=== block 1 ===
**Block 1: wiring by layer**

The bar under the picture is 20 um long. Only two layers are drawn.
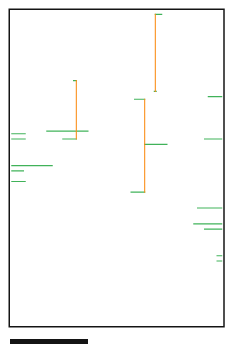

`src/rtl/sort_pkg.sv`:
```
// Shared constants and state encoding for the sort result reader.
package sort_pkg;

  // Default width of one two's-complement element.
  localparam int ELEM_W = 3;

  // Number of elements in one sorter result set.
  localparam int NUM_ELEM = 4;

  // Reader FSM: waiting for a result, or streaming a captured set.
  typedef enum logic {
    IDLE = 1'b0,
    SEND = 1'b1
  } state_t;

endpackage

```
`src/rtl/sort_reader.sv`:
```
// Captures a four-element sorter result on the rising edge of done and
// streams it out one element per valid/ready transfer. It flags sets that
// are not non-decreasing (signed) and remembers any result it had to drop.
module sort_reader
  import sort_pkg::*;
#(
  parameter int N = ELEM_W
) (
  input  logic         clk,
  input  logic         rst,
  input  logic         done,
  input  logic [N-1:0] s0,
  input  logic [N-1:0] s1,
  input  logic [N-1:0] s2,
  input  logic [N-1:0] s3,
  output logic         out_valid,
  input  logic         out_ready,
  output logic [N-1:0] out_data,
  output logic         out_last,
  output logic         busy,
  output logic         order_err,
  output logic         overrun
);

  state_t         state_q;
  state_t         state_d;
  logic           done_q;
  logic [1:0]     idx;
  logic [N-1:0]   data_buf [NUM_ELEM];
  logic [N-1:0]   data_q;
  logic signed [N-1:0] sv [NUM_ELEM];

  logic cap;
  logic xfer;
  logic load;
  logic adv;
  logic drop;
  logic order_bad;

  // A result is taken once per rising edge of done, so a held level captures once.
  assign cap = done & ~done_q;

  assign sv[0] = s0;
  assign sv[1] = s1;
  assign sv[2] = s2;
  assign sv[3] = s3;

  // Signed order check of the incoming set: any adjacent pair out of order.
  always_comb begin
    // NOTE: every always_comb output gets a default first so no path can infer a latch.
    order_bad = 1'b0;
    for (int i = 0; i < NUM_ELEM - 1; i++) begin
      if (sv[i] > sv[i+1]) order_bad = 1'b1;
    end
  end

  // State register; reset discards any set in flight at once.
  always_ff @(posedge clk or posedge rst) begin
    if (rst) begin
      // NOTE: sequential state uses non-blocking assignments so all registers update together.
      state_q <= IDLE;
    end else begin
      state_q <= state_d;
    end
  end

  // Next state, output mux and the load/advance/drop decisions.
  always_comb begin
    state_d   = state_q;
    load      = 1'b0;
    adv       = 1'b0;
    drop      = 1'b0;
    xfer      = 1'b0;
    out_valid = 1'b0;
    out_last  = 1'b0;
    out_data  = data_q;
    unique case (state_q)
      IDLE: begin
        if (cap) begin
          load    = 1'b1;
          state_d = SEND;
        end
      end
      SEND: begin
        out_valid = 1'b1;
        out_data  = data_buf[idx];
        out_last  = (idx == 2'd3);
        xfer      = out_ready;
        if (xfer && idx == 2'd3) begin
          // A new result arriving with the final transfer is chained with no bubble.
          if (cap) load = 1'b1;
          else     state_d = IDLE;
        end else begin
          adv  = xfer;
          drop = cap;
        end
      end
      default: state_d = IDLE;
    endcase
  end

  // Buffer, index, edge detector and status flags.
  always_ff @(posedge clk or posedge rst) begin
    if (rst) begin
      done_q    <= 1'b0;
      idx       <= 2'd0;
      data_q    <= '0;
      order_err <= 1'b0;
      overrun   <= 1'b0;
      // NOTE: the element buffer is reset too, so out_data is defined from reset onward.
      for (int i = 0; i < NUM_ELEM; i++) data_buf[i] <= '0;
    end else begin
      done_q <= done;
      // Tracks the presented element so out_data holds it once the FSM goes idle.
      data_q <= out_data;
      if (load) begin
        data_buf[0] <= s0;
        data_buf[1] <= s1;
        data_buf[2] <= s2;
        data_buf[3] <= s3;
        idx         <= 2'd0;
        order_err   <= order_bad;
      end else if (adv) begin
        idx <= idx + 2'd1;
      end
      if (drop) overrun <= 1'b1;
    end
  end

  assign busy = (state_q == SEND);

endmodule

```
`config.mk`:
```
export PLATFORM = sky130hd
export DESIGN_NAME = sort_reader
export DESIGN_NICKNAME = d
export VERILOG_FILES = /design/src/rtl/sort_pkg.sv /design/src/rtl/sort_reader.sv
export SDC_FILE = /design/constraint.sdc
export NUM_CORES = 1
export LEC_CHECK = 0
export CAP_MARGIN = 20
export CORE_ASPECT_RATIO = 1.5
export CORE_MARGIN = 1
export CORE_UTILIZATION = 29
export DETAILED_ROUTE_END_ITERATION = 10
export REMOVE_ABC_BUFFERS = 1
export SYNTH_ARGS = -nofsm -noshare
export SYNTH_HDL_FRONTEND = slang
export SYNTH_SLANG_ARGS = --single-unit
```
`constraint.sdc`:
```
create_clock -name clk -period 2 [get_ports clk]
set_input_delay 0.3 -clock clk [delete_from_list [all_inputs] [get_ports clk]]
set_output_delay 0.3 -clock clk [all_outputs]
set_load 0.01 [all_outputs]
```
=== block 2 ===
**config.mk**
```make
export PLATFORM = sky130hd
export DESIGN_NAME = pin_pair_packer
export DESIGN_NICKNAME = d
export VERILOG_FILES = /design/src/rtl/pin_packer_pkg.sv /design/src/rtl/pin_packer_fifo.sv /design/src/rtl/pin_pair_packer.sv
export SDC_FILE = /design/constraint.sdc
export NUM_CORES = 1
export LEC_CHECK = 0
export ABC_CLOCK_PERIOD_IN_PS = 3450
export CORE_MARGIN = 5
export CORE_UTILIZATION = 60
export CTS_BUF_LIST = sky130_fd_sc_hd__clkbuf_8
export DETAILED_ROUTE_END_ITERATION = 10
export PLACE_DENSITY = 0.9
export SYNTH_ARGS = -nofsm -noshare
export SYNTH_HDL_FRONTEND = slang
export SYNTH_SLANG_ARGS = --single-unit
```
**constraint.sdc**
```tcl
create_clock -name clk -period 3.45 [get_ports clk]
set_input_delay 0.69 -clock clk [delete_from_list [all_inputs] [get_ports clk]]
set_output_delay 0.69 -clock clk [all_outputs]
set_load 0.03 [all_outputs]
```
**src/rtl/pin_packer_pkg.sv**
```systemverilog
// Shared types and helpers for the 2-bit sample packer.
// The top's out_parity port and parity storage exist only when PIN_PACKER_PARITY_EN is defined.
package pin_packer_pkg;

    typedef enum logic {
        IDLE = 1'b0,
        FILL = 1'b1
    } state_t;

    localparam int DEF_WORD_W   = 8;
    localparam int SAMPLES      = DEF_WORD_W / 2;
    localparam int SAMPLE_IDX_W = $clog2(SAMPLES);

    function automatic int samples_of(input int word_w);
        return word_w / 2;
    endfunction

endpackage

```
**src/rtl/pin_packer_fifo.sv**
```systemverilog
// Show-ahead synchronous FIFO with a registered head word.
// Pointers carry an extra MSB so full and empty can be told apart.
module pin_packer_fifo #(
    parameter int DW    = 8,
    parameter int DEPTH = 4
) (
    input  logic          clk,
    input  logic          rst,
    input  logic          push,
    input  logic [DW-1:0] din,
    input  logic          pop,
    output logic          full,
    output logic          empty,
    output logic [DW-1:0] dout
);

    localparam int AW = $clog2(DEPTH);

    logic [DW-1:0] mem [DEPTH];
    logic [AW:0]   wptr_q, rptr_q, wptr_d, rptr_d;
    logic [DW-1:0] dout_q, head_d;
    logic          empty_q;
    logic          do_pop, do_push;

    assign full    = (wptr_q[AW] != rptr_q[AW]) && (wptr_q[AW-1:0] == rptr_q[AW-1:0]);
    assign do_pop  = pop && !empty_q;
    assign do_push = push && (!full || do_pop);
    assign wptr_d  = wptr_q + (AW+1)'(do_push);
    assign rptr_d  = rptr_q + (AW+1)'(do_pop);

    // The new head is the incoming word when it lands in the head slot this cycle.
    always_comb begin
        head_d = dout_q;
        if (rptr_d != wptr_d) begin
            if (do_push && (rptr_d == wptr_q)) begin
                head_d = din;
            end else begin
                head_d = mem[rptr_d[AW-1:0]];
            end
        end
    end

    always_ff @(posedge clk or posedge rst) begin
        if (rst) begin
            wptr_q  <= '0;
            rptr_q  <= '0;
            dout_q  <= '0;
            empty_q <= 1'b1;
        end else begin
            wptr_q  <= wptr_d;
            rptr_q  <= rptr_d;
            dout_q  <= head_d;
            empty_q <= (rptr_d == wptr_d);
        end
    end

    always_ff @(posedge clk) begin
        if (do_push) begin
            mem[wptr_q[AW-1:0]] <= din;
        end
    end

    assign empty = empty_q;
    assign dout  = dout_q;

endmodule

```
**src/rtl/pin_pair_packer.sv**
```systemverilog
// Packs 2-bit capture samples LSB-first into words and queues them behind a valid/ready port.
// Optional feature: PIN_PACKER_PARITY_EN adds out_parity (even parity of out_data).
//
// state | meaning
// IDLE  | no partial word; sample index 0
// FILL  | partial word pending in the shift register
module pin_pair_packer
    import pin_packer_pkg::*;
#(
    parameter int WORD_W = 8,
    parameter int DEPTH  = 4,
    parameter int CNT_W  = 8
) (
    input  logic              clk,
    input  logic              rst,
    input  logic              in_valid,
    input  logic [1:0]        in_data,
    input  logic              flush,
    output logic              out_valid,
    input  logic              out_ready,
    output logic [WORD_W-1:0] out_data,
    output logic [CNT_W-1:0]  ovf_count,
    output logic              busy
`ifdef PIN_PACKER_PARITY_EN
    ,
    output logic              out_parity
`endif
);

    localparam int N_SMP = samples_of(WORD_W);
    localparam int IDX_W = $clog2(N_SMP);
    localparam logic [IDX_W-1:0] LAST_IDX = IDX_W'(N_SMP - 1);

`ifdef PIN_PACKER_PARITY_EN
    localparam int FIFO_W = WORD_W + 1;
`else
    localparam int FIFO_W = WORD_W;
`endif

    state_t            state_q, state_d;
    logic [IDX_W-1:0]  idx_q, idx_d;
    logic [WORD_W-1:0] word_q, word_d, packed_word;
    logic [CNT_W-1:0]  ovf_q;
    logic              push;
    logic              fifo_full, fifo_empty;
    logic              pop_xfer;
    logic [FIFO_W-1:0] fifo_din, fifo_dout;

    always_comb begin
        packed_word = word_q;
        if (in_valid) begin
            for (int k = 0; k < N_SMP; k++) begin
                if (idx_q == IDX_W'(k)) begin
                    packed_word[2*k +: 2] = in_data;
                end
            end
        end
    end

    // A sample arriving with flush is packed first, so both paths push packed_word.
    always_comb begin
        state_d = state_q;
        idx_d   = idx_q;
        word_d  = word_q;
        push    = 1'b0;
        case (state_q)
            IDLE: begin
                if (in_valid) begin
                    if (flush) begin
                        push = 1'b1;
                    end else begin
                        state_d = FILL;
                        word_d  = packed_word;
                        idx_d   = IDX_W'(1);
                    end
                end
            end
            FILL: begin
                if ((in_valid && (idx_q == LAST_IDX)) || flush) begin
                    push    = 1'b1;
                    state_d = IDLE;
                    word_d  = '0;
                    idx_d   = '0;
                end else if (in_valid) begin
                    word_d = packed_word;
                    idx_d  = idx_q + IDX_W'(1);
                end
            end
            default: begin
                state_d = IDLE;
                word_d  = '0;
                idx_d   = '0;
            end
        endcase
    end

    always_ff @(posedge clk or posedge rst) begin
        if (rst) begin
            state_q <= IDLE;
            idx_q   <= '0;
            word_q  <= '0;
        end else begin
            state_q <= state_d;
            idx_q   <= idx_d;
            word_q  <= word_d;
        end
    end

    assign pop_xfer = out_ready && !fifo_empty;

    always_ff @(posedge clk or posedge rst) begin
        if (rst) begin
            ovf_q <= '0;
        end else if (push && fifo_full && !pop_xfer && (ovf_q != {CNT_W{1'b1}})) begin
            ovf_q <= ovf_q + CNT_W'(1);
        end
    end

`ifdef PIN_PACKER_PARITY_EN
    assign fifo_din   = {^packed_word, packed_word};
    assign out_data   = fifo_dout[WORD_W-1:0];
    assign out_parity = fifo_dout[WORD_W];
`else
    assign fifo_din   = packed_word;
    assign out_data   = fifo_dout;
`endif

    pin_packer_fifo #(
        .DW    (FIFO_W),
        .DEPTH (DEPTH)
    ) u_fifo (
        .clk   (clk),
        .rst   (rst),
        .push  (push),
        .din   (fifo_din),
        .pop   (out_ready),
        .full  (fifo_full),
        .empty (fifo_empty),
        .dout  (fifo_dout)
    );

    assign out_valid = !fifo_empty;
    assign ovf_count = ovf_q;
    assign busy      = (state_q == FILL);

endmodule
```
=== block 3 ===
$ cat src/rtl/mem_arbiter_pkg.sv
// Shared types for the instruction/data memory-port arbiter:
// FSM state and grant encodings.
package mem_arbiter_pkg;

    typedef enum logic [1:0] {
        ARB_IDLE = 2'd0,
        ARB_WAIT = 2'd1,
        ARB_RESP = 2'd2
    } arb_state_e;

    typedef enum logic {
        GNT_I = 1'b0,
        GNT_D = 1'b1
    } grant_e;

endpackage

$ cat src/rtl/mem_arbiter_watchdog.sv
// Watchdog counter for the arbiter's WAIT state. The counter clears on
// entry to WAIT and advances once per WAIT cycle without mem_ack.
// expired marks the WAIT cycle in which the count reaches TIMEOUT, so the
// shared bus is held for at most TIMEOUT cycles.
module mem_arbiter_watchdog #(
    parameter int TO_WIDTH = 8,
    parameter int TIMEOUT  = 255
) (
    input  logic clk,
    input  logic rst,
    input  logic clr,
    input  logic inc,
    output logic expired
);

    logic [TO_WIDTH-1:0] count;

    // Count WAIT cycles; cleared at the start of every transaction.
    always_ff @(posedge clk) begin
        // NOTE: state registers use non-blocking assignments so every flop samples pre-edge values.
        if (!rst) begin
            count <= '0;
        end else if (clr) begin
            count <= '0;
        end else if (inc) begin
            count <= count + 1'b1;
        end
    end

    // The current WAIT cycle is the TIMEOUT-th one.
    assign expired = (count == TO_WIDTH'(TIMEOUT - 1));

endmodule

$ cat src/rtl/mem_arbiter.sv
// Arbiter sharing one multi-cycle memory port between instruction fetch
// and data access. Latches the winner's command, holds the shared bus until
// mem_ack or watchdog expiry, then returns a one-cycle ack.
// Optional feature: define ARB_RR_EN for round-robin on simultaneous
// requests; otherwise the data port has fixed priority.
module mem_arbiter
    import mem_arbiter_pkg::*;
#(
    parameter int ADDR_WIDTH = 32,
    parameter int DATA_WIDTH = 32,
    parameter int TIMEOUT    = 255,
    parameter int TO_WIDTH   = 8
) (
    input  logic                  clk,
    input  logic                  rst,
    input  logic                  i_req,
    input  logic [ADDR_WIDTH-1:0] i_addr,
    output logic                  i_ack,
    output logic [DATA_WIDTH-1:0] i_rdata,
    input  logic                  d_req,
    input  logic                  d_we,
    input  logic [ADDR_WIDTH-1:0] d_addr,
    input  logic [DATA_WIDTH-1:0] d_wdata,
    output logic                  d_ack,
    output logic [DATA_WIDTH-1:0] d_rdata,
    output logic                  mem_cs,
    output logic                  mem_we,
    output logic [ADDR_WIDTH-1:0] mem_addr,
    output logic [DATA_WIDTH-1:0] mem_dout,
    input  logic [DATA_WIDTH-1:0] mem_din,
    input  logic                  mem_ack,
    output logic                  bus_err,
    output logic                  busy
);

    arb_state_e            state, state_n;
    grant_e                grant, grant_n, pick;
    logic                  mem_cs_n, mem_we_n;
    logic [ADDR_WIDTH-1:0] mem_addr_n;
    logic [DATA_WIDTH-1:0] mem_dout_n;
    logic [DATA_WIDTH-1:0] i_rdata_n, d_rdata_n;
    logic                  i_ack_n, d_ack_n, bus_err_n;
    logic                  wd_clr, wd_inc, wd_expired;

    mem_arbiter_watchdog #(
        .TO_WIDTH (TO_WIDTH),
        .TIMEOUT  (TIMEOUT)
    ) u_watchdog (
        .clk     (clk),
        .rst     (rst),
        .clr     (wd_clr),
        .inc     (wd_inc),
        .expired (wd_expired)
    );

`ifdef ARB_RR_EN
    grant_e last_grant;

    // Remember the most recent winner; reset makes I win the first collision.
    always_ff @(posedge clk) begin
        if (!rst) begin
            last_grant <= GNT_D;
        end else if (state == ARB_IDLE && state_n == ARB_WAIT) begin
            last_grant <= grant_n;
        end
    end

    // Alternate on a collision; a lone requester wins outright.
    always_comb begin
        if (i_req && d_req) begin
            pick = (last_grant == GNT_I) ? GNT_D : GNT_I;
        end else begin
            pick = d_req ? GNT_D : GNT_I;
        end
    end
`else
    // Data always wins: a stalled data access freezes fetch anyway.
    always_comb begin
        pick = d_req ? GNT_D : GNT_I;
    end
`endif

    // Next-state and next-output logic for the IDLE/WAIT/RESP sequence.
    always_comb begin
        // NOTE: every variable gets a default first so no path leaves one unassigned (no latches).
        state_n    = state;
        grant_n    = grant;
        mem_cs_n   = mem_cs;
        mem_we_n   = mem_we;
        mem_addr_n = mem_addr;
        mem_dout_n = mem_dout;
        i_rdata_n  = i_rdata;
        d_rdata_n  = d_rdata;
        i_ack_n    = 1'b0;
        d_ack_n    = 1'b0;
        bus_err_n  = 1'b0;
        wd_clr     = 1'b0;
        wd_inc     = 1'b0;

        unique case (state)
            ARB_IDLE: begin
                if (i_req || d_req) begin
                    state_n    = ARB_WAIT;
                    grant_n    = pick;
                    mem_cs_n   = 1'b1;
                    mem_we_n   = (pick == GNT_D) && d_we;
                    mem_addr_n = (pick == GNT_D) ? d_addr : i_addr;
                    mem_dout_n = (pick == GNT_D) ? d_wdata : '0;
                    wd_clr     = 1'b1;
                end
            end

            ARB_WAIT: begin
                if (wd_expired || mem_ack) begin
                    state_n   = ARB_RESP;
                    mem_cs_n  = 1'b0;
                    mem_we_n  = 1'b0;
                    bus_err_n = wd_expired;
                    if (grant == GNT_D) begin
                        d_ack_n = 1'b1;
                        if (wd_expired) begin
                            d_rdata_n = '0;
                        end else if (!mem_we) begin
                            d_rdata_n = mem_din;
                        end
                    end else begin
                        i_ack_n = 1'b1;
                        i_rdata_n = wd_expired ? '0 : mem_din;
                    end
                end else begin
                    wd_inc = 1'b1;
                end
            end

            ARB_RESP: begin
                state_n = ARB_IDLE;
            end

            default: begin
                state_n = ARB_IDLE;
            end
        endcase
    end

    // Register state and all outputs; reset abandons any transaction.
    always_ff @(posedge clk) begin
        if (!rst) begin
            state    <= ARB_IDLE;
            grant    <= GNT_I;
            mem_cs   <= 1'b0;
            mem_we   <= 1'b0;
            mem_addr <= '0;
            mem_dout <= '0;
            i_rdata  <= '0;
            d_rdata  <= '0;
            i_ack    <= 1'b0;
            d_ack    <= 1'b0;
            bus_err  <= 1'b0;
            busy     <= 1'b0;
        end else begin
            state    <= state_n;
            grant    <= grant_n;
            mem_cs   <= mem_cs_n;
            mem_we   <= mem_we_n;
            mem_addr <= mem_addr_n;
            mem_dout <= mem_dout_n;
            i_rdata  <= i_rdata_n;
            d_rdata  <= d_rdata_n;
            i_ack    <= i_ack_n;
            d_ack    <= d_ack_n;
            bus_err  <= bus_err_n;
            busy     <= (state_n != ARB_IDLE);
        end
    end

endmodule
$ cat config.mk
export PLATFORM = sky130hd
export DESIGN_NAME = mem_arbiter
export DESIGN_NICKNAME = d
export VERILOG_FILES = /design/src/rtl/mem_arbiter_pkg.sv /design/src/rtl/mem_arbiter_watchdog.sv /design/src/rtl/mem_arbiter.sv
export SDC_FILE = /design/constraint.sdc
export NUM_CORES = 1
export LEC_CHECK = 0
export CAP_MARGIN = 15
export CORE_MARGIN = 8
export CORE_UTILIZATION = 42
export CTS_CLUSTER_DIAMETER = 30
export DETAILED_ROUTE_END_ITERATION = 16
export PLACE_DENSITY = 0.91
export SETUP_SLACK_MARGIN = 0.5
export SLEW_MARGIN = 20
export SYNTH_ARGS = -nofsm -noshare
export SYNTH_HDL_FRONTEND = slang
export SYNTH_HIERARCHICAL = 1
export SYNTH_SLANG_ARGS = --single-unit
$ cat constraint.sdc
create_clock -name clk -period 3 [get_ports clk]
set_clock_uncertainty 0.2 [all_clocks]
set_input_delay 0.6 -clock clk [delete_from_list [all_inputs] [get_ports clk]]
set_output_delay 0.6 -clock clk [all_outputs]
set_load 0.05 [all_outputs]
**Block 3: wiring by layer**

The bar under the picture is 50 um long. Only two layers are drawn.
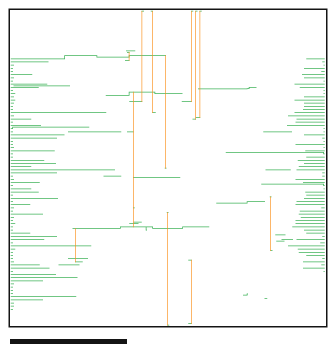
layer	color	wire length
M3	green	1580 um
M4	orange	435 um
post-DR wirelength/cell: 17.85 um
total vias in the final route: 5396
detailed-route wire length: 18.77 mm
aggregate global-route resource usage: 0.2024

==> impl_results.html, block 3 <==
<h3>Flow metrics</h3>
<table>
<tr><th>Metric</th><th>Value</th></tr>
<tr><th colspan="2">Hold path</th></tr>
<tr><td>HP Start</td><td>i_rdata[22]$_SDFFE_PN0P_</td></tr>
<tr><th colspan="2">Critical path</th></tr>
<tr><td>Critical Path AT</td><td>between 1.5 and 2 ns</td></tr>
<tr><td>Required @ worst endpoint</td><td>roughly 2.2 ns</td></tr>
<tr><td>Startpoint Class</td><td>register</td></tr>
<tr><th colspan="2">Yosys</th></tr>
<tr><td>Synthesized cell area</td><td>about 6000 sq um</td></tr>
<tr><td>Mean instance size in the synthesized netlist</td><td>9.803 sq um</td></tr>
<tr><td>Area share of the largest cell type after synthesis</td><td>0.4838</td></tr>
<tr><th colspan="2">Clock tree</th></tr>
<tr><td>CTS Buf Count</td><td>17</td></tr>
<tr><td>CTS hold repair buffers</td><td>0</td></tr>
<tr><th colspan="2">Power</th></tr>
<tr><td>Switching share of power</td><td>0.2891</td></tr>
<tr><th colspan="2">Timing</th></tr>
<tr><td>Setup slack after layout</td><td>approximately 0.58 ns</td></tr>
<tr><th colspan="2">Outcome</th></tr>
<tr><td>Run status</td><td>finished clean</td></tr>
<tr><th colspan="2">Floorplanning</th></tr>
<tr><td>Initial core utilization</td><td>0.4305</td></tr>
<tr><th colspan="2">Layout</th></tr>
<tr><td>Clock-cell share of area</td><td>0.06512</td></tr>
<tr><th colspan="2">Placement</th></tr>
<tr><td>Hpwl dp</td><td>about 14 mm</td></tr>
<tr><th colspan="2">Global routing</th></tr>
<tr><td>Wire length of the first global-routing pass</td><td>between 20 and 30 mm</td></tr>
</table>
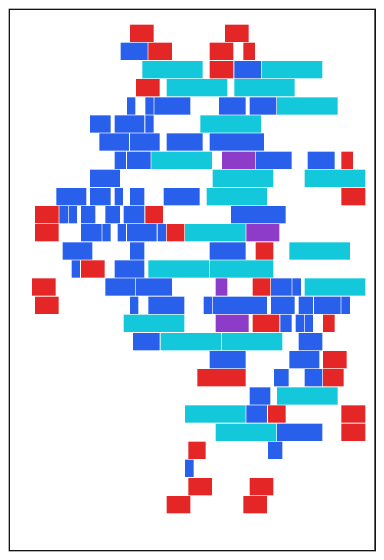
**Above:** block 1 (cell classes on the final placement).
class	color	cells	share of their area
clock drivers and dummy loads	purple	4	3.1%
remaining buffers and delay cells	red	31	19%
registers	cyan	21	35%
remaining logic cells	blue	66	42%
core area: 3959 sq um
flop share of the area: 0.3406
final core area utilization: 0.3906
standard-cell rows: 28

**Block 1: routed clock nets over the placement**

The bar under the picture is 20 um long.
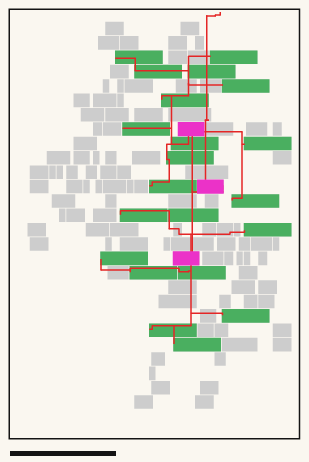
[flip-flops] green | count: 21
[clock wires] red | length: 264 um
[clock-net drivers] magenta | count: 3
routed clock nets	4
clock network fraction of design power: 0.145
clk latency late pin: 0.26 ns
Clock Power: 0.000280 W
worst clock skew on the final layout: 0.003697 ns

Notes on 'wiring by layer' of block 1 above:
layer	color	wire length
M4	orange	58.5 um
M3	green	79.8 um
total vias in the final route: 806
aggregate global-route resource usage: 0.1139
post-DR wirelength/cell: 13.32 um

==> impl_results.html, block 1 <==
<h3>Flow metrics</h3>
<table>
<tr><th>Metric</th><th>Value</th></tr>
<tr><th colspan="2">Layout</th></tr>
<tr><td>Area of all sequential standard cells</td><td>~530 sq um</td></tr>
<tr><td>Final net count</td><td>roughly 150</td></tr>
<tr><td>Logic share of the area</td><td>0.3738</td></tr>
<tr><td>Non-clk buf share</td><td>0.1877</td></tr>
<tr><td>Clk_buf instances</td><td>3</td></tr>
<tr><th colspan="2">Clock tree</th></tr>
<tr><td>Clock tree from TritonCTS</td><td>yes</td></tr>
<tr><td>Clock Tree Buf Depth</td><td>2</td></tr>
<tr><td>CTS hold repair buffers</td><td>0</td></tr>
<tr><th colspan="2">Timing</th></tr>
<tr><td>Max Clk Rate</td><td>512.3 MHz</td></tr>
<tr><th colspan="2">Critical path</th></tr>
<tr><td>Reg2reg setup slack</td><td>~0.29 ns</td></tr>
<tr><td>Required @ worst endpoint</td><td>1.70 ns</td></tr>
<tr><td>Source of the critical timing path</td><td>idx[0]$_DFFE_PP0P_</td></tr>
<tr><td>Bufs and invs on worst path</td><td>2</td></tr>
<tr><td>Critical-path cell with the highest stage delay</td><td>sky130_fd_sc_hd__mux4_2</td></tr>
<tr><td>Capture point of the critical path</td><td>out_data[0]</td></tr>
<tr><th colspan="2">Flow run</th></tr>
<tr><td>OpenROAD warning count</td><td>25</td></tr>
<tr><td>Max-cap viol count</td><td>0</td></tr>
<tr><th colspan="2">Outcome</th></tr>
<tr><td>Run status</td><td>finished clean</td></tr>
<tr><th colspan="2">Global routing</th></tr>
<tr><td>Met2 demand-to-capacity share in global routing</td><td>0.1807</td></tr>
<tr><th colspan="2">Placement</th></tr>
<tr><td>Area of placed instances</td><td>about 1500 sq um</td></tr>
<tr><td>Port Buffers</td><td>23</td></tr>
<tr><td>Routability congestion estimate</td><td>approximately 0.85</td></tr>
<tr><th colspan="2">Yosys</th></tr>
<tr><td>Leading post-synthesis cells by instance count</td><td>21 x sky130_fd_sc_hd__dfrtp_1, 13 x sky130_fd_sc_hd__inv_1, 10 x sky130_fd_sc_hd__ha_1, 8 x sky130_fd_sc_hd__mux2_4, 7 x sky130_fd_sc_hd__mux2_2</td></tr>
<tr><td>YS chip area</td><td>1207 sq um</td></tr>
<tr><td>Mean instance size in the synthesized netlist</td><td>approximately 13 sq um</td></tr>
</table>
**Block 2: power grid**

The bar under the picture is 20 um long. Pins as bars on the die edge. Tap cells in gray.
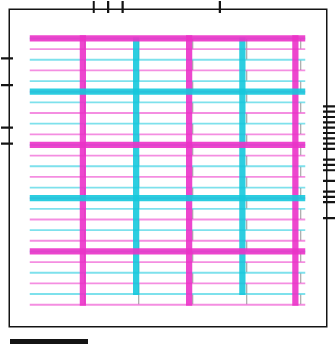
net	color
VSS	magenta
VDD	cyan
tap cells	67
rows	25
met5 straps	5
signal pins	25
met4 straps	5

==> impl_results.html, block 2 <==
<h3>Flow metrics</h3>
<table>
<tr><th>Metric</th><th>Value</th></tr>
<tr><th colspan="2">Outcome</th></tr>
<tr><td>Run status</td><td>finished clean</td></tr>
<tr><th colspan="2">Floorplanning</th></tr>
<tr><td>Die width</td><td>roughly 80 um</td></tr>
<tr><td>Core area</td><td>approximately 4800 sq um</td></tr>
<tr><td>Tap cell count</td><td>67</td></tr>
<tr><th colspan="2">Placement</th></tr>
<tr><td>Total instance count after detailed placement</td><td>309</td></tr>
<tr><td>Hpwl dp</td><td>4.043 mm</td></tr>
<tr><td>Port Buffers</td><td>24</td></tr>
<tr><th colspan="2">Clock tree</th></tr>
<tr><td>CTS Sinks</td><td>66</td></tr>
<tr><th colspan="2">Critical path</th></tr>
<tr><td>Required @ worst endpoint</td><td>approximately 3.7 ns</td></tr>
<tr><th colspan="2">Global routing</th></tr>
<tr><td>Aggregate global-route resource usage</td><td>0.1990</td></tr>
<tr><th colspan="2">Route</th></tr>
<tr><td>Met2 wirelength from detailed routing</td><td>approximately 2.7 mm</td></tr>
<tr><td>Count of unresolved DRC violations after routing</td><td>0</td></tr>
<tr><th colspan="2">Timing</th></tr>
<tr><td>Setup slack after layout</td><td>0.3977 ns</td></tr>
<tr><th colspan="2">Yosys</th></tr>
<tr><td>YS chip area</td><td>around 3000 sq um</td></tr>
<tr><td>XORs/XNORs by Area</td><td>0.05755</td></tr>
<tr><th colspan="2">Layout</th></tr>
<tr><td>Count of flip-flops and latches</td><td>about 66</td></tr>
</table>

=== block 4 ===
**Block 4: routed clock nets over the placement**

The bar under the picture is 100 um long.
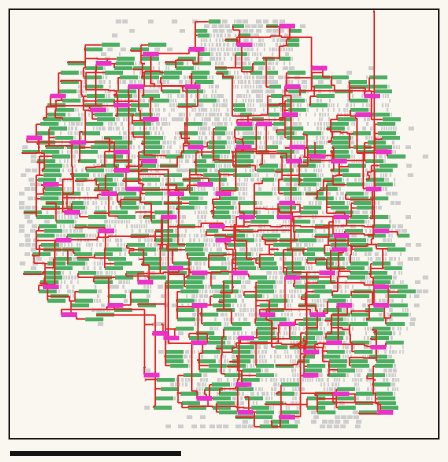

$ cat src/rtl/hash_serializer_if.sv
// Hash ingress / word egress bundle for hash_serializer.
// slave: the serializer itself. master: the environment feeding hashes
// and sinking words.
interface hash_serializer_if #(
  parameter int DEPTH = 4
);
  localparam int LVL_W = $clog2(DEPTH) + 1;

  logic             i_valid;
  logic [127:0]     i_hash;
  logic [31:0]      o_data;
  logic             o_valid;
  logic             o_ready;
  logic             o_first;
  logic             o_last;
  logic             o_overflow;
  logic [15:0]      o_drop_cnt;
  logic [LVL_W-1:0] o_level;

  modport slave (
    input  i_valid, i_hash, o_ready,
    output o_data, o_valid, o_first, o_last, o_overflow, o_drop_cnt, o_level
  );

  modport master (
    output i_valid, i_hash, o_ready,
    input  o_data, o_valid, o_first, o_last, o_overflow, o_drop_cnt, o_level
  );
endinterface

$ cat src/rtl/hash_serializer.sv
// Buffers 128-bit hashes in a small circular FIFO and emits each one as
// four 32-bit beats on a valid/ready link. Hashes arriving while the
// buffer is full (and no final-beat pop frees a slot) are dropped and counted.
module hash_serializer #(
  parameter int DEPTH     = 4,
  parameter bit MSB_FIRST = 1'b1
) (
  input  logic            clk,
  input  logic            rst,
  hash_serializer_if.slave bus
);
  localparam int PTR_W = $clog2(DEPTH);
  localparam int CNT_W = PTR_W + 1;

  localparam logic [0:0] ST_IDLE = 1'b0;
  localparam logic [0:0] ST_SEND = 1'b1;

  logic [127:0]     mem_q [DEPTH];
  logic [PTR_W-1:0] wr_ptr_q, wr_ptr_d;
  logic [PTR_W-1:0] rd_ptr_q, rd_ptr_d;
  logic [CNT_W-1:0] count_q, count_d;
  logic [1:0]       beat_q, beat_d;
  logic [0:0]       state_q, state_d;
  logic [31:0]      o_data_q, o_data_d;
  logic             o_valid_q, o_valid_d;
  logic             o_first_q, o_first_d;
  logic             o_last_q, o_last_d;
  logic             overflow_q, overflow_d;
  logic [15:0]      drop_cnt_q, drop_cnt_d;

  logic             hs_s, pop_s, full_s, wr_acc_s, drop_s;
  logic [127:0]     head_s;

  // Pick beat b of a hash according to the configured word order.
  function automatic logic [31:0] sel_word(input logic [127:0] h, input logic [1:0] b);
    logic [1:0] idx;
    idx = MSB_FIRST ? (2'd3 - b) : b;
    return h[{idx, 5'd0} +: 32];
  endfunction

  // Next-state logic: FIFO bookkeeping, egress FSM and output precompute.
  always_comb begin
    hs_s     = o_valid_q && bus.o_ready;
    pop_s    = hs_s && (beat_q == 2'd3);
    full_s   = (count_q == CNT_W'(DEPTH));
    wr_acc_s = bus.i_valid && (!full_s || pop_s);
    drop_s   = bus.i_valid && full_s && !pop_s;

    wr_ptr_d = wr_acc_s ? (wr_ptr_q + PTR_W'(1)) : wr_ptr_q;
    rd_ptr_d = pop_s    ? (rd_ptr_q + PTR_W'(1)) : rd_ptr_q;

    case ({wr_acc_s, pop_s})
      2'b10:   count_d = count_q + CNT_W'(1);
      2'b01:   count_d = count_q - CNT_W'(1);
      default: count_d = count_q;
    endcase

    beat_d = hs_s ? (beat_q + 2'd1) : beat_q;

    case (state_q)
      ST_IDLE: begin
        // Looking at the post-write count lets a hash written into an
        // empty buffer appear on the link in the very next cycle.
        if (count_d != '0) state_d = ST_SEND;
        else               state_d = ST_IDLE;
      end
      ST_SEND: begin
        if (pop_s && (count_d == '0)) state_d = ST_IDLE;
        else                          state_d = ST_SEND;
      end
      default: state_d = ST_IDLE;
    endcase

    // The next head entry may be the one being written this very cycle
    // (empty buffer, or last entry popping as a new one arrives).
    if (wr_acc_s && (wr_ptr_q == rd_ptr_d)) head_s = bus.i_hash;
    else                                    head_s = mem_q[rd_ptr_d];

    o_valid_d = (state_d == ST_SEND);
    if (o_valid_d) o_data_d = sel_word(head_s, beat_d);
    else           o_data_d = 32'h0;
    o_first_d = o_valid_d && (beat_d == 2'd0);
    o_last_d  = o_valid_d && (beat_d == 2'd3);

    overflow_d = overflow_q || drop_s;
    if (drop_s && (drop_cnt_q != 16'hFFFF)) drop_cnt_d = drop_cnt_q + 16'd1;
    else                                    drop_cnt_d = drop_cnt_q;
  end

  // Control and output registers with synchronous reset.
  always_ff @(posedge clk) begin
    if (rst) begin
      wr_ptr_q   <= '0;
      rd_ptr_q   <= '0;
      count_q    <= '0;
      beat_q     <= 2'd0;
      state_q    <= ST_IDLE;
      o_data_q   <= 32'h0;
      o_valid_q  <= 1'b0;
      o_first_q  <= 1'b0;
      o_last_q   <= 1'b0;
      overflow_q <= 1'b0;
      drop_cnt_q <= 16'h0;
    end else begin
      wr_ptr_q   <= wr_ptr_d;
      rd_ptr_q   <= rd_ptr_d;
      count_q    <= count_d;
      beat_q     <= beat_d;
      state_q    <= state_d;
      o_data_q   <= o_data_d;
      o_valid_q  <= o_valid_d;
      o_first_q  <= o_first_d;
      o_last_q   <= o_last_d;
      overflow_q <= overflow_d;
      drop_cnt_q <= drop_cnt_d;
    end
  end

  // Hash storage; contents need no reset since pointers gate every read.
  always_ff @(posedge clk) begin
    if (!rst && wr_acc_s) begin
      mem_q[wr_ptr_q] <= bus.i_hash;
    end
  end

  assign bus.o_data     = o_data_q;
  assign bus.o_valid    = o_valid_q;
  assign bus.o_first    = o_first_q;
  assign bus.o_last     = o_last_q;
  assign bus.o_overflow = overflow_q;
  assign bus.o_drop_cnt = drop_cnt_q;
  assign bus.o_level    = count_q;
endmodule

$ cat src/flat_wrapper.sv
// flat-port wrapper written by rule: the top's interface ports become plain ports
module hash_serializer_flat 
#(
  parameter int DEPTH     = 4,
  parameter bit MSB_FIRST = 1'b1
)
  (clk, rst, bus_i_valid, bus_i_hash, bus_o_ready, bus_o_data, bus_o_valid, bus_o_first, bus_o_last, bus_o_overflow, bus_o_drop_cnt, bus_o_level);
  hash_serializer_if #(.DEPTH(DEPTH)) bus_i ();
  input  logic clk;
  input  logic rst;
  input wire logic [$bits(bus_i.i_valid)-1:0] bus_i_valid;
  input wire logic [$bits(bus_i.i_hash)-1:0] bus_i_hash;
  input wire logic [$bits(bus_i.o_ready)-1:0] bus_o_ready;
  output wire logic [$bits(bus_i.o_data)-1:0] bus_o_data;
  output wire logic [$bits(bus_i.o_valid)-1:0] bus_o_valid;
  output wire logic [$bits(bus_i.o_first)-1:0] bus_o_first;
  output wire logic [$bits(bus_i.o_last)-1:0] bus_o_last;
  output wire logic [$bits(bus_i.o_overflow)-1:0] bus_o_overflow;
  output wire logic [$bits(bus_i.o_drop_cnt)-1:0] bus_o_drop_cnt;
  output wire logic [$bits(bus_i.o_level)-1:0] bus_o_level;
  assign bus_i.i_valid = bus_i_valid;
  assign bus_i.i_hash = bus_i_hash;
  assign bus_i.o_ready = bus_o_ready;
  assign bus_o_data = bus_i.o_data;
  assign bus_o_valid = bus_i.o_valid;
  assign bus_o_first = bus_i.o_first;
  assign bus_o_last = bus_i.o_last;
  assign bus_o_overflow = bus_i.o_overflow;
  assign bus_o_drop_cnt = bus_i.o_drop_cnt;
  assign bus_o_level = bus_i.o_level;
  hash_serializer #(.DEPTH(DEPTH), .MSB_FIRST(MSB_FIRST)) u_core (.clk(clk), .rst(rst), .bus(bus_i));
endmodule
$ cat config.mk
export PLATFORM = sky130hd
export DESIGN_NAME = hash_serializer_flat
export DESIGN_NICKNAME = d
export VERILOG_FILES = /design/src/rtl/hash_serializer_if.sv /design/src/rtl/hash_serializer.sv /design/src/flat_wrapper.sv
export SDC_FILE = /design/constraint.sdc
export NUM_CORES = 1
export LEC_CHECK = 0
export ABC_AREA = 1
export ABC_CLOCK_PERIOD_IN_PS = 9700
export CORE_MARGIN = 5
export CORE_UTILIZATION = 45
export CTS_CLUSTER_SIZE = 8
export DETAILED_ROUTE_END_ITERATION = 16
export PLACE_DENSITY = 0.72
export SLEW_MARGIN = 20
export SYNTH_ARGS = -nofsm -noshare
export SYNTH_HDL_FRONTEND = slang
export SYNTH_SLANG_ARGS = --single-unit
export TNS_END_PERCENT = 100
$ cat constraint.sdc
create_clock -name clk -period 9.7 [get_ports clk]
set_input_delay 1.455 -clock clk [delete_from_list [all_inputs] [get_ports clk]]
set_output_delay 1.455 -clock clk [all_outputs]
set_load 0.01 [all_outputs]
=== block 5 ===
$ cat src/rtl/commit_bus_arbiter_pkg.sv
// Shared definitions for the register-file commit bus arbiter.
package commit_bus_arbiter_pkg;

  // Width of one commit packet (RSID/WE/DST/X/Y/Z fields).
  localparam int COMMIT_PACKET_SIZE = 16;

  // Largest station count the arbiter is sized for; oLastId is 4 bits wide.
  localparam int ARB_MAX_STATIONS = 16;

  // Arbiter state: IDLE means no grant is on the bus this cycle.
  typedef enum logic {
    ARB_IDLE  = 1'b0,
    ARB_GRANT = 1'b1
  } arb_state_e;

endpackage

$ cat src/rtl/commit_bus_arbiter_rr_pick.sv
// Round-robin priority pick: the first set request bit at or above ptr,
// wrapping past the top. The request vector is doubled so that the wrapped
// bits sit above the unwrapped ones, bits below ptr are masked off, and the
// lowest remaining bit is isolated with x & -x.
module rr_priority_pick #(
  parameter int NUM_STATIONS = 4,
  parameter int IDX_W        = 2
) (
  input  logic [NUM_STATIONS-1:0] req,
  input  logic [IDX_W-1:0]        ptr,
  output logic [NUM_STATIONS-1:0] onehot,
  output logic [IDX_W-1:0]        idx
);

  localparam int DW = 2 * NUM_STATIONS;

  logic [DW-1:0] dbl;
  logic [DW-1:0] below;
  logic [DW-1:0] cand;
  logic [DW-1:0] iso;

  assign dbl    = {req, req};
  assign below  = (DW'(1) << ptr) - DW'(1);
  assign cand   = dbl & ~below;
  assign iso    = cand & (~cand + DW'(1));
  assign onehot = iso[NUM_STATIONS-1:0] | iso[DW-1:NUM_STATIONS];

  // Encode the one-hot winner into a station index.
  always_comb begin
    idx = '0;
    for (int i = 0; i < NUM_STATIONS; i++) begin
      if (onehot[i]) idx = IDX_W'(i);
    end
  end

endmodule

$ cat src/rtl/commit_bus_arbiter.sv
// Shares the register-file commit bus between the reservation stations.
// A registered one-hot grant is issued round-robin; the winner's packet is
// captured at the end of its grant cycle and broadcast the next cycle.
module commit_bus_arbiter
  import commit_bus_arbiter_pkg::*;
#(
  parameter int NUM_STATIONS = 4,
  parameter int PKT_W        = COMMIT_PACKET_SIZE
) (
  input  logic                          Clock,
  input  logic                          Reset,
  input  logic [NUM_STATIONS-1:0]       iRequest,
  input  logic [NUM_STATIONS*PKT_W-1:0] iPacket,
  input  logic                          iStall,
  output logic [NUM_STATIONS-1:0]       oGrant,
  output logic                          oCommitValid,
  output logic [PKT_W-1:0]              oCommitData,
  output logic [3:0]                    oLastId
);

  localparam int IDX_W = (NUM_STATIONS > 1) ? $clog2(NUM_STATIONS) : 1;

  arb_state_e              state, state_next;
  logic [IDX_W-1:0]        ptr;
  logic [IDX_W-1:0]        grant_idx;
  logic [NUM_STATIONS-1:0] mask;
  logic [NUM_STATIONS-1:0] eligible;
  logic [NUM_STATIONS-1:0] win_onehot;
  logic [IDX_W-1:0]        win_idx;
  logic                    fire;

  // A granted station still shows its request during the grant cycle; the
  // mask hides it so the same station is never granted twice in a row.
  assign eligible = iRequest & ~mask;

  rr_priority_pick #(
    .NUM_STATIONS (NUM_STATIONS),
    .IDX_W        (IDX_W)
  ) u_pick (
    .req    (eligible),
    .ptr    (ptr),
    .onehot (win_onehot),
    .idx    (win_idx)
  );

  // Next state: grant whenever someone is eligible and the write port is free.
  always_comb begin
    state_next = ARB_IDLE;
    fire       = 1'b0;
    case (state)
      ARB_IDLE, ARB_GRANT: begin
        if (eligible != '0 && !iStall) begin
          fire       = 1'b1;
          state_next = ARB_GRANT;
        end
      end
      default: begin
        state_next = ARB_IDLE;
        fire       = 1'b0;
      end
    endcase
  end

  // Grant, pointer and mask registers; the pointer only moves on a grant.
  always_ff @(posedge Clock or posedge Reset) begin
    if (Reset) begin
      state     <= ARB_IDLE;
      oGrant    <= '0;
      mask      <= '0;
      ptr       <= '0;
      grant_idx <= '0;
    end else begin
      state <= state_next;
      if (fire) begin
        oGrant    <= win_onehot;
        mask      <= win_onehot;
        grant_idx <= win_idx;
        ptr       <= (win_idx == IDX_W'(NUM_STATIONS - 1)) ? '0 : win_idx + 1'b1;
      end else begin
        oGrant <= '0;
        mask   <= '0;
      end
    end
  end

  // Capture the granted station's packet at the end of its grant cycle.
  // Independent of iStall so an in-flight commit always completes.
  always_ff @(posedge Clock or posedge Reset) begin
    if (Reset) begin
      oCommitValid <= 1'b0;
      oCommitData  <= '0;
      oLastId      <= '0;
    end else begin
      oCommitValid <= (state == ARB_GRANT);
      if (state == ARB_GRANT) begin
        oCommitData <= iPacket[grant_idx*PKT_W +: PKT_W];
        oLastId     <= 4'(grant_idx);
      end
    end
  end

endmodule

$ cat config.mk
export PLATFORM = sky130hd
export DESIGN_NAME = commit_bus_arbiter
export DESIGN_NICKNAME = d
export VERILOG_FILES = /design/src/rtl/commit_bus_arbiter_pkg.sv /design/src/rtl/commit_bus_arbiter_rr_pick.sv /design/src/rtl/commit_bus_arbiter.sv
export SDC_FILE = /design/constraint.sdc
export NUM_CORES = 1
export LEC_CHECK = 0
export CAP_MARGIN = 0
export CELL_PAD_IN_SITES_DETAIL_PLACEMENT = 0
export CELL_PAD_IN_SITES_GLOBAL_PLACEMENT = 1
export CORE_ASPECT_RATIO = 1.1
export CORE_UTILIZATION = 31
export DETAILED_ROUTE_END_ITERATION = 8
export PLACE_DENSITY_LB_ADDON = 0.15
export SLEW_MARGIN = 20
export SYNTH_ARGS = -nofsm -noshare
export SYNTH_HDL_FRONTEND = slang
export SYNTH_SLANG_ARGS = --single-unit
$ cat constraint.sdc
create_clock -name Clock -period 4 [get_ports Clock]
set_input_delay 0.8 -clock Clock [delete_from_list [all_inputs] [get_ports Clock]]
set_output_delay 0.8 -clock Clock [all_outputs]
set_load 0.05 [all_outputs]
=== block 6 ===
--- src/rtl/cache_op_sequencer_if.sv ---
// Handshake bundle between the MEM stage, the cache-op sequencer and the icache/dcache maintenance ports.
// The sequencer connects through the slave modport; the environment (MEM stage plus caches) uses master.
interface cache_op_sequencer_if #(
    parameter int ADDR_W = 32,
    parameter int OP_W   = 5
);
    logic              op_valid_i;
    logic [OP_W-1:0]   op_code_i;
    logic [ADDR_W-1:0] op_addr_i;
    logic              op_exc_i;
    logic              flush_i;
    logic              icache_req_o;
    logic [OP_W-1:0]   icache_op_o;
    logic [ADDR_W-1:0] icache_addr_o;
    logic              icache_ok_i;
    logic              dcache_req_o;
    logic [OP_W-1:0]   dcache_op_o;
    logic [ADDR_W-1:0] dcache_addr_o;
    logic              dcache_ok_i;
    logic              op_done_o;
    logic              busy_o;
    logic              op_timeout_o;

    modport master (
        output op_valid_i, op_code_i, op_addr_i, op_exc_i, flush_i, icache_ok_i, dcache_ok_i,
        input  icache_req_o, icache_op_o, icache_addr_o, dcache_req_o, dcache_op_o, dcache_addr_o,
        input  op_done_o, busy_o, op_timeout_o
    );

    modport slave (
        input  op_valid_i, op_code_i, op_addr_i, op_exc_i, flush_i, icache_ok_i, dcache_ok_i,
        output icache_req_o, icache_op_o, icache_addr_o, dcache_req_o, dcache_op_o, dcache_addr_o,
        output op_done_o, busy_o, op_timeout_o
    );
endinterface

--- src/rtl/cache_op_sequencer.sv ---
// Sequences one MEM-stage CACHE instruction onto the icache/dcache maintenance port and pulses op_done.
// Define CACHE_OP_TIMEOUT_EN to build the request watchdog (TIMEOUT_CYC, CNT_W); otherwise REQ waits forever.
module cache_op_sequencer #(
    parameter int ADDR_W      = 32,
    parameter int OP_W        = 5,
    parameter int TIMEOUT_CYC = 256,
    parameter int CNT_W       = 9
) (
    input logic                 clk,
    input logic                 rst,
    cache_op_sequencer_if.slave bus
);

    typedef enum logic [1:0] {
        ST_IDLE = 2'b00,
        ST_REQ  = 2'b01,
        ST_DONE = 2'b10
    } state_e;

    state_e            state_r;
    state_e            state_nxt_s;
    logic              drop_r;
    logic              drop_nxt_s;
    logic              accept_s;
    logic              sel_ok_s;
    logic              timeout_hit_s;
    logic [OP_W-1:0]   op_r;
    logic [ADDR_W-1:0] addr_r;

    // A watchdog counter too narrow to reach its limit would never fire.
    if ((2 ** CNT_W) <= TIMEOUT_CYC) begin : g_cnt_w_check
        $error("cache_op_sequencer: CNT_W too narrow for TIMEOUT_CYC");
    end

    // Completion strobe from whichever cache the latched op targets; the other cache's ok is ignored.
    always_comb begin
        if (op_r[0]) begin
            sel_ok_s = bus.dcache_ok_i;
        end else begin
            sel_ok_s = bus.icache_ok_i;
        end
    end

    // Next-state and drop-flag logic; a flushed request is still held until its ok, then retired silently.
    always_comb begin
        state_nxt_s = state_r;
        drop_nxt_s  = drop_r;
        accept_s    = 1'b0;
        case (state_r)
            ST_IDLE: begin
                drop_nxt_s = 1'b0;
                if (bus.op_valid_i && !bus.flush_i) begin
                    accept_s = 1'b1;
                    if (!bus.op_exc_i && !bus.op_code_i[1]) begin
                        state_nxt_s = ST_REQ;
                    end else begin
                        state_nxt_s = ST_DONE;
                    end
                end else begin
                    state_nxt_s = ST_IDLE;
                end
            end
            ST_REQ: begin
                if (sel_ok_s || timeout_hit_s) begin
                    state_nxt_s = drop_r ? ST_IDLE : ST_DONE;
                    drop_nxt_s  = 1'b0;
                end else begin
                    state_nxt_s = ST_REQ;
                    drop_nxt_s  = drop_r | bus.flush_i;
                end
            end
            ST_DONE: begin
                state_nxt_s = ST_IDLE;
                drop_nxt_s  = 1'b0;
            end
            default: begin
                state_nxt_s = ST_IDLE;
                drop_nxt_s  = 1'b0;
            end
        endcase
    end

    // State, drop flag and the op/address latch captured on accept.
    always_ff @(posedge clk or negedge rst) begin
        if (!rst) begin
            state_r <= ST_IDLE;
            drop_r  <= 1'b0;
            op_r    <= {OP_W{1'b0}};
            addr_r  <= {ADDR_W{1'b0}};
        end else begin
            state_r <= state_nxt_s;
            drop_r  <= drop_nxt_s;
            if (accept_s) begin
                op_r   <= bus.op_code_i;
                addr_r <= bus.op_addr_i;
            end
        end
    end

`ifdef CACHE_OP_TIMEOUT_EN
    logic [CNT_W-1:0] cnt_r;
    logic             timeout_r;

    assign timeout_hit_s = (cnt_r == CNT_W'(TIMEOUT_CYC - 1));

    // Watchdog: counts REQ cycles without ok; the timeout flag lines up with the DONE cycle it causes.
    always_ff @(posedge clk or negedge rst) begin
        if (!rst) begin
            cnt_r     <= {CNT_W{1'b0}};
            timeout_r <= 1'b0;
        end else begin
            if ((state_r == ST_REQ) && !sel_ok_s) begin
                cnt_r <= cnt_r + {{(CNT_W-1){1'b0}}, 1'b1};
            end else begin
                cnt_r <= {CNT_W{1'b0}};
            end
            timeout_r <= (state_r == ST_REQ) && !sel_ok_s && timeout_hit_s && !drop_r;
        end
    end

    assign bus.op_timeout_o = timeout_r;
`else
    assign timeout_hit_s    = 1'b0;
    assign bus.op_timeout_o = 1'b0;
`endif

    assign bus.icache_req_o  = (state_r == ST_REQ) && !op_r[0];
    assign bus.dcache_req_o  = (state_r == ST_REQ) && op_r[0];
    assign bus.icache_op_o   = op_r;
    assign bus.dcache_op_o   = op_r;
    assign bus.icache_addr_o = addr_r;
    assign bus.dcache_addr_o = addr_r;
    assign bus.op_done_o     = (state_r == ST_DONE);
    assign bus.busy_o        = (state_r != ST_IDLE);

endmodule
--- src/flat_wrapper.sv ---
// flat-port wrapper written by rule: the top's interface ports become plain ports
module cache_op_sequencer_flat 
#(
    parameter int ADDR_W      = 32,
    parameter int OP_W        = 5,
    parameter int TIMEOUT_CYC = 256,
    parameter int CNT_W       = 9
)
  (clk, rst, bus_op_valid_i, bus_op_code_i, bus_op_addr_i, bus_op_exc_i, bus_flush_i, bus_icache_ok_i, bus_dcache_ok_i, bus_icache_req_o, bus_icache_op_o, bus_icache_addr_o, bus_dcache_req_o, bus_dcache_op_o, bus_dcache_addr_o, bus_op_done_o, bus_busy_o, bus_op_timeout_o);
  cache_op_sequencer_if #(.ADDR_W(ADDR_W), .OP_W(OP_W)) bus_i ();
  input logic clk;
  input logic rst;
  input wire logic [$bits(bus_i.op_valid_i)-1:0] bus_op_valid_i;
  input wire logic [$bits(bus_i.op_code_i)-1:0] bus_op_code_i;
  input wire logic [$bits(bus_i.op_addr_i)-1:0] bus_op_addr_i;
  input wire logic [$bits(bus_i.op_exc_i)-1:0] bus_op_exc_i;
  input wire logic [$bits(bus_i.flush_i)-1:0] bus_flush_i;
  input wire logic [$bits(bus_i.icache_ok_i)-1:0] bus_icache_ok_i;
  input wire logic [$bits(bus_i.dcache_ok_i)-1:0] bus_dcache_ok_i;
  output wire logic [$bits(bus_i.icache_req_o)-1:0] bus_icache_req_o;
  output wire logic [$bits(bus_i.icache_op_o)-1:0] bus_icache_op_o;
  output wire logic [$bits(bus_i.icache_addr_o)-1:0] bus_icache_addr_o;
  output wire logic [$bits(bus_i.dcache_req_o)-1:0] bus_dcache_req_o;
  output wire logic [$bits(bus_i.dcache_op_o)-1:0] bus_dcache_op_o;
  output wire logic [$bits(bus_i.dcache_addr_o)-1:0] bus_dcache_addr_o;
  output wire logic [$bits(bus_i.op_done_o)-1:0] bus_op_done_o;
  output wire logic [$bits(bus_i.busy_o)-1:0] bus_busy_o;
  output wire logic [$bits(bus_i.op_timeout_o)-1:0] bus_op_timeout_o;
  assign bus_i.op_valid_i = bus_op_valid_i;
  assign bus_i.op_code_i = bus_op_code_i;
  assign bus_i.op_addr_i = bus_op_addr_i;
  assign bus_i.op_exc_i = bus_op_exc_i;
  assign bus_i.flush_i = bus_flush_i;
  assign bus_i.icache_ok_i = bus_icache_ok_i;
  assign bus_i.dcache_ok_i = bus_dcache_ok_i;
  assign bus_icache_req_o = bus_i.icache_req_o;
  assign bus_icache_op_o = bus_i.icache_op_o;
  assign bus_icache_addr_o = bus_i.icache_addr_o;
  assign bus_dcache_req_o = bus_i.dcache_req_o;
  assign bus_dcache_op_o = bus_i.dcache_op_o;
  assign bus_dcache_addr_o = bus_i.dcache_addr_o;
  assign bus_op_done_o = bus_i.op_done_o;
  assign bus_busy_o = bus_i.busy_o;
  assign bus_op_timeout_o = bus_i.op_timeout_o;
  cache_op_sequencer #(.ADDR_W(ADDR_W), .OP_W(OP_W), .TIMEOUT_CYC(TIMEOUT_CYC), .CNT_W(CNT_W)) u_core (.clk(clk), .rst(rst), .bus(bus_i));
endmodule
--- config.mk ---
export PLATFORM = sky130hd
export DESIGN_NAME = cache_op_sequencer_flat
export DESIGN_NICKNAME = d
export VERILOG_FILES = /design/src/rtl/cache_op_sequencer_if.sv /design/src/rtl/cache_op_sequencer.sv /design/src/flat_wrapper.sv
export SDC_FILE = /design/constraint.sdc
export NUM_CORES = 1
export LEC_CHECK = 0
export ABC_AREA = 1
export CORE_UTILIZATION = 40
export CTS_BUF_LIST = sky130_fd_sc_hd__clkbuf_16
export DETAILED_ROUTE_END_ITERATION = 10
export GPL_TIMING_DRIVEN = 0
export PLACE_DENSITY = 0.82
export SLEW_MARGIN = 20
export SYNTH_ARGS = -nofsm -noshare
export SYNTH_HDL_FRONTEND = slang
export SYNTH_SLANG_ARGS = --single-unit
--- constraint.sdc ---
create_clock -name clk -period 2 [get_ports clk]
set_input_delay 0.3 -clock clk [delete_from_list [all_inputs] [get_ports clk]]
set_output_delay 0.3 -clock clk [all_outputs]
set_load 0.01 [all_outputs]
=== block 7 ===
## config.mk

```make
export PLATFORM = sky130hd
export DESIGN_NAME = clock_hms
export DESIGN_NICKNAME = d
export VERILOG_FILES = /design/src/rtl/clock_hms.sv
export SDC_FILE = /design/constraint.sdc
export NUM_CORES = 1
export LEC_CHECK = 0
export ABC_AREA = 1
export CAP_MARGIN = 40
export CORE_MARGIN = 4
export CORE_UTILIZATION = 53
export DETAILED_ROUTE_END_ITERATION = 10
export PLACE_DENSITY = 0.76
export SYNTH_ARGS = -nofsm -noshare
export SYNTH_HDL_FRONTEND = slang
export SYNTH_SLANG_ARGS = --single-unit
export TNS_END_PERCENT = 100
```

## constraint.sdc

```tcl
create_clock -name clk4m -period 2.6 [get_ports clk4m]
set_input_delay 0.65 -clock clk4m [delete_from_list [all_inputs] [get_ports clk4m]]
set_output_delay 0.65 -clock clk4m [all_outputs]
set_load 0.02 [all_outputs]
```

## src/rtl/clock_hms.sv

```systemverilog
// clock_hms: BCD hours/minutes/seconds clock driven by a 4 MHz system clock.
// The run/set switch, increment button and field select are debounced on a slow
// strobe; in set mode each button press bumps one field without carrying.
// Optional feature macro: CLOCK_HMS_ALARM_EN adds an hour:minute alarm comparator.
module clock_hms #(
    parameter int DIV      = 4000000,
    parameter int DEB_BITS = 16,
    parameter bit MODE12   = 1'b0
) (
    input  logic       clk4m,
    input  logic       clr,
`ifdef CLOCK_HMS_ALARM_EN
    input  logic       alm_sel,
    input  logic       alm_en,
    output logic       alarm,
`endif
    input  logic       run_sw,
    input  logic [1:0] set_sel,
    input  logic       inc_btn,
    output logic [7:0] sec_bcd,
    output logic [7:0] min_bcd,
    output logic [7:0] hr_bcd,
    output logic       pm,
    output logic       tick
);
    localparam int            PW     = $clog2(DIV);
    localparam logic [PW-1:0] LAST   = PW'(DIV - 1);
    localparam logic [7:0]    HR_RST = MODE12 ? 8'h12 : 8'h00;

    // Control bits: [1:0] set_sel, [2] inc_btn, [3] run_sw, [4] alm_sel (alarm build).
    // The reset pattern leaves the clock running, the button released and no field selected.
`ifdef CLOCK_HMS_ALARM_EN
    localparam int            NC      = 5;
    localparam logic [NC-1:0] CTL_RST = 5'b01011;
`else
    localparam int            NC      = 4;
    localparam logic [NC-1:0] CTL_RST = 4'b1011;
`endif

    logic [NC-1:0]       raw_ctl;
    logic [NC-1:0]       meta_ctl;
    logic [NC-1:0]       sync_ctl;
    logic [NC-1:0]       samp_ctl;
    logic [NC-1:0]       deb_ctl;
    logic [DEB_BITS-1:0] deb_cnt;
    logic                strobe;
    logic                run_deb;
    logic                inc_deb;
    logic [1:0]          sel_deb;
    logic                inc_prev;
    logic                inc_pulse;
    logic                edit_time;
    logic [PW-1:0]       pre_cnt;

`ifdef CLOCK_HMS_ALARM_EN
    logic       alm_sel_deb;
    logic [7:0] alm_hr;
    logic [7:0] alm_min;

    assign raw_ctl     = {alm_sel, run_sw, inc_btn, set_sel};
    assign alm_sel_deb = deb_ctl[4];
    assign edit_time   = ~alm_sel_deb;
`else
    assign raw_ctl   = {run_sw, inc_btn, set_sel};
    assign edit_time = 1'b1;
`endif

    assign strobe    = &deb_cnt;
    assign run_deb   = deb_ctl[3];
    assign inc_deb   = deb_ctl[2];
    assign sel_deb   = deb_ctl[1:0];
    assign inc_pulse = inc_deb & ~inc_prev;

    // Increment a two-digit BCD value, rolling the ones digit into the tens.
    function automatic logic [7:0] bcd_inc(input logic [7:0] v);
        if (v[3:0] == 4'd9)
            return {v[7:4] + 4'd1, 4'd0};
        else
            return {v[7:4], v[3:0] + 4'd1};
    endfunction

    // Next value of a 00..59 field.
    function automatic logic [7:0] next_60(input logic [7:0] v);
        return (v == 8'h59) ? 8'h00 : bcd_inc(v);
    endfunction

    // Next hour: 00..23 in 24 h format, 12,01..11 in 12 h format.
    function automatic logic [7:0] next_hr(input logic [7:0] v);
        if (MODE12)
            return (v == 8'h12) ? 8'h01 : bcd_inc(v);
        else
            return (v == 8'h23) ? 8'h00 : bcd_inc(v);
    endfunction

    // Two-flop synchroniser so the raw switches never reach the debouncer asynchronously.
    always_ff @(posedge clk4m or posedge clr) begin
        if (clr) begin
            meta_ctl <= CTL_RST;
            sync_ctl <= CTL_RST;
        end else begin
            meta_ctl <= raw_ctl;
            sync_ctl <= meta_ctl;
        end
    end

    // Free-running counter whose all-ones state is the debounce sampling strobe.
    always_ff @(posedge clk4m or posedge clr) begin
        if (clr)
            deb_cnt <= '0;
        else
            deb_cnt <= deb_cnt + 1'b1;
    end

    // On each strobe a control bit follows its input only when two samples in a row agree.
    always_ff @(posedge clk4m or posedge clr) begin
        if (clr) begin
            samp_ctl <= CTL_RST;
            deb_ctl  <= CTL_RST;
        end else if (strobe) begin
            samp_ctl <= sync_ctl;
            deb_ctl  <= (sync_ctl & ~(sync_ctl ^ samp_ctl)) | (deb_ctl & (sync_ctl ^ samp_ctl));
        end
    end

    // Remember the previous debounced button level to form a single-cycle press pulse.
    always_ff @(posedge clk4m or posedge clr) begin
        if (clr)
            inc_prev <= 1'b0;
        else
            inc_prev <= inc_deb;
    end

    // Prescaler, timekeeping with full carry chain in run mode, field editing in set mode.
    always_ff @(posedge clk4m or posedge clr) begin
        if (clr) begin
            pre_cnt <= '0;
            tick    <= 1'b0;
            sec_bcd <= 8'h00;
            min_bcd <= 8'h00;
            hr_bcd  <= HR_RST;
            pm      <= 1'b0;
        end else if (run_deb) begin
            if (pre_cnt == LAST) begin
                pre_cnt <= '0;
                tick    <= 1'b1;
                sec_bcd <= next_60(sec_bcd);
                if (sec_bcd == 8'h59) begin
                    min_bcd <= next_60(min_bcd);
                    if (min_bcd == 8'h59) begin
                        hr_bcd <= next_hr(hr_bcd);
                        if (MODE12 && hr_bcd == 8'h11)
                            pm <= ~pm;
                    end
                end
            end else begin
                pre_cnt <= pre_cnt + 1'b1;
                tick    <= 1'b0;
            end
        end else begin
            pre_cnt <= '0;
            tick    <= 1'b0;
            if (inc_pulse && edit_time) begin
                case (sel_deb)
                    2'b00:   sec_bcd <= next_60(sec_bcd);
                    2'b01:   min_bcd <= next_60(min_bcd);
                    2'b10:   hr_bcd  <= next_hr(hr_bcd);
                    default: begin end
                endcase
            end
        end
    end

`ifdef CLOCK_HMS_ALARM_EN
    // Alarm setpoint editing in set mode, and the registered hour:minute match flag.
    // The alarm setpoint has no PM bit, so in 12 h format it only matches AM times.
    always_ff @(posedge clk4m or posedge clr) begin
        if (clr) begin
            alm_hr  <= HR_RST;
            alm_min <= 8'h00;
            alarm   <= 1'b0;
        end else begin
            if (!run_deb && inc_pulse && alm_sel_deb) begin
                case (sel_deb)
                    2'b01:   alm_min <= next_60(alm_min);
                    2'b10:   alm_hr  <= next_hr(alm_hr);
                    default: begin end
                endcase
            end
            alarm <= alm_en && run_deb && (hr_bcd == alm_hr) && (min_bcd == alm_min) && !pm;
        end
    end
`endif

endmodule

```

**Block 4: power grid**

The bar under the picture is 100 um long. Pins as bars on the die edge. Tap cells in gray.
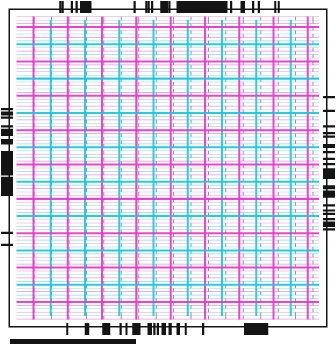
net	color
VDD	cyan
VSS	magenta
met1 rails	89
signal pins	187
Die Span Y: 250.2 um
die width: 250.2 um

Notes on 'routed clock nets over the placement' of block 4 above:
[flip-flops] green | count: 573
[clock-net drivers] magenta | count: 81
[clock wires] red | length: 7350 um
flops lie	spread over the die
routed clock nets	82

==> impl_results.html, block 4 <==
<h3>Flow metrics</h3>
<table>
<tr><th>Metric</th><th>Value</th></tr>
<tr><th colspan="2">Outcome</th></tr>
<tr><td>Run status</td><td>finished clean</td></tr>
<tr><th colspan="2">Critical path</th></tr>
<tr><td>Reg2reg setup slack</td><td>approximately 5 ns</td></tr>
<tr><td>Family with the most delay on the worst path</td><td>simple AND/OR/NAND/NOR gates</td></tr>
<tr><td>Source of the critical timing path</td><td>bus_o_ready</td></tr>
<tr><td>Critical-path cell with the highest stage delay</td><td>sky130_fd_sc_hd__nand2_8</td></tr>
<tr><th colspan="2">Global routing</th></tr>
<tr><td>Aggregate global-route resource usage</td><td>0.2206</td></tr>
<tr><td>Largest net degree at the start of global routing</td><td>around 130</td></tr>
<tr><th colspan="2">Layout</th></tr>
<tr><td>Most flop-heavy register</td><td>u_core.mem_q</td></tr>
<tr><td>Count of filler cells inserted in the layout</td><td>a little under 5000</td></tr>
<tr><th colspan="2">Yosys</th></tr>
<tr><td>Number of cells in Yosys stat</td><td>approximately 2600</td></tr>
<tr><td>Most instantiated library cell after synthesis</td><td>sky130_fd_sc_hd__nand2_1</td></tr>
<tr><td>Post-synth mux share</td><td>0.0007712</td></tr>
<tr><td>Synth warnings</td><td>0</td></tr>
<tr><td>Number of distinct standard cells referenced by the synthesized netlist</td><td>34</td></tr>
<tr><td>Leading post-synthesis cells by instance count</td><td>683 x sky130_fd_sc_hd__nand2_1, 512 x sky130_fd_sc_hd__edfxtp_1, 398 x sky130_fd_sc_hd__nand3_1, 321 x sky130_fd_sc_hd__inv_1, 172 x sky130_fd_sc_hd__nand3b_1</td></tr>
<tr><th colspan="2">Timing</th></tr>
<tr><td>Setup repair after global routing missed its margin</td><td>no</td></tr>
<tr><th colspan="2">Flow run</th></tr>
<tr><td>OpenROAD warning count</td><td>39</td></tr>
<tr><th colspan="2">Hold path</th></tr>
<tr><td>HP Start</td><td>u_core.bus.o_overflow$_SDFF_PP0_</td></tr>
<tr><td>Type of the worst min-delay path</td><td>register to register</td></tr>
<tr><th colspan="2">Floorplanning</th></tr>
<tr><td>I/O pin total</td><td>around 190</td></tr>
<tr><th colspan="2">Placement</th></tr>
<tr><td>Total instance count after detailed placement</td><td>3427</td></tr>
<tr><th colspan="2">Route</th></tr>
<tr><td>Count of unresolved DRC violations after routing</td><td>0</td></tr>
</table>
**Block 5: power grid**

The bar under the picture is 20 um long. Pins as bars on the die edge. Tap cells in gray.
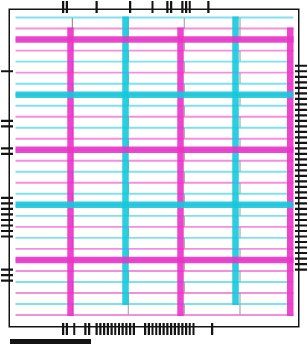
net	color
VSS	magenta
VDD	cyan
met1 rails	28
met4 straps	5
rows	27
signal pins	96
tap cells	58
Die Span Y: 78.03 um
core area: 5034 sq um

==> impl_results.html, block 5 <==
<h3>Flow metrics</h3>
<table>
<tr><th>Metric</th><th>Value</th></tr>
<tr><th colspan="2">Critical path</th></tr>
<tr><td>Worst flop-to-flop path endpoint</td><td>oCommitData[4]$_DFFE_PP0P_</td></tr>
<tr><td>CP Class</td><td>register to primary output</td></tr>
<tr><th colspan="2">Yosys</th></tr>
<tr><td>Main synth FF type</td><td>sky130_fd_sc_hd__dfrtp_1</td></tr>
<tr><td>Sequential fraction of the synthesis area</td><td>0.4301</td></tr>
<tr><td>Mean instance size in the synthesized netlist</td><td>between 10 and 15 sq um</td></tr>
<tr><td>XORs/XNORs by Area</td><td>0</td></tr>
<tr><td>Aoi share</td><td>0.06912</td></tr>
<tr><th colspan="2">Hold path</th></tr>
<tr><td>Type of the worst min-delay path</td><td>register to register</td></tr>
<tr><th colspan="2">Flow run</th></tr>
<tr><td>OpenROAD warning count</td><td>26</td></tr>
<tr><th colspan="2">Power</th></tr>
<tr><td>Leakage power summed over all cells</td><td>about 1.1 nW</td></tr>
<tr><td>Switching power total</td><td>~0.0006 W</td></tr>
<tr><th colspan="2">Layout</th></tr>
<tr><td>Most common logic cell in the routed design</td><td>sky130_fd_sc_hd__clkdlybuf4s50_1</td></tr>
<tr><td>Antenna diode instance count</td><td>0</td></tr>
<tr><th colspan="2">Route</th></tr>
<tr><td>First-pass detailed-route iteration total</td><td>6</td></tr>
<tr><td>Count of unresolved DRC violations after routing</td><td>10</td></tr>
<tr><th colspan="2">Timing</th></tr>
<tr><td>Post-layout minimum cycle time</td><td>roughly 2.3 ns</td></tr>
<tr><td>Hold violation count in the final report</td><td>0</td></tr>
<tr><td>Setup TNS Final</td><td>0 ns</td></tr>
<tr><th colspan="2">Outcome</th></tr>
<tr><td>Violated checks</td><td>design-rule violations</td></tr>
<tr><td>Run status</td><td>complete, but fails checks</td></tr>
<tr><th colspan="2">Clock tree</th></tr>
<tr><td>Clk latency late pin</td><td>between 0.2 and 0.3 ns</td></tr>
</table>
**Block 6: routed clock nets over the placement**

The bar under the picture is 20 um long.
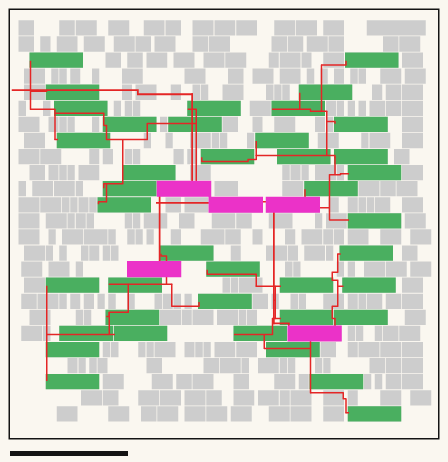
[flip-flops] green | count: 40
[clock wires] red | length: 425 um
[clock-net drivers] magenta | count: 5
routed clock nets	6
clk latency late pin: 0.27 ns
clock network fraction of design power: 0.218
worst clock skew on the final layout: 0.004011 ns
Clock Power: 0.000720 W

==> impl_results.html, block 6 <==
<h3>Flow metrics</h3>
<table>
<tr><th>Metric</th><th>Value</th></tr>
<tr><th colspan="2">Flow run</th></tr>
<tr><td>OpenROAD warning count</td><td>26</td></tr>
<tr><th colspan="2">Yosys</th></tr>
<tr><td>Cell type with the highest aggregate area in the netlist</td><td>sky130_fd_sc_hd__dfrtp_1</td></tr>
<tr><td>Area share of the largest cell type after synthesis</td><td>0.5051</td></tr>
<tr><td>XORs/XNORs by Area</td><td>0</td></tr>
<tr><td>Post-synth area hogs</td><td>sky130_fd_sc_hd__dfrtp_1 51%, sky130_fd_sc_hd__buf_4 16%, sky130_fd_sc_hd__nand2_1 16%</td></tr>
<tr><th colspan="2">Global routing</th></tr>
<tr><td>Antenna violations before repair</td><td>0</td></tr>
<tr><td>Grt met1 use</td><td>0.2529</td></tr>
<tr><th colspan="2">Critical path</th></tr>
<tr><td>Startpoint Class</td><td>register</td></tr>
<tr><td>Worst-path fanout max</td><td>10</td></tr>
<tr><td>R2r worst-path depth</td><td>5</td></tr>
<tr><td>Crit path depth</td><td>4</td></tr>
<tr><td>Largest stage delay, worst path</td><td>around 0.47 ns</td></tr>
<tr><td>Bufs and invs on worst path</td><td>3</td></tr>
<tr><th colspan="2">Timing</th></tr>
<tr><td>Setup TNS Final</td><td>0 ns</td></tr>
<tr><th colspan="2">Placement</th></tr>
<tr><td>Total instance count after detailed placement</td><td>419</td></tr>
<tr><td>Routability congestion estimate</td><td>about 0.72</td></tr>
<tr><td>Worst slack at placement</td><td>about 0.31 ns</td></tr>
<tr><th colspan="2">Clock tree</th></tr>
<tr><td>Clock slew at the register clock pins of the worst setup and hold paths</td><td>about 0.050 ns</td></tr>
<tr><td>Setup bufs post-CTS</td><td>0</td></tr>
<tr><td>CTS Buf Count</td><td>5</td></tr>
<tr><td>Count of H-tree levels built during CTS</td><td>2</td></tr>
<tr><td>CTS Sinks</td><td>about 40</td></tr>
<tr><th colspan="2">Layout</th></tr>
<tr><td>Layout inverter count without the clock tree</td><td>7</td></tr>
<tr><td>Post-Layout Cell Count</td><td>428</td></tr>
<tr><td>Final core area utilization</td><td>0.7253</td></tr>
<tr><th colspan="2">Floorplanning</th></tr>
<tr><td>Initial core utilization</td><td>0.4168</td></tr>
<tr><td>Core area</td><td>approximately 4800 sq um</td></tr>
<tr><th colspan="2">Route</th></tr>
<tr><td>Count of unresolved DRC violations after routing</td><td>0</td></tr>
<tr><th colspan="2">Outcome</th></tr>
<tr><td>Run status</td><td>finished clean</td></tr>
</table>
**Block 7: routed clock nets over the placement**

The bar under the picture is 20 um long.
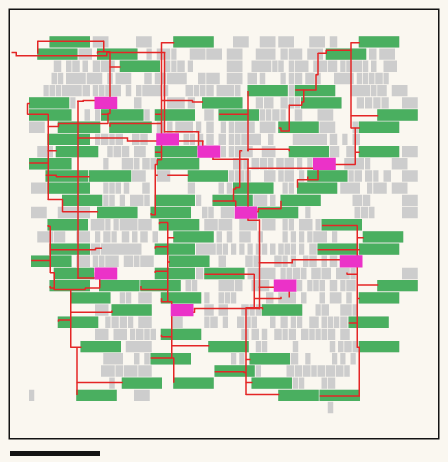
[clock-net drivers] magenta | count: 9
[clock wires] red | length: 921 um
[flip-flops] green | count: 80
flops lie	spread over the die

**Block 7: wiring by layer**

The bar under the picture is 20 um long. Only two layers are drawn.
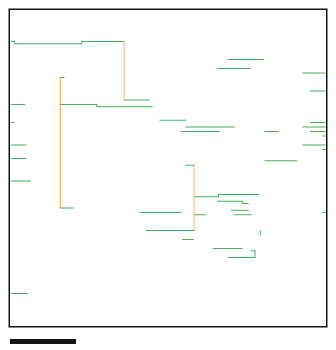
layer	color	wire length
M4	orange	76.8 um
M3	green	301 um
detailed-route wire length: 7.478 mm
post-DR wirelength/cell: 12.36 um

==> impl_results.html, block 7 <==
<h3>Flow metrics</h3>
<table>
<tr><th>Metric</th><th>Value</th></tr>
<tr><th colspan="2">Critical path</th></tr>
<tr><td>Required @ worst endpoint</td><td>1.95 ns</td></tr>
<tr><td>Source of the critical timing path</td><td>min_bcd[6]$_DFFE_PP0P_</td></tr>
<tr><td>Worst-path fanout max</td><td>5</td></tr>
<tr><th colspan="2">Flow run</th></tr>
<tr><td>OpenROAD warning count</td><td>32</td></tr>
<tr><th colspan="2">Timing</th></tr>
<tr><td>Worst clock skew on the final layout</td><td>about 0.0058 ns</td></tr>
<tr><td>Final setup violating endpoints</td><td>0</td></tr>
<tr><td>Max Clk Rate</td><td>between 400 and 500 MHz</td></tr>
<tr><td>Setup TNS Final</td><td>0 ns</td></tr>
<tr><th colspan="2">Global routing</th></tr>
<tr><td>Number of global-route vias before repair</td><td>between 2000 and 3000</td></tr>
<tr><td>Global route hottest layer</td><td>met2</td></tr>
<tr><td>Grt met1 use</td><td>0.2476</td></tr>
<tr><th colspan="2">Clock tree</th></tr>
<tr><td>CTS hold repair buffers</td><td>0</td></tr>
<tr><td>Clk latency late pin</td><td>approximately 0.36 ns</td></tr>
<tr><th colspan="2">Power</th></tr>
<tr><td>Clock Power</td><td>slightly above 0.0009 W</td></tr>
<tr><td>Switching share of power</td><td>0.2350</td></tr>
<tr><td>Top Consumer</td><td>registers</td></tr>
<tr><td>Clock network fraction of design power</td><td>0.415</td></tr>
<tr><td>Leakage power summed over all cells</td><td>about 2.1 nW</td></tr>
<tr><td>Comb pwr share</td><td>0.016</td></tr>
<tr><th colspan="2">Layout</th></tr>
<tr><td>Post-route cell area</td><td>around 4700 sq um</td></tr>
<tr><td>Count of filler cells inserted in the layout</td><td>approximately 590</td></tr>
<tr><td>Area growth, synth to finish</td><td>15.50%</td></tr>
<tr><td>Combinational cell area excluding buffers and inverters</td><td>1836 sq um</td></tr>
<tr><td>Flop share of the area</td><td>0.4301</td></tr>
<tr><td>Clock-cell share of area</td><td>0.04376</td></tr>
<tr><th colspan="2">Placement</th></tr>
<tr><td>Port Buffers</td><td>30</td></tr>
<tr><th colspan="2">Outcome</th></tr>
<tr><td>Run status</td><td>finished clean</td></tr>
<tr><th colspan="2">Yosys</th></tr>
<tr><td>Cell type with the highest aggregate area in the netlist</td><td>sky130_fd_sc_hd__dfrtp_1</td></tr>
<tr><th colspan="2">Route</th></tr>
<tr><td>Number of routed nets with antenna violations</td><td>0</td></tr>
</table>

=== block 8 ===
**Block 8: power grid**

The bar under the picture is 20 um long. Pins as bars on the die edge. Tap cells in gray.
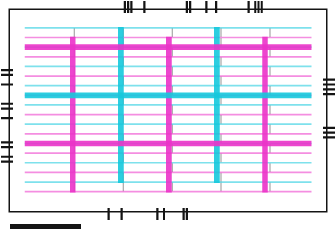

$ cat config.mk
export PLATFORM = sky130hd
export DESIGN_NAME = aes_encrypt_round_sequencer
export DESIGN_NICKNAME = d
export VERILOG_FILES = /design/src/rtl/aes_encrypt_round_sequencer.sv
export SDC_FILE = /design/constraint.sdc
export NUM_CORES = 1
export LEC_CHECK = 0
export ABC_AREA = 0
export CAP_MARGIN = 15
export CORE_ASPECT_RATIO = 0.6
export CORE_MARGIN = 4
export CORE_UTILIZATION = 45
export CTS_CLUSTER_SIZE = 25
export DETAILED_ROUTE_END_ITERATION = 10
export GPL_TIMING_DRIVEN = 0
export PLACE_DENSITY = 0.72
export SKIP_CTS_REPAIR_TIMING = 1
export SYNTH_ARGS = -nofsm -noshare
export SYNTH_HDL_FRONTEND = slang
export SYNTH_SLANG_ARGS = --single-unit
$ cat constraint.sdc
create_clock -name Clk -period 2.35 [get_ports Clk]
set_clock_uncertainty 0.15 [all_clocks]
set_input_delay 0.5875 -clock Clk [delete_from_list [all_inputs] [get_ports Clk]]
set_output_delay 0.5875 -clock Clk [all_outputs]
set_load 0.1 [all_outputs]
$ cat src/rtl/aes_encrypt_round_sequencer.sv
// Round sequencer for a single-block AES encryption datapath.
// It drives the round index and the per-round datapath and key-schedule strobes.
module aes_encrypt_round_sequencer #(
  parameter int unsigned ROUND_W = 4,
  parameter int unsigned CNT_W   = 16,
  parameter bit          EN_256  = 1'b1
) (
  input  logic               Clk,
  input  logic               Rst,
  input  logic               in_valid,
  output logic               in_ready,
  input  logic [1:0]         key_size,
  input  logic               abort,
  output logic               out_valid,
  input  logic               out_ready,
  output logic [ROUND_W-1:0] round_idx,
  output logic               dp_init,
  output logic               dp_round,
  output logic               dp_mix,
  output logic               key_step,
  output logic               busy,
  output logic               err_pulse,
  output logic [CNT_W-1:0]   blocks_done
);

  typedef enum logic [2:0] {
    S_IDLE  = 3'd0,
    S_INIT  = 3'd1,
    S_ROUND = 3'd2,
    S_FINAL = 3'd3,
    S_DONE  = 3'd4
  } state_t;

  state_t             state_r;
  logic [ROUND_W-1:0] nr_r;
  logic [ROUND_W-1:0] nr_sel_s;
  logic               key_legal_s;

  // Decode the offered key size into a round count and a legality flag.
  always_comb begin
    nr_sel_s    = ROUND_W'(10);
    key_legal_s = 1'b0;
    case (key_size)
      2'b00: begin
        nr_sel_s    = ROUND_W'(10);
        key_legal_s = 1'b1;
      end
      2'b01: begin
        nr_sel_s    = ROUND_W'(12);
        key_legal_s = 1'b1;
      end
      2'b10: begin
        nr_sel_s    = ROUND_W'(14);
        key_legal_s = EN_256;
      end
      default: begin
        nr_sel_s    = ROUND_W'(10);
        key_legal_s = 1'b0;
      end
    endcase
  end

  // State, round index, registered strobes and the handoff counter.
  // The outputs are computed from the next state, so they line up with the state register.
  always_ff @(posedge Clk or posedge Rst) begin
    if (Rst) begin
      state_r     <= S_IDLE;
      nr_r        <= ROUND_W'(10);
      round_idx   <= ROUND_W'(0);
      in_ready    <= 1'b1;
      out_valid   <= 1'b0;
      busy        <= 1'b0;
      dp_init     <= 1'b0;
      dp_round    <= 1'b0;
      dp_mix      <= 1'b0;
      key_step    <= 1'b0;
      err_pulse   <= 1'b0;
      blocks_done <= CNT_W'(0);
    end else begin
      dp_init   <= 1'b0;
      dp_round  <= 1'b0;
      dp_mix    <= 1'b0;
      key_step  <= 1'b0;
      err_pulse <= 1'b0;
      // Abort takes priority, even over an accept or an error in the same cycle.
      if (abort) begin
        state_r   <= S_IDLE;
        round_idx <= ROUND_W'(0);
        in_ready  <= 1'b1;
        out_valid <= 1'b0;
        busy      <= 1'b0;
      end else begin
        case (state_r)
          S_IDLE: begin
            if (in_valid && key_legal_s) begin
              state_r   <= S_INIT;
              nr_r      <= nr_sel_s;
              round_idx <= ROUND_W'(0);
              in_ready  <= 1'b0;
              busy      <= 1'b1;
              dp_init   <= 1'b1;
              key_step  <= 1'b1;
            end else if (in_valid) begin
              err_pulse <= 1'b1;
            end else begin
              state_r <= S_IDLE;
            end
          end
          S_INIT: begin
            state_r   <= S_ROUND;
            round_idx <= ROUND_W'(1);
            dp_round  <= 1'b1;
            dp_mix    <= 1'b1;
            key_step  <= 1'b1;
          end
          S_ROUND: begin
            if (round_idx == nr_r - ROUND_W'(1)) begin
              state_r   <= S_FINAL;
              round_idx <= nr_r;
              dp_round  <= 1'b1;
            end else begin
              round_idx <= round_idx + ROUND_W'(1);
              dp_round  <= 1'b1;
              dp_mix    <= 1'b1;
              key_step  <= 1'b1;
            end
          end
          S_FINAL: begin
            state_r   <= S_DONE;
            out_valid <= 1'b1;
          end
          S_DONE: begin
            if (out_ready) begin
              state_r   <= S_IDLE;
              round_idx <= ROUND_W'(0);
              out_valid <= 1'b0;
              in_ready  <= 1'b1;
              busy      <= 1'b0;
              if (blocks_done != {CNT_W{1'b1}}) begin
                blocks_done <= blocks_done + CNT_W'(1);
              end else begin
                blocks_done <= blocks_done;
              end
            end else begin
              state_r <= S_DONE;
            end
          end
          default: begin
            state_r   <= S_IDLE;
            round_idx <= ROUND_W'(0);
            in_ready  <= 1'b1;
            out_valid <= 1'b0;
            busy      <= 1'b0;
          end
        endcase
      end
    end
  end

endmodule

=== block 9 ===
--- src/rtl/ir_grid_scanner.sv ---
// 4x4 IR beam grid scanner: drives one row at a time, synchronizes column returns,
// and debounces each cell over whole scan frames into a registered occupancy vector.
module ir_grid_scanner #(
    parameter int SETTLE_CYCLES   = 4,
    parameter int DEBOUNCE_FRAMES = 3
) (
    input  logic        clk,
    input  logic        reset,
    input  logic        enable,
    input  logic        clear,
    input  logic [3:0]  ir_col,
    output logic [3:0]  ir_row_sel,
    output logic [15:0] ir_in,
    output logic        frame_done
);

    localparam logic [1:0] ST_IDLE   = 2'd0;
    localparam logic [1:0] ST_SETTLE = 2'd1;
    localparam logic [1:0] ST_SAMPLE = 2'd2;

    localparam logic [7:0] SETTLE_MAX = 8'(SETTLE_CYCLES - 1);
    localparam logic [3:0] DB_MAX     = 4'(DEBOUNCE_FRAMES - 1);

    logic [3:0]  r_sync1;
    logic [3:0]  r_col_s;
    logic [1:0]  r_state;
    logic [1:0]  r_row;
    logic [7:0]  r_settle;
    logic [3:0]  r_row_sel;
    logic [15:0] r_ir;
    logic [3:0]  r_cnt [16];
    logic        r_frame_done;

    logic [1:0]  w_state_nxt;
    logic [1:0]  w_row_nxt;
    logic [7:0]  w_settle_nxt;
    logic [3:0]  w_row_sel_nxt;
    logic        w_frame_done_nxt;
    logic        w_sample_en;
    logic [15:0] w_ir_nxt;
    logic [3:0]  w_cnt_nxt [16];

    // One debounce step for a cell: returns {new_state, new_count}.
    function automatic logic [4:0] debounce_step(input logic state,
                                                 input logic [3:0] cnt,
                                                 input logic sample);
        logic [4:0] res;
        if (sample == state) begin
            res = {state, 4'd0};
        end else if (cnt == DB_MAX) begin
            res = {~state, 4'd0};
        end else begin
            res = {state, cnt + 4'd1};
        end
        return res;
    endfunction

    // Row scan sequencing: settle each driven row, then sample it for one cycle.
    always_comb begin
        w_state_nxt      = r_state;
        w_row_nxt        = r_row;
        w_settle_nxt     = r_settle;
        w_row_sel_nxt    = r_row_sel;
        w_frame_done_nxt = 1'b0;
        w_sample_en      = 1'b0;
        case (r_state)
            ST_IDLE: begin
                if (enable) begin
                    w_state_nxt   = ST_SETTLE;
                    w_row_nxt     = 2'd0;
                    w_row_sel_nxt = 4'b0001;
                    w_settle_nxt  = 8'd0;
                end else begin
                    w_row_sel_nxt = 4'b0000;
                end
            end
            ST_SETTLE: begin
                if (r_settle == SETTLE_MAX) begin
                    w_state_nxt = ST_SAMPLE;
                end else begin
                    w_settle_nxt = r_settle + 8'd1;
                end
            end
            ST_SAMPLE: begin
                w_sample_en = 1'b1;
                if (r_row != 2'd3) begin
                    w_row_nxt     = r_row + 2'd1;
                    w_row_sel_nxt = {r_row_sel[2:0], 1'b0};
                    w_settle_nxt  = 8'd0;
                    w_state_nxt   = ST_SETTLE;
                end else begin
                    // enable is only re-examined here, so a frame always completes
                    w_frame_done_nxt = 1'b1;
                    w_row_nxt        = 2'd0;
                    w_settle_nxt     = 8'd0;
                    if (enable) begin
                        w_state_nxt   = ST_SETTLE;
                        w_row_sel_nxt = 4'b0001;
                    end else begin
                        w_state_nxt   = ST_IDLE;
                        w_row_sel_nxt = 4'b0000;
                    end
                end
            end
            default: begin
                w_state_nxt   = ST_IDLE;
                w_row_nxt     = 2'd0;
                w_settle_nxt  = 8'd0;
                w_row_sel_nxt = 4'b0000;
            end
        endcase
    end

    // Per-cell debounce of the currently sampled row.
    always_comb begin
        w_ir_nxt = r_ir;
        for (int i = 0; i < 16; i++) begin
            w_cnt_nxt[i] = r_cnt[i];
            if (w_sample_en && (2'(i / 4) == r_row)) begin
                {w_ir_nxt[4'(i)], w_cnt_nxt[i]} =
                    debounce_step(r_ir[4'(i)], r_cnt[i], r_col_s[2'(i % 4)]);
            end else begin
                w_cnt_nxt[i] = r_cnt[i];
            end
        end
    end

    // State registers; clear wipes cell state and discards a coincident sample.
    always_ff @(posedge clk) begin
        if (reset) begin
            r_sync1      <= 4'd0;
            r_col_s      <= 4'd0;
            r_state      <= ST_IDLE;
            r_row        <= 2'd0;
            r_settle     <= 8'd0;
            r_row_sel    <= 4'd0;
            r_ir         <= 16'd0;
            r_frame_done <= 1'b0;
            for (int i = 0; i < 16; i++) begin
                r_cnt[i] <= 4'd0;
            end
        end else begin
            r_sync1      <= ir_col;
            r_col_s      <= r_sync1;
            r_state      <= w_state_nxt;
            r_row        <= w_row_nxt;
            r_settle     <= w_settle_nxt;
            r_row_sel    <= w_row_sel_nxt;
            r_frame_done <= w_frame_done_nxt;
            if (clear) begin
                r_ir <= 16'd0;
                for (int i = 0; i < 16; i++) begin
                    r_cnt[i] <= 4'd0;
                end
            end else begin
                r_ir <= w_ir_nxt;
                for (int i = 0; i < 16; i++) begin
                    r_cnt[i] <= w_cnt_nxt[i];
                end
            end
        end
    end

    assign ir_row_sel = r_row_sel;
    assign ir_in      = r_ir;
    assign frame_done = r_frame_done;

endmodule

--- config.mk ---
export PLATFORM = sky130hd
export DESIGN_NAME = ir_grid_scanner
export DESIGN_NICKNAME = d
export VERILOG_FILES = /design/src/rtl/ir_grid_scanner.sv
export SDC_FILE = /design/constraint.sdc
export NUM_CORES = 1
export LEC_CHECK = 0
export CAP_MARGIN = 20
export CORE_ASPECT_RATIO = 1.1
export CORE_MARGIN = 8
export CORE_UTILIZATION = 45
export CTS_CLUSTER_SIZE = 12
export DETAILED_ROUTE_END_ITERATION = 16
export HOLD_SLACK_MARGIN = 0.1
export PLACE_DENSITY = 0.65
export SYNTH_ARGS = -nofsm -noshare
export SYNTH_HDL_FRONTEND = slang
export SYNTH_SLANG_ARGS = --single-unit
export TNS_END_PERCENT = 20
--- constraint.sdc ---
create_clock -name clk -period 3.4 [get_ports clk]
set_input_delay 0.85 -clock clk [delete_from_list [all_inputs] [get_ports clk]]
set_output_delay 0.85 -clock clk [all_outputs]
set_load 0.02 [all_outputs]
=== block 10 ===
<file path="src/rtl/tpu_pkg.sv">
// Shared definitions for the systolic tile datapath: operand width, default
// array size and the operand-feeder FSM state encoding.
package tpu_pkg;

    localparam int DATA_W    = 16;
    localparam int DEFAULT_N = 4;

    typedef enum logic [1:0] {
        IDLE   = 2'd0,
        LOAD   = 2'd1,
        STREAM = 2'd2,
        DRAIN  = 2'd3
    } feeder_state_t;

endpackage

</file>
<file path="src/rtl/skew_delay_line.sv">
// Clear-on-reset shift register of DEPTH stages; DEPTH=0 degenerates to a
// plain wire so lane 0 of the feeder carries no skew.
module skew_delay_line #(
    parameter int DEPTH  = 0,
    parameter int DATA_W = tpu_pkg::DATA_W
) (
    input  logic              clk,
    input  logic              reset,
    input  logic [DATA_W-1:0] d,
    output logic [DATA_W-1:0] q
);

    generate
        if (DEPTH == 0) begin : g_wire
            logic unused_ctl;
            assign unused_ctl = clk | reset;
            assign q          = d;
        end else begin : g_regs
            logic [DATA_W-1:0] stage [DEPTH];

            always_ff @(posedge clk or posedge reset) begin
                if (reset) begin
                    for (int s = 0; s < DEPTH; s++) stage[s] <= '0;
                end else begin
                    stage[0] <= d;
                    for (int s = 1; s < DEPTH; s++) stage[s] <= stage[s-1];
                end
            end

            assign q = stage[DEPTH-1];
        end
    endgenerate

endmodule

</file>
<file path="src/rtl/systolic_operand_feeder.sv">
// Buffers up to K_MAX A-column/B-row slices, then streams them diagonally
// skewed into the west and north edges of an N x N PE array, drains, and pulses done.
module systolic_operand_feeder #(
    parameter int N      = tpu_pkg::DEFAULT_N,
    parameter int DATA_W = tpu_pkg::DATA_W,
    parameter int K_MAX  = 8
) (
    input  logic                clk,
    input  logic                reset,
    input  logic                in_valid,
    output logic                in_ready,
    input  logic [N*DATA_W-1:0] in_a,
    input  logic [N*DATA_W-1:0] in_b,
    input  logic                in_last,
    output logic [N*DATA_W-1:0] a_edge,
    output logic [N*DATA_W-1:0] b_edge,
    output logic                busy,
    output logic                done
);
    import tpu_pkg::*;

    localparam int LANE_W = N * DATA_W;
    localparam int AW     = (K_MAX > 1) ? $clog2(K_MAX) : 1;
    localparam int WR_W   = $clog2(K_MAX + 1);
    localparam int T_W    = $clog2(K_MAX + 2 * N + 1);

    feeder_state_t state, next_state;

    logic [WR_W-1:0]     wr_cnt;
    logic [T_W-1:0]      t_cnt;
    logic [T_W-1:0]      k_ext;
    logic                xfer;
    logic                last_beat;
    logic                stream_end;
    logic                drain_end;
    logic [2*LANE_W-1:0] slice_mem [K_MAX];
    logic [LANE_W-1:0]   inj_a, inj_b;
    logic [LANE_W-1:0]   skew_a, skew_b;

    assign in_ready   = !reset && (state == IDLE || state == LOAD);
    assign xfer       = in_valid && in_ready;
    assign k_ext      = T_W'(wr_cnt);
    // A full buffer closes the tile even without in_last.
    assign last_beat  = in_last || (wr_cnt == WR_W'(K_MAX - 1));
    assign stream_end = (state == STREAM) && (t_cnt == k_ext + T_W'(N - 2));
    assign drain_end  = (state == DRAIN) && (t_cnt == T_W'(2 * N - 1));

    always_ff @(posedge clk or posedge reset) begin
        if (reset) state <= IDLE;
        else       state <= next_state;
    end

    // NOTE: every output of this block is given a default first so no latch is inferred.
    always_comb begin
        next_state = state;
        busy       = (state != IDLE);
        done       = 1'b0;
        unique case (state)
            IDLE:   if (xfer) next_state = last_beat ? STREAM : LOAD;
            LOAD:   if (xfer && last_beat) next_state = STREAM;
            STREAM: if (stream_end) next_state = DRAIN;
            DRAIN: begin
                if (drain_end) begin
                    next_state = IDLE;
                    done       = 1'b1;
                end
            end
            default: next_state = IDLE;
        endcase
    end

    always_ff @(posedge clk or posedge reset) begin
        if (reset) begin
            wr_cnt <= '0;
            t_cnt  <= '0;
        end else begin
            if (xfer)      wr_cnt <= wr_cnt + 1'b1;
            if (drain_end) wr_cnt <= '0;
            unique case (state)
                STREAM:  t_cnt <= stream_end ? '0 : t_cnt + 1'b1;
                DRAIN:   t_cnt <= drain_end  ? '0 : t_cnt + 1'b1;
                default: t_cnt <= '0;
            endcase
        end
    end

    // NOTE: the slice buffer is deliberately left out of reset; entries are
    // always written before they are read within a tile.
    always_ff @(posedge clk) begin
        if (xfer) slice_mem[wr_cnt[AW-1:0]] <= {in_b, in_a};
    end

    always_comb begin
        {inj_b, inj_a} = '0;
        if (state == STREAM && t_cnt < k_ext)
            {inj_b, inj_a} = slice_mem[t_cnt[AW-1:0]];
    end

    // Lane i of each edge is delayed i cycles so operands meet on the PE diagonal.
    for (genvar i = 0; i < N; i++) begin : g_lane
        skew_delay_line #(.DEPTH(i), .DATA_W(DATA_W)) u_skew_a (
            .clk   (clk),
            .reset (reset),
            .d     (inj_a[i*DATA_W +: DATA_W]),
            .q     (skew_a[i*DATA_W +: DATA_W])
        );
        skew_delay_line #(.DEPTH(i), .DATA_W(DATA_W)) u_skew_b (
            .clk   (clk),
            .reset (reset),
            .d     (inj_b[i*DATA_W +: DATA_W]),
            .q     (skew_b[i*DATA_W +: DATA_W])
        );
    end

    always_ff @(posedge clk or posedge reset) begin
        if (reset) begin
            a_edge <= '0;
            b_edge <= '0;
        end else begin
            a_edge <= skew_a;
            b_edge <= skew_b;
        end
    end

endmodule

</file>
<file path="config.mk">
export PLATFORM = sky130hd
export DESIGN_NAME = systolic_operand_feeder
export DESIGN_NICKNAME = d
export VERILOG_FILES = /design/src/rtl/tpu_pkg.sv /design/src/rtl/skew_delay_line.sv /design/src/rtl/systolic_operand_feeder.sv
export SDC_FILE = /design/constraint.sdc
export NUM_CORES = 1
export LEC_CHECK = 0
export ABC_AREA = 1
export CORE_MARGIN = 5
export CORE_UTILIZATION = 51
export CTS_CLUSTER_DIAMETER = 150
export CTS_CLUSTER_SIZE = 25
export DETAILED_ROUTE_END_ITERATION = 6
export PLACE_DENSITY_LB_ADDON = 0.2
export SKIP_CTS_REPAIR_TIMING = 1
export SLEW_MARGIN = 20
export SYNTH_ARGS = -nofsm -noshare
export SYNTH_HDL_FRONTEND = slang
export SYNTH_SLANG_ARGS = --single-unit
</file>
<file path="constraint.sdc">
create_clock -name clk -period 17.49 [get_ports clk]
set_input_delay 1.749 -clock clk [delete_from_list [all_inputs] [get_ports clk]]
set_output_delay 1.749 -clock clk [all_outputs]
set_load 0.05 [all_outputs]
</file>
=== block 11 ===
==> src/rtl/watch_pkg.sv <==
// Shared constants for the watch time-setting path: key codes, digit positions,
// set-mode FSM states and the per-position BCD digit limits.
package watch_pkg;

    localparam logic [3:0] KEY_STAR = 4'd10;
    localparam logic [3:0] KEY_HASH = 4'd11;

    localparam logic [2:0] POS_HT = 3'd0;
    localparam logic [2:0] POS_HO = 3'd1;
    localparam logic [2:0] POS_MT = 3'd2;
    localparam logic [2:0] POS_MO = 3'd3;
    localparam logic [2:0] POS_ST = 3'd4;
    localparam logic [2:0] POS_SO = 3'd5;

    typedef enum logic [2:0] {
        IDLE,
        CAPTURE,
        ENTRY,
        COMMIT,
        WAIT_REL
    } set_state_e;

    // Largest digit allowed at a position; hour ones depends on hour tens.
    function automatic logic [3:0] digit_max(input logic [2:0] pos, input logic [3:0] hour_tens);
        case (pos)
            POS_HT:         return 4'd2;
            POS_HO:         return (hour_tens == 4'd2) ? 4'd3 : 4'd9;
            POS_MT, POS_ST: return 4'd5;
            POS_MO, POS_SO: return 4'd9;
            default:        return 4'd9;
        endcase
    endfunction

    // Bit offset of a digit nibble in HHMMSS; position 0 is the top nibble.
    function automatic logic [4:0] nib_lsb(input logic [2:0] pos);
        return 5'd20 - {pos, 2'b00};
    endfunction

endpackage

==> src/rtl/blink_gen.sv <==
// Free-running blink phase generator: phase toggles every HALF cycles,
// clr restarts the count in the "shown" phase (phase = 0).
module blink_gen #(
    parameter int unsigned HALF = 250
) (
    input  logic clk,
    input  logic rst,
    input  logic clr,
    output logic phase
);

    localparam int unsigned CW = (HALF > 1) ? $clog2(HALF) : 1;
    localparam logic [CW-1:0] CNT_LAST = CW'(HALF - 1);

    logic [CW-1:0] cnt_q;
    logic          phase_q;

    always_ff @(posedge clk) begin
        if (rst || clr) begin
            cnt_q   <= '0;
            phase_q <= 1'b0;
        end else if (cnt_q == CNT_LAST) begin
            cnt_q   <= '0;
            phase_q <= ~phase_q;
        end else begin
            cnt_q <= cnt_q + 1'b1;
        end
    end

    assign phase = phase_q;

endmodule

==> src/rtl/time_set_ctrl.sv <==
// Keypad time-set sequencer: captures the running time, walks a cursor over six
// BCD digits with range checks, blinks the active digit and strobes a counter load.
module time_set_ctrl
    import watch_pkg::*;
#(
    parameter int unsigned BLINK_HALF  = 250,
    parameter int unsigned TIMEOUT_CYC = 10000
) (
    input  logic        clk,
    input  logic        rst,
    input  logic        set_mode,
    input  logic        key_valid,
    input  logic [3:0]  key_code,
    input  logic [23:0] cur_time,
    output logic [23:0] edit_time,
    output logic [23:0] load_time,
    output logic        load_pulse,
    output logic        busy,
    output logic [2:0]  cursor,
    output logic [5:0]  blink_mask,
    output logic        err_pulse
);

    localparam int unsigned TW = (TIMEOUT_CYC > 1) ? $clog2(TIMEOUT_CYC) : 1;
    localparam logic [TW-1:0] TMO_LAST = TW'(TIMEOUT_CYC - 1);

    set_state_e    state_q, state_d;
    logic          set_mode_q;
    logic [23:0]   edit_q, edit_d;
    logic [23:0]   load_q, load_d;
    logic [2:0]    cursor_q, cursor_d;
    logic [TW-1:0] tmo_q, tmo_d;
    logic          err_q, err_d;
    logic          blink_clr;
    logic          blink_phase;
    logic          set_rise;
    logic          key_live;

    assign set_rise = set_mode & ~set_mode_q;
    // Codes 12-15 are dead keys: no effect and no timeout/blink restart.
    assign key_live = key_valid & (key_code <= KEY_HASH);

    blink_gen #(
        .HALF(BLINK_HALF)
    ) u_blink (
        .clk  (clk),
        .rst  (rst),
        .clr  (blink_clr),
        .phase(blink_phase)
    );

    always_comb begin
        state_d    = state_q;
        edit_d     = edit_q;
        load_d     = load_q;
        cursor_d   = cursor_q;
        tmo_d      = tmo_q;
        err_d      = 1'b0;
        blink_clr  = 1'b0;
        busy       = 1'b0;
        load_pulse = 1'b0;

        unique case (state_q)
            IDLE: begin
                if (set_rise) state_d = CAPTURE;
            end
            CAPTURE: begin
                busy      = 1'b1;
                edit_d    = cur_time;
                cursor_d  = POS_HT;
                tmo_d     = '0;
                blink_clr = 1'b1;
                state_d   = ENTRY;
            end
            ENTRY: begin
                busy = 1'b1;
                if (!set_mode) begin
                    state_d = IDLE;
                end else if (key_live) begin
                    tmo_d     = '0;
                    blink_clr = 1'b1;
                    if (key_code == KEY_HASH) begin
                        load_d  = edit_q;
                        state_d = COMMIT;
                    end else if (key_code == KEY_STAR) begin
                        if (cursor_q != POS_HT) cursor_d = cursor_q - 3'd1;
                    end else if (key_code <= digit_max(cursor_q, edit_q[23:20])) begin
                        edit_d[nib_lsb(cursor_q) +: 4] = key_code;
                        // Keep the hour legal when tens becomes 2 over a large ones digit.
                        if (cursor_q == POS_HT && key_code == 4'd2 && edit_q[19:16] > 4'd3) begin
                            edit_d[19:16] = 4'd0;
                        end
                        if (cursor_q != POS_SO) cursor_d = cursor_q + 3'd1;
                    end else begin
                        err_d = 1'b1;
                    end
                end else if (tmo_q == TMO_LAST) begin
                    err_d   = 1'b1;
                    state_d = WAIT_REL;
                end else begin
                    tmo_d = tmo_q + 1'b1;
                end
            end
            COMMIT: begin
                busy       = 1'b1;
                load_pulse = 1'b1;
                state_d    = WAIT_REL;
            end
            WAIT_REL: begin
                if (!set_mode) state_d = IDLE;
            end
            default: state_d = IDLE;
        endcase
    end

    always_ff @(posedge clk) begin
        if (rst) begin
            state_q    <= IDLE;
            set_mode_q <= 1'b0;
            edit_q     <= '0;
            load_q     <= '0;
            cursor_q   <= '0;
            tmo_q      <= '0;
            err_q      <= 1'b0;
        end else begin
            state_q    <= state_d;
            set_mode_q <= set_mode;
            edit_q     <= edit_d;
            load_q     <= load_d;
            cursor_q   <= cursor_d;
            tmo_q      <= tmo_d;
            err_q      <= err_d;
        end
    end

    assign edit_time  = edit_q;
    assign load_time  = load_q;
    assign cursor     = cursor_q;
    assign err_pulse  = err_q;
    assign blink_mask = (state_q == ENTRY && blink_phase) ? (6'b100000 >> cursor_q) : 6'b000000;

endmodule

==> config.mk <==
export PLATFORM = sky130hd
export DESIGN_NAME = time_set_ctrl
export DESIGN_NICKNAME = d
export VERILOG_FILES = /design/src/rtl/watch_pkg.sv /design/src/rtl/blink_gen.sv /design/src/rtl/time_set_ctrl.sv
export SDC_FILE = /design/constraint.sdc
export NUM_CORES = 1
export LEC_CHECK = 0
export ABC_AREA = 1
export CORE_MARGIN = 5
export CORE_UTILIZATION = 48
export CTS_BUF_LIST = sky130_fd_sc_hd__clkbuf_4
export DETAILED_ROUTE_END_ITERATION = 10
export GPL_ROUTABILITY_DRIVEN = 1
export PLACE_DENSITY = 0.8
export SLEW_MARGIN = 5
export SYNTH_ARGS = -nofsm -noshare
export SYNTH_HDL_FRONTEND = slang
export SYNTH_SLANG_ARGS = --single-unit
==> constraint.sdc <==
create_clock -name clk -period 2.1 [get_ports clk]
set_input_delay 0.42 -clock clk [delete_from_list [all_inputs] [get_ports clk]]
set_output_delay 0.42 -clock clk [all_outputs]
set_load 0.005 [all_outputs]

==> gallery <==
Routed clock nets over the placement.
panel A
The bar under the picture is 20 um long.
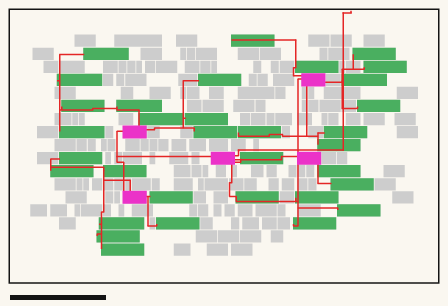
panel B
The bar under the picture is 100 um long.
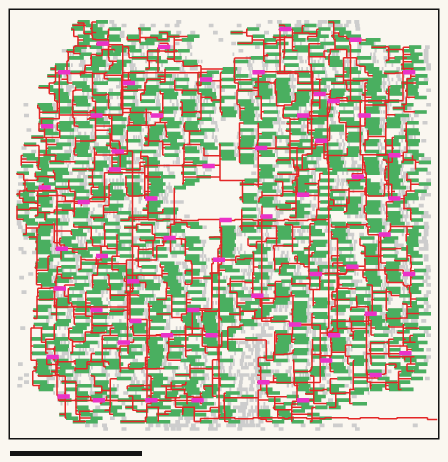
panel C
The bar under the picture is 20 um long.
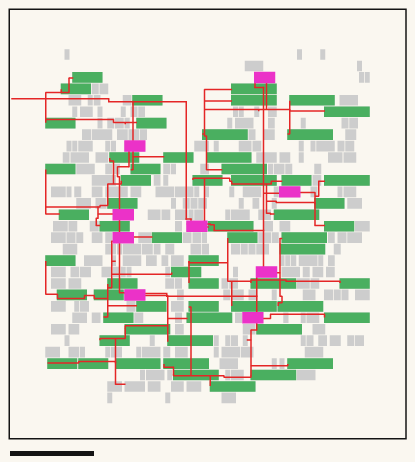
panel D
The bar under the picture is 20 um long.
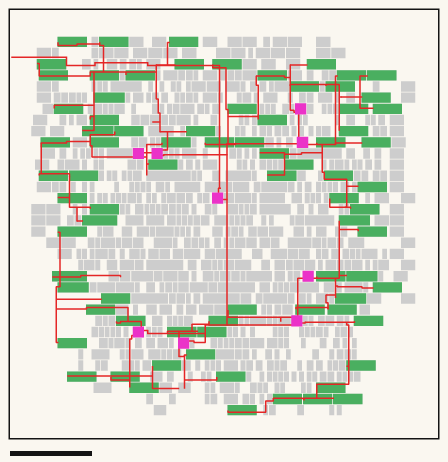
Panel B comes from block 10.
Panel D comes from block 11.
Panel A comes from block 8.
Panel C comes from block 9.
The one with the fewest sequential cells is panel A.

**Block 10: wiring by layer**

The bar under the picture is 100 um long. Only two layers are drawn.
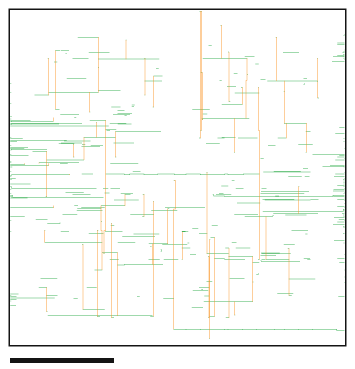
layer	color	wire length
M3	green	4550 um
M4	orange	2610 um
total vias in the final route: 28360
aggregate global-route resource usage: 0.1956
post-DR wirelength/cell: 18.86 um
detailed-route wire length: 103.3 mm

==> impl_results.html, block 10 <==
<h3>Flow metrics</h3>
<table>
<tr><th>Metric</th><th>Value</th></tr>
<tr><th colspan="2">Outcome</th></tr>
<tr><td>Run status</td><td>finished clean</td></tr>
<tr><th colspan="2">Layout</th></tr>
<tr><td>Area of all sequential standard cells</td><td>between 30000 and 40000 sq um</td></tr>
<tr><td>Clock-cell share of area</td><td>0.03153</td></tr>
<tr><td>Count of filler cells inserted in the layout</td><td>roughly 7700</td></tr>
<tr><td>Final net count</td><td>roughly 4300</td></tr>
<tr><td>Biggest cell category by area in the final layout</td><td>flip-flops and latches</td></tr>
<tr><th colspan="2">Floorplanning</th></tr>
<tr><td>Tap cell count</td><td>approximately 1300</td></tr>
<tr><th colspan="2">Route</th></tr>
<tr><td>Metal1 wirelength</td><td>44.13 mm</td></tr>
<tr><th colspan="2">Power</th></tr>
<tr><td>Sequential-cell power consumption</td><td>0.00409 W</td></tr>
<tr><td>Total power divided by cell area</td><td>between 100 and 150 nW/um^2</td></tr>
<tr><th colspan="2">Yosys</th></tr>
<tr><td>Main synth FF type</td><td>sky130_fd_sc_hd__edfxtp_1</td></tr>
<tr><td>Mean instance size in the synthesized netlist</td><td>about 13 sq um</td></tr>
<tr><td>YS chip area</td><td>approximately 50000 sq um</td></tr>
<tr><td>Area share of the largest cell type after synthesis</td><td>0.6150</td></tr>
<tr><th colspan="2">Critical path</th></tr>
<tr><td>Critical Path AT</td><td>about 5.7 ns</td></tr>
<tr><td>Family with the most delay on the worst path</td><td>buffers and inverters</td></tr>
<tr><td>Critical-path cell with the highest stage delay</td><td>sky130_fd_sc_hd__buf_4</td></tr>
<tr><td>Source of the critical timing path</td><td>reset</td></tr>
<tr><th colspan="2">Placement</th></tr>
<tr><td>Routability congestion estimate</td><td>around 0.75</td></tr>
<tr><td>Worst slack at placement</td><td>11.35 ns</td></tr>
<tr><th colspan="2">Global routing</th></tr>
<tr><td>Antenna violations before repair</td><td>18</td></tr>
<tr><th colspan="2">Hold path</th></tr>
<tr><td>Hold path cells</td><td>0</td></tr>
<tr><th colspan="2">Timing</th></tr>
<tr><td>Slew of the pin with the lowest slew margin</td><td>1.094 ns</td></tr>
<tr><td>Max_slew headroom</td><td>0.2707</td></tr>
</table>
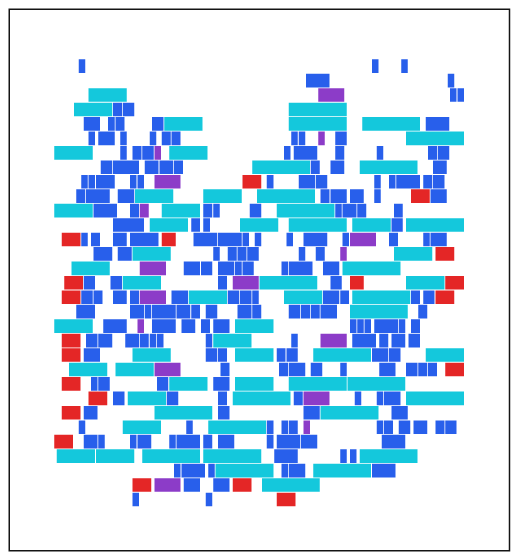
**Above:** block 9 (cell classes on the final placement).
class	color	cells	share of their area
remaining buffers and delay cells	red	20	5.9%
remaining logic cells	blue	224	44%
registers	cyan	61	46%
clock drivers and dummy loads	purple	16	4.9%
core area: 6516 sq um
flop share of the area: 0.4418
standard-cell rows: 31
final core area utilization: 0.5215
post-route cell area: 3398 sq um

**Block 9: clock wiring as the flow saved it**

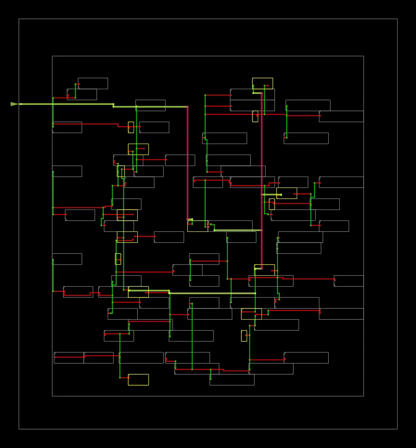
clk latency late pin: 0.33 ns
CTS Sinks: 61
clk_buf instances: 14
Clock Power: 0.000545 W
count of flip-flops and latches: 61

==> impl_results.html, block 9 <==
<h3>Flow metrics</h3>
<table>
<tr><th>Metric</th><th>Value</th></tr>
<tr><th colspan="2">Critical path</th></tr>
<tr><td>R2r worst-path depth</td><td>2</td></tr>
<tr><td>Family with the most delay on the worst path</td><td>simple AND/OR/NAND/NOR gates</td></tr>
<tr><td>Worst-path fanout max</td><td>16</td></tr>
<tr><th colspan="2">Power</th></tr>
<tr><td>Total power divided by cell area</td><td>~430 nW/um^2</td></tr>
<tr><td>Comb pwr share</td><td>0.065</td></tr>
<tr><th colspan="2">Hold path</th></tr>
<tr><td>Hold path cells</td><td>1</td></tr>
<tr><th colspan="2">Layout</th></tr>
<tr><td>Most used cells in the layout excluding fill and tap cells</td><td>33 x sky130_fd_sc_hd__dfxtp_1, 29 x sky130_fd_sc_hd__nor2_1, 28 x sky130_fd_sc_hd__edfxtp_1</td></tr>
<tr><td>Non-clk buf share</td><td>0.05744</td></tr>
<tr><td>Largest register FFs</td><td>32</td></tr>
<tr><td>Final net count</td><td>around 340</td></tr>
<tr><th colspan="2">Route</th></tr>
<tr><td>Number of routed nets with antenna violations</td><td>0</td></tr>
<tr><td>Routed via count divided by cell count</td><td>between 5 and 6</td></tr>
<tr><th colspan="2">Clock tree</th></tr>
<tr><td>Master cell of the clock root buffer</td><td>sky130_fd_sc_hd__clkbuf_8</td></tr>
<tr><th colspan="2">Timing</th></tr>
<tr><td>Final setup violating endpoints</td><td>0</td></tr>
<tr><th colspan="2">Floorplanning</th></tr>
<tr><td>Total Die Area</td><td>around 9500 sq um</td></tr>
<tr><th colspan="2">Flow run</th></tr>
<tr><td>OpenROAD warning count</td><td>38</td></tr>
<tr><th colspan="2">Global routing</th></tr>
<tr><td>Wire length of the first global-routing pass</td><td>around 8.9 mm</td></tr>
<tr><th colspan="2">Placement</th></tr>
<tr><td>Port Buffers</td><td>18</td></tr>
<tr><th colspan="2">Outcome</th></tr>
<tr><td>Run status</td><td>finished clean</td></tr>
<tr><th colspan="2">Yosys</th></tr>
<tr><td>Adder-cell share of the synthesized area</td><td>0.08330</td></tr>
</table>
**Block 11: wiring by layer**

The bar under the picture is 20 um long. Only two layers are drawn.
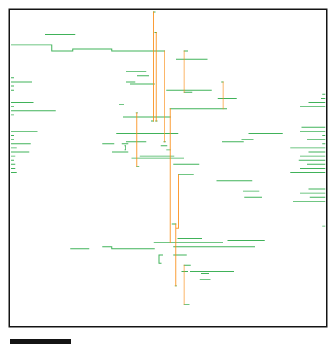
layer	color	wire length
M3	green	598 um
M4	orange	231 um
detailed-route wire length: 12.60 mm
total vias in the final route: 4620
aggregate global-route resource usage: 0.2282
post-DR wirelength/cell: 14.11 um

==> impl_results.html, block 11 <==
<h3>Flow metrics</h3>
<table>
<tr><th>Metric</th><th>Value</th></tr>
<tr><th colspan="2">Clock tree</th></tr>
<tr><td>Clock tree from TritonCTS</td><td>yes</td></tr>
<tr><td>Clk latency late pin</td><td>about 0.44 ns</td></tr>
<tr><th colspan="2">Timing</th></tr>
<tr><td>Final setup violating endpoints</td><td>28</td></tr>
<tr><td>Setup slack after layout</td><td>-0.1998 ns</td></tr>
<tr><td>Fraction of the cycle the final worst path needs</td><td>1.095</td></tr>
<tr><td>Setup repair after global routing missed its margin</td><td>yes</td></tr>
<tr><th colspan="2">Yosys</th></tr>
<tr><td>Flip-flop and latch count after synthesis</td><td>between 70 and 80</td></tr>
<tr><th colspan="2">Route</th></tr>
<tr><td>Count of routing violations after the opening detailed-route iteration</td><td>242</td></tr>
<tr><th colspan="2">Power</th></tr>
<tr><td>P_int</td><td>roughly 0.0034 W</td></tr>
<tr><th colspan="2">Outcome</th></tr>
<tr><td>Run status</td><td>complete, but fails checks</td></tr>
<tr><td>Violated checks</td><td>negative setup slack</td></tr>
<tr><th colspan="2">Global routing</th></tr>
<tr><td>Wire length of the first global-routing pass</td><td>about 21 mm</td></tr>
<tr><th colspan="2">Placement</th></tr>
<tr><td>Routability congestion estimate</td><td>between 0.9 and 1</td></tr>
<tr><th colspan="2">Critical path</th></tr>
<tr><td>R2r startpoint</td><td>edit_time[23]$_SDFFE_PP0P_</td></tr>
<tr><th colspan="2">Hold path</th></tr>
<tr><td>HP Start</td><td>edit_time[16]$_SDFFE_PP0P_</td></tr>
</table>
**Block 8: clock wiring as the flow saved it**

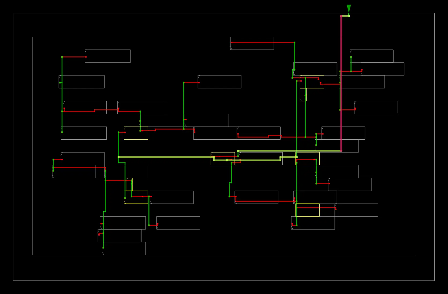
CTS Sinks: 33
clk_buf instances: 8
clk latency late pin: 0.28 ns

Notes on 'power grid' of block 8 above:
net	color
VDD	cyan
VSS	magenta
signal pins	35
met5 straps	3
die width: 89.21 um
worst vdd rail ir drop: 0.3013 mV
Die Span Y: 56.73 um

==> impl_results.html, block 8 <==
<h3>Flow metrics</h3>
<table>
<tr><th>Metric</th><th>Value</th></tr>
<tr><th colspan="2">Outcome</th></tr>
<tr><td>Run status</td><td>finished clean</td></tr>
<tr><th colspan="2">Timing</th></tr>
<tr><td>Post-layout minimum cycle time</td><td>between 2 and 2.5 ns</td></tr>
<tr><td>Setup slack after layout</td><td>between 0.04 and 0.05 ns</td></tr>
<tr><td>Setup repair after global routing missed its margin</td><td>no</td></tr>
<tr><th colspan="2">Layout</th></tr>
<tr><td>Buffers outside the clock class</td><td>41</td></tr>
<tr><td>Biggest registers after layout</td><td>blocks_done x16, round_idx x4, state_r x3</td></tr>
<tr><td>Combinational cell area excluding buffers and inverters</td><td>880.8 sq um</td></tr>
<tr><th colspan="2">Critical path</th></tr>
<tr><td>Critical-path cell with the highest stage delay</td><td>sky130_fd_sc_hd__dlymetal6s2s_1</td></tr>
<tr><td>Worst-path fanout max</td><td>3</td></tr>
<tr><th colspan="2">Placement</th></tr>
<tr><td>Worst slack at placement</td><td>-0.1020 ns</td></tr>
<tr><th colspan="2">Global routing</th></tr>
<tr><td>Number of global-route vias before repair</td><td>approximately 1300</td></tr>
<tr><td>Global route hottest layer</td><td>met1</td></tr>
<tr><th colspan="2">Route</th></tr>
<tr><td>Post-DR wirelength/cell</td><td>15.04 um</td></tr>
<tr><th colspan="2">Yosys</th></tr>
<tr><td>Number of cells in Yosys stat</td><td>around 160</td></tr>
<tr><th colspan="2">Floorplanning</th></tr>
<tr><td>Tap cell count</td><td>about 47</td></tr>
</table>


==> gallery <==
Wiring by layer.
picture 1
The bar under the picture is 20 um long. Only two layers are drawn.
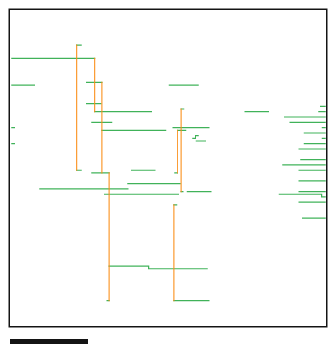
picture 2
The bar under the picture is 20 um long. Only two layers are drawn.
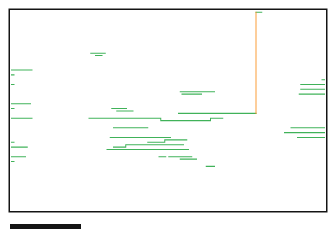
picture 3
The bar under the picture is 20 um long. Only two layers are drawn.
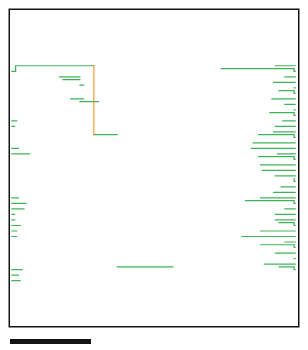
picture 4
The bar under the picture is 20 um long. Only two layers are drawn.
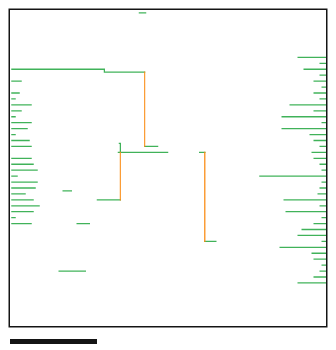
picture 5
The bar under the picture is 20 um long. Only two layers are drawn.
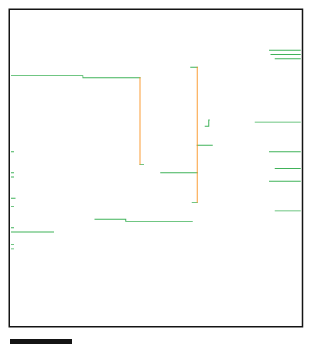
picture 6
The bar under the picture is 100 um long. Only two layers are drawn.
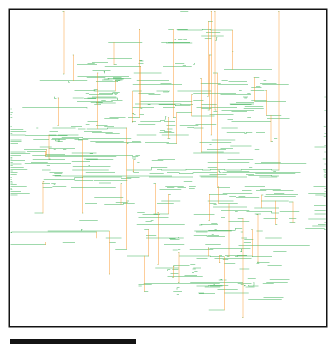
block 5 -> picture 3
block 6 -> picture 4
block 2 -> picture 1
block 8 -> picture 2
block 9 -> picture 5
block 4 -> picture 6
Of these, largest die: picture 6
Of these, most wire: picture 6


==> layout pictures side by side <==
Clock wiring as the flow saved it.
(a)
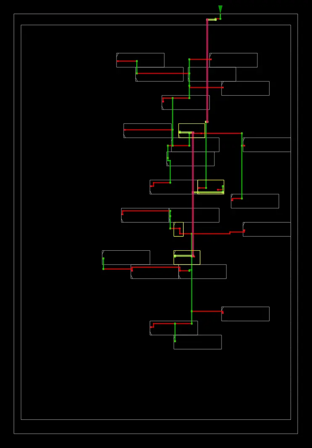
(b)
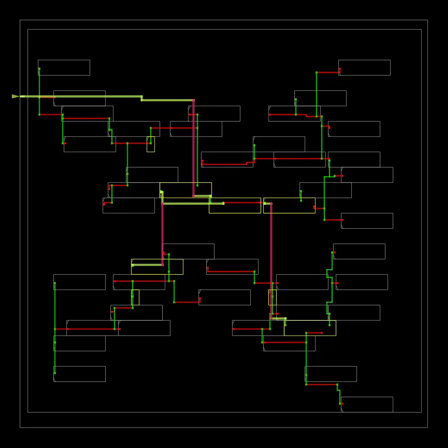
(c)
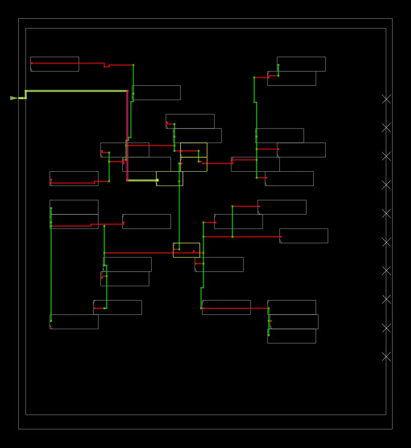
(d)
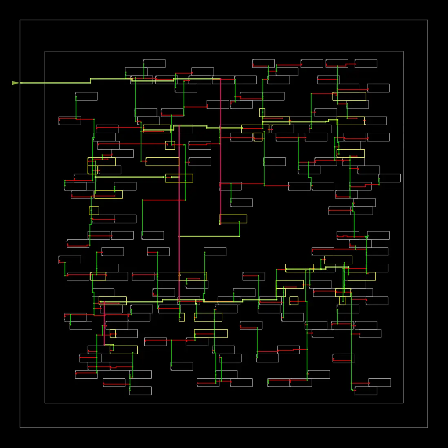
(e)
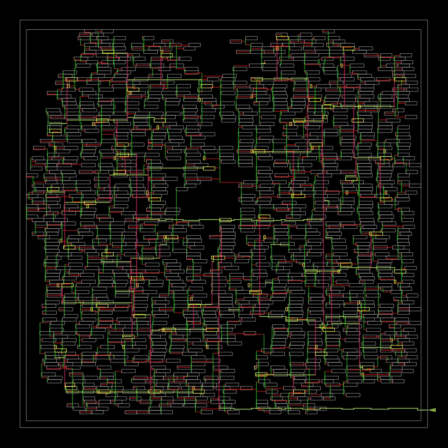
(f)
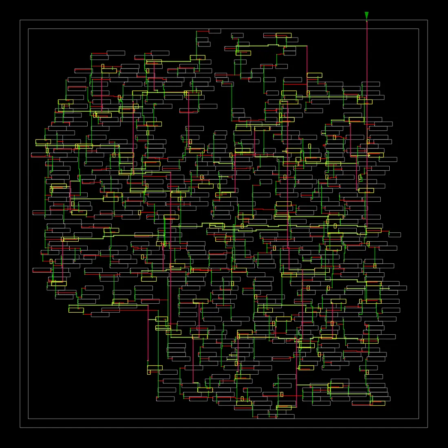
(e) -> block 10
(d) -> block 3
(a) -> block 1
(c) -> block 5
(f) -> block 4
(b) -> block 6
Of these, fewest sequential cells: (a)

Power figures rest on the tool's default switching activity, not on a simulated workload.
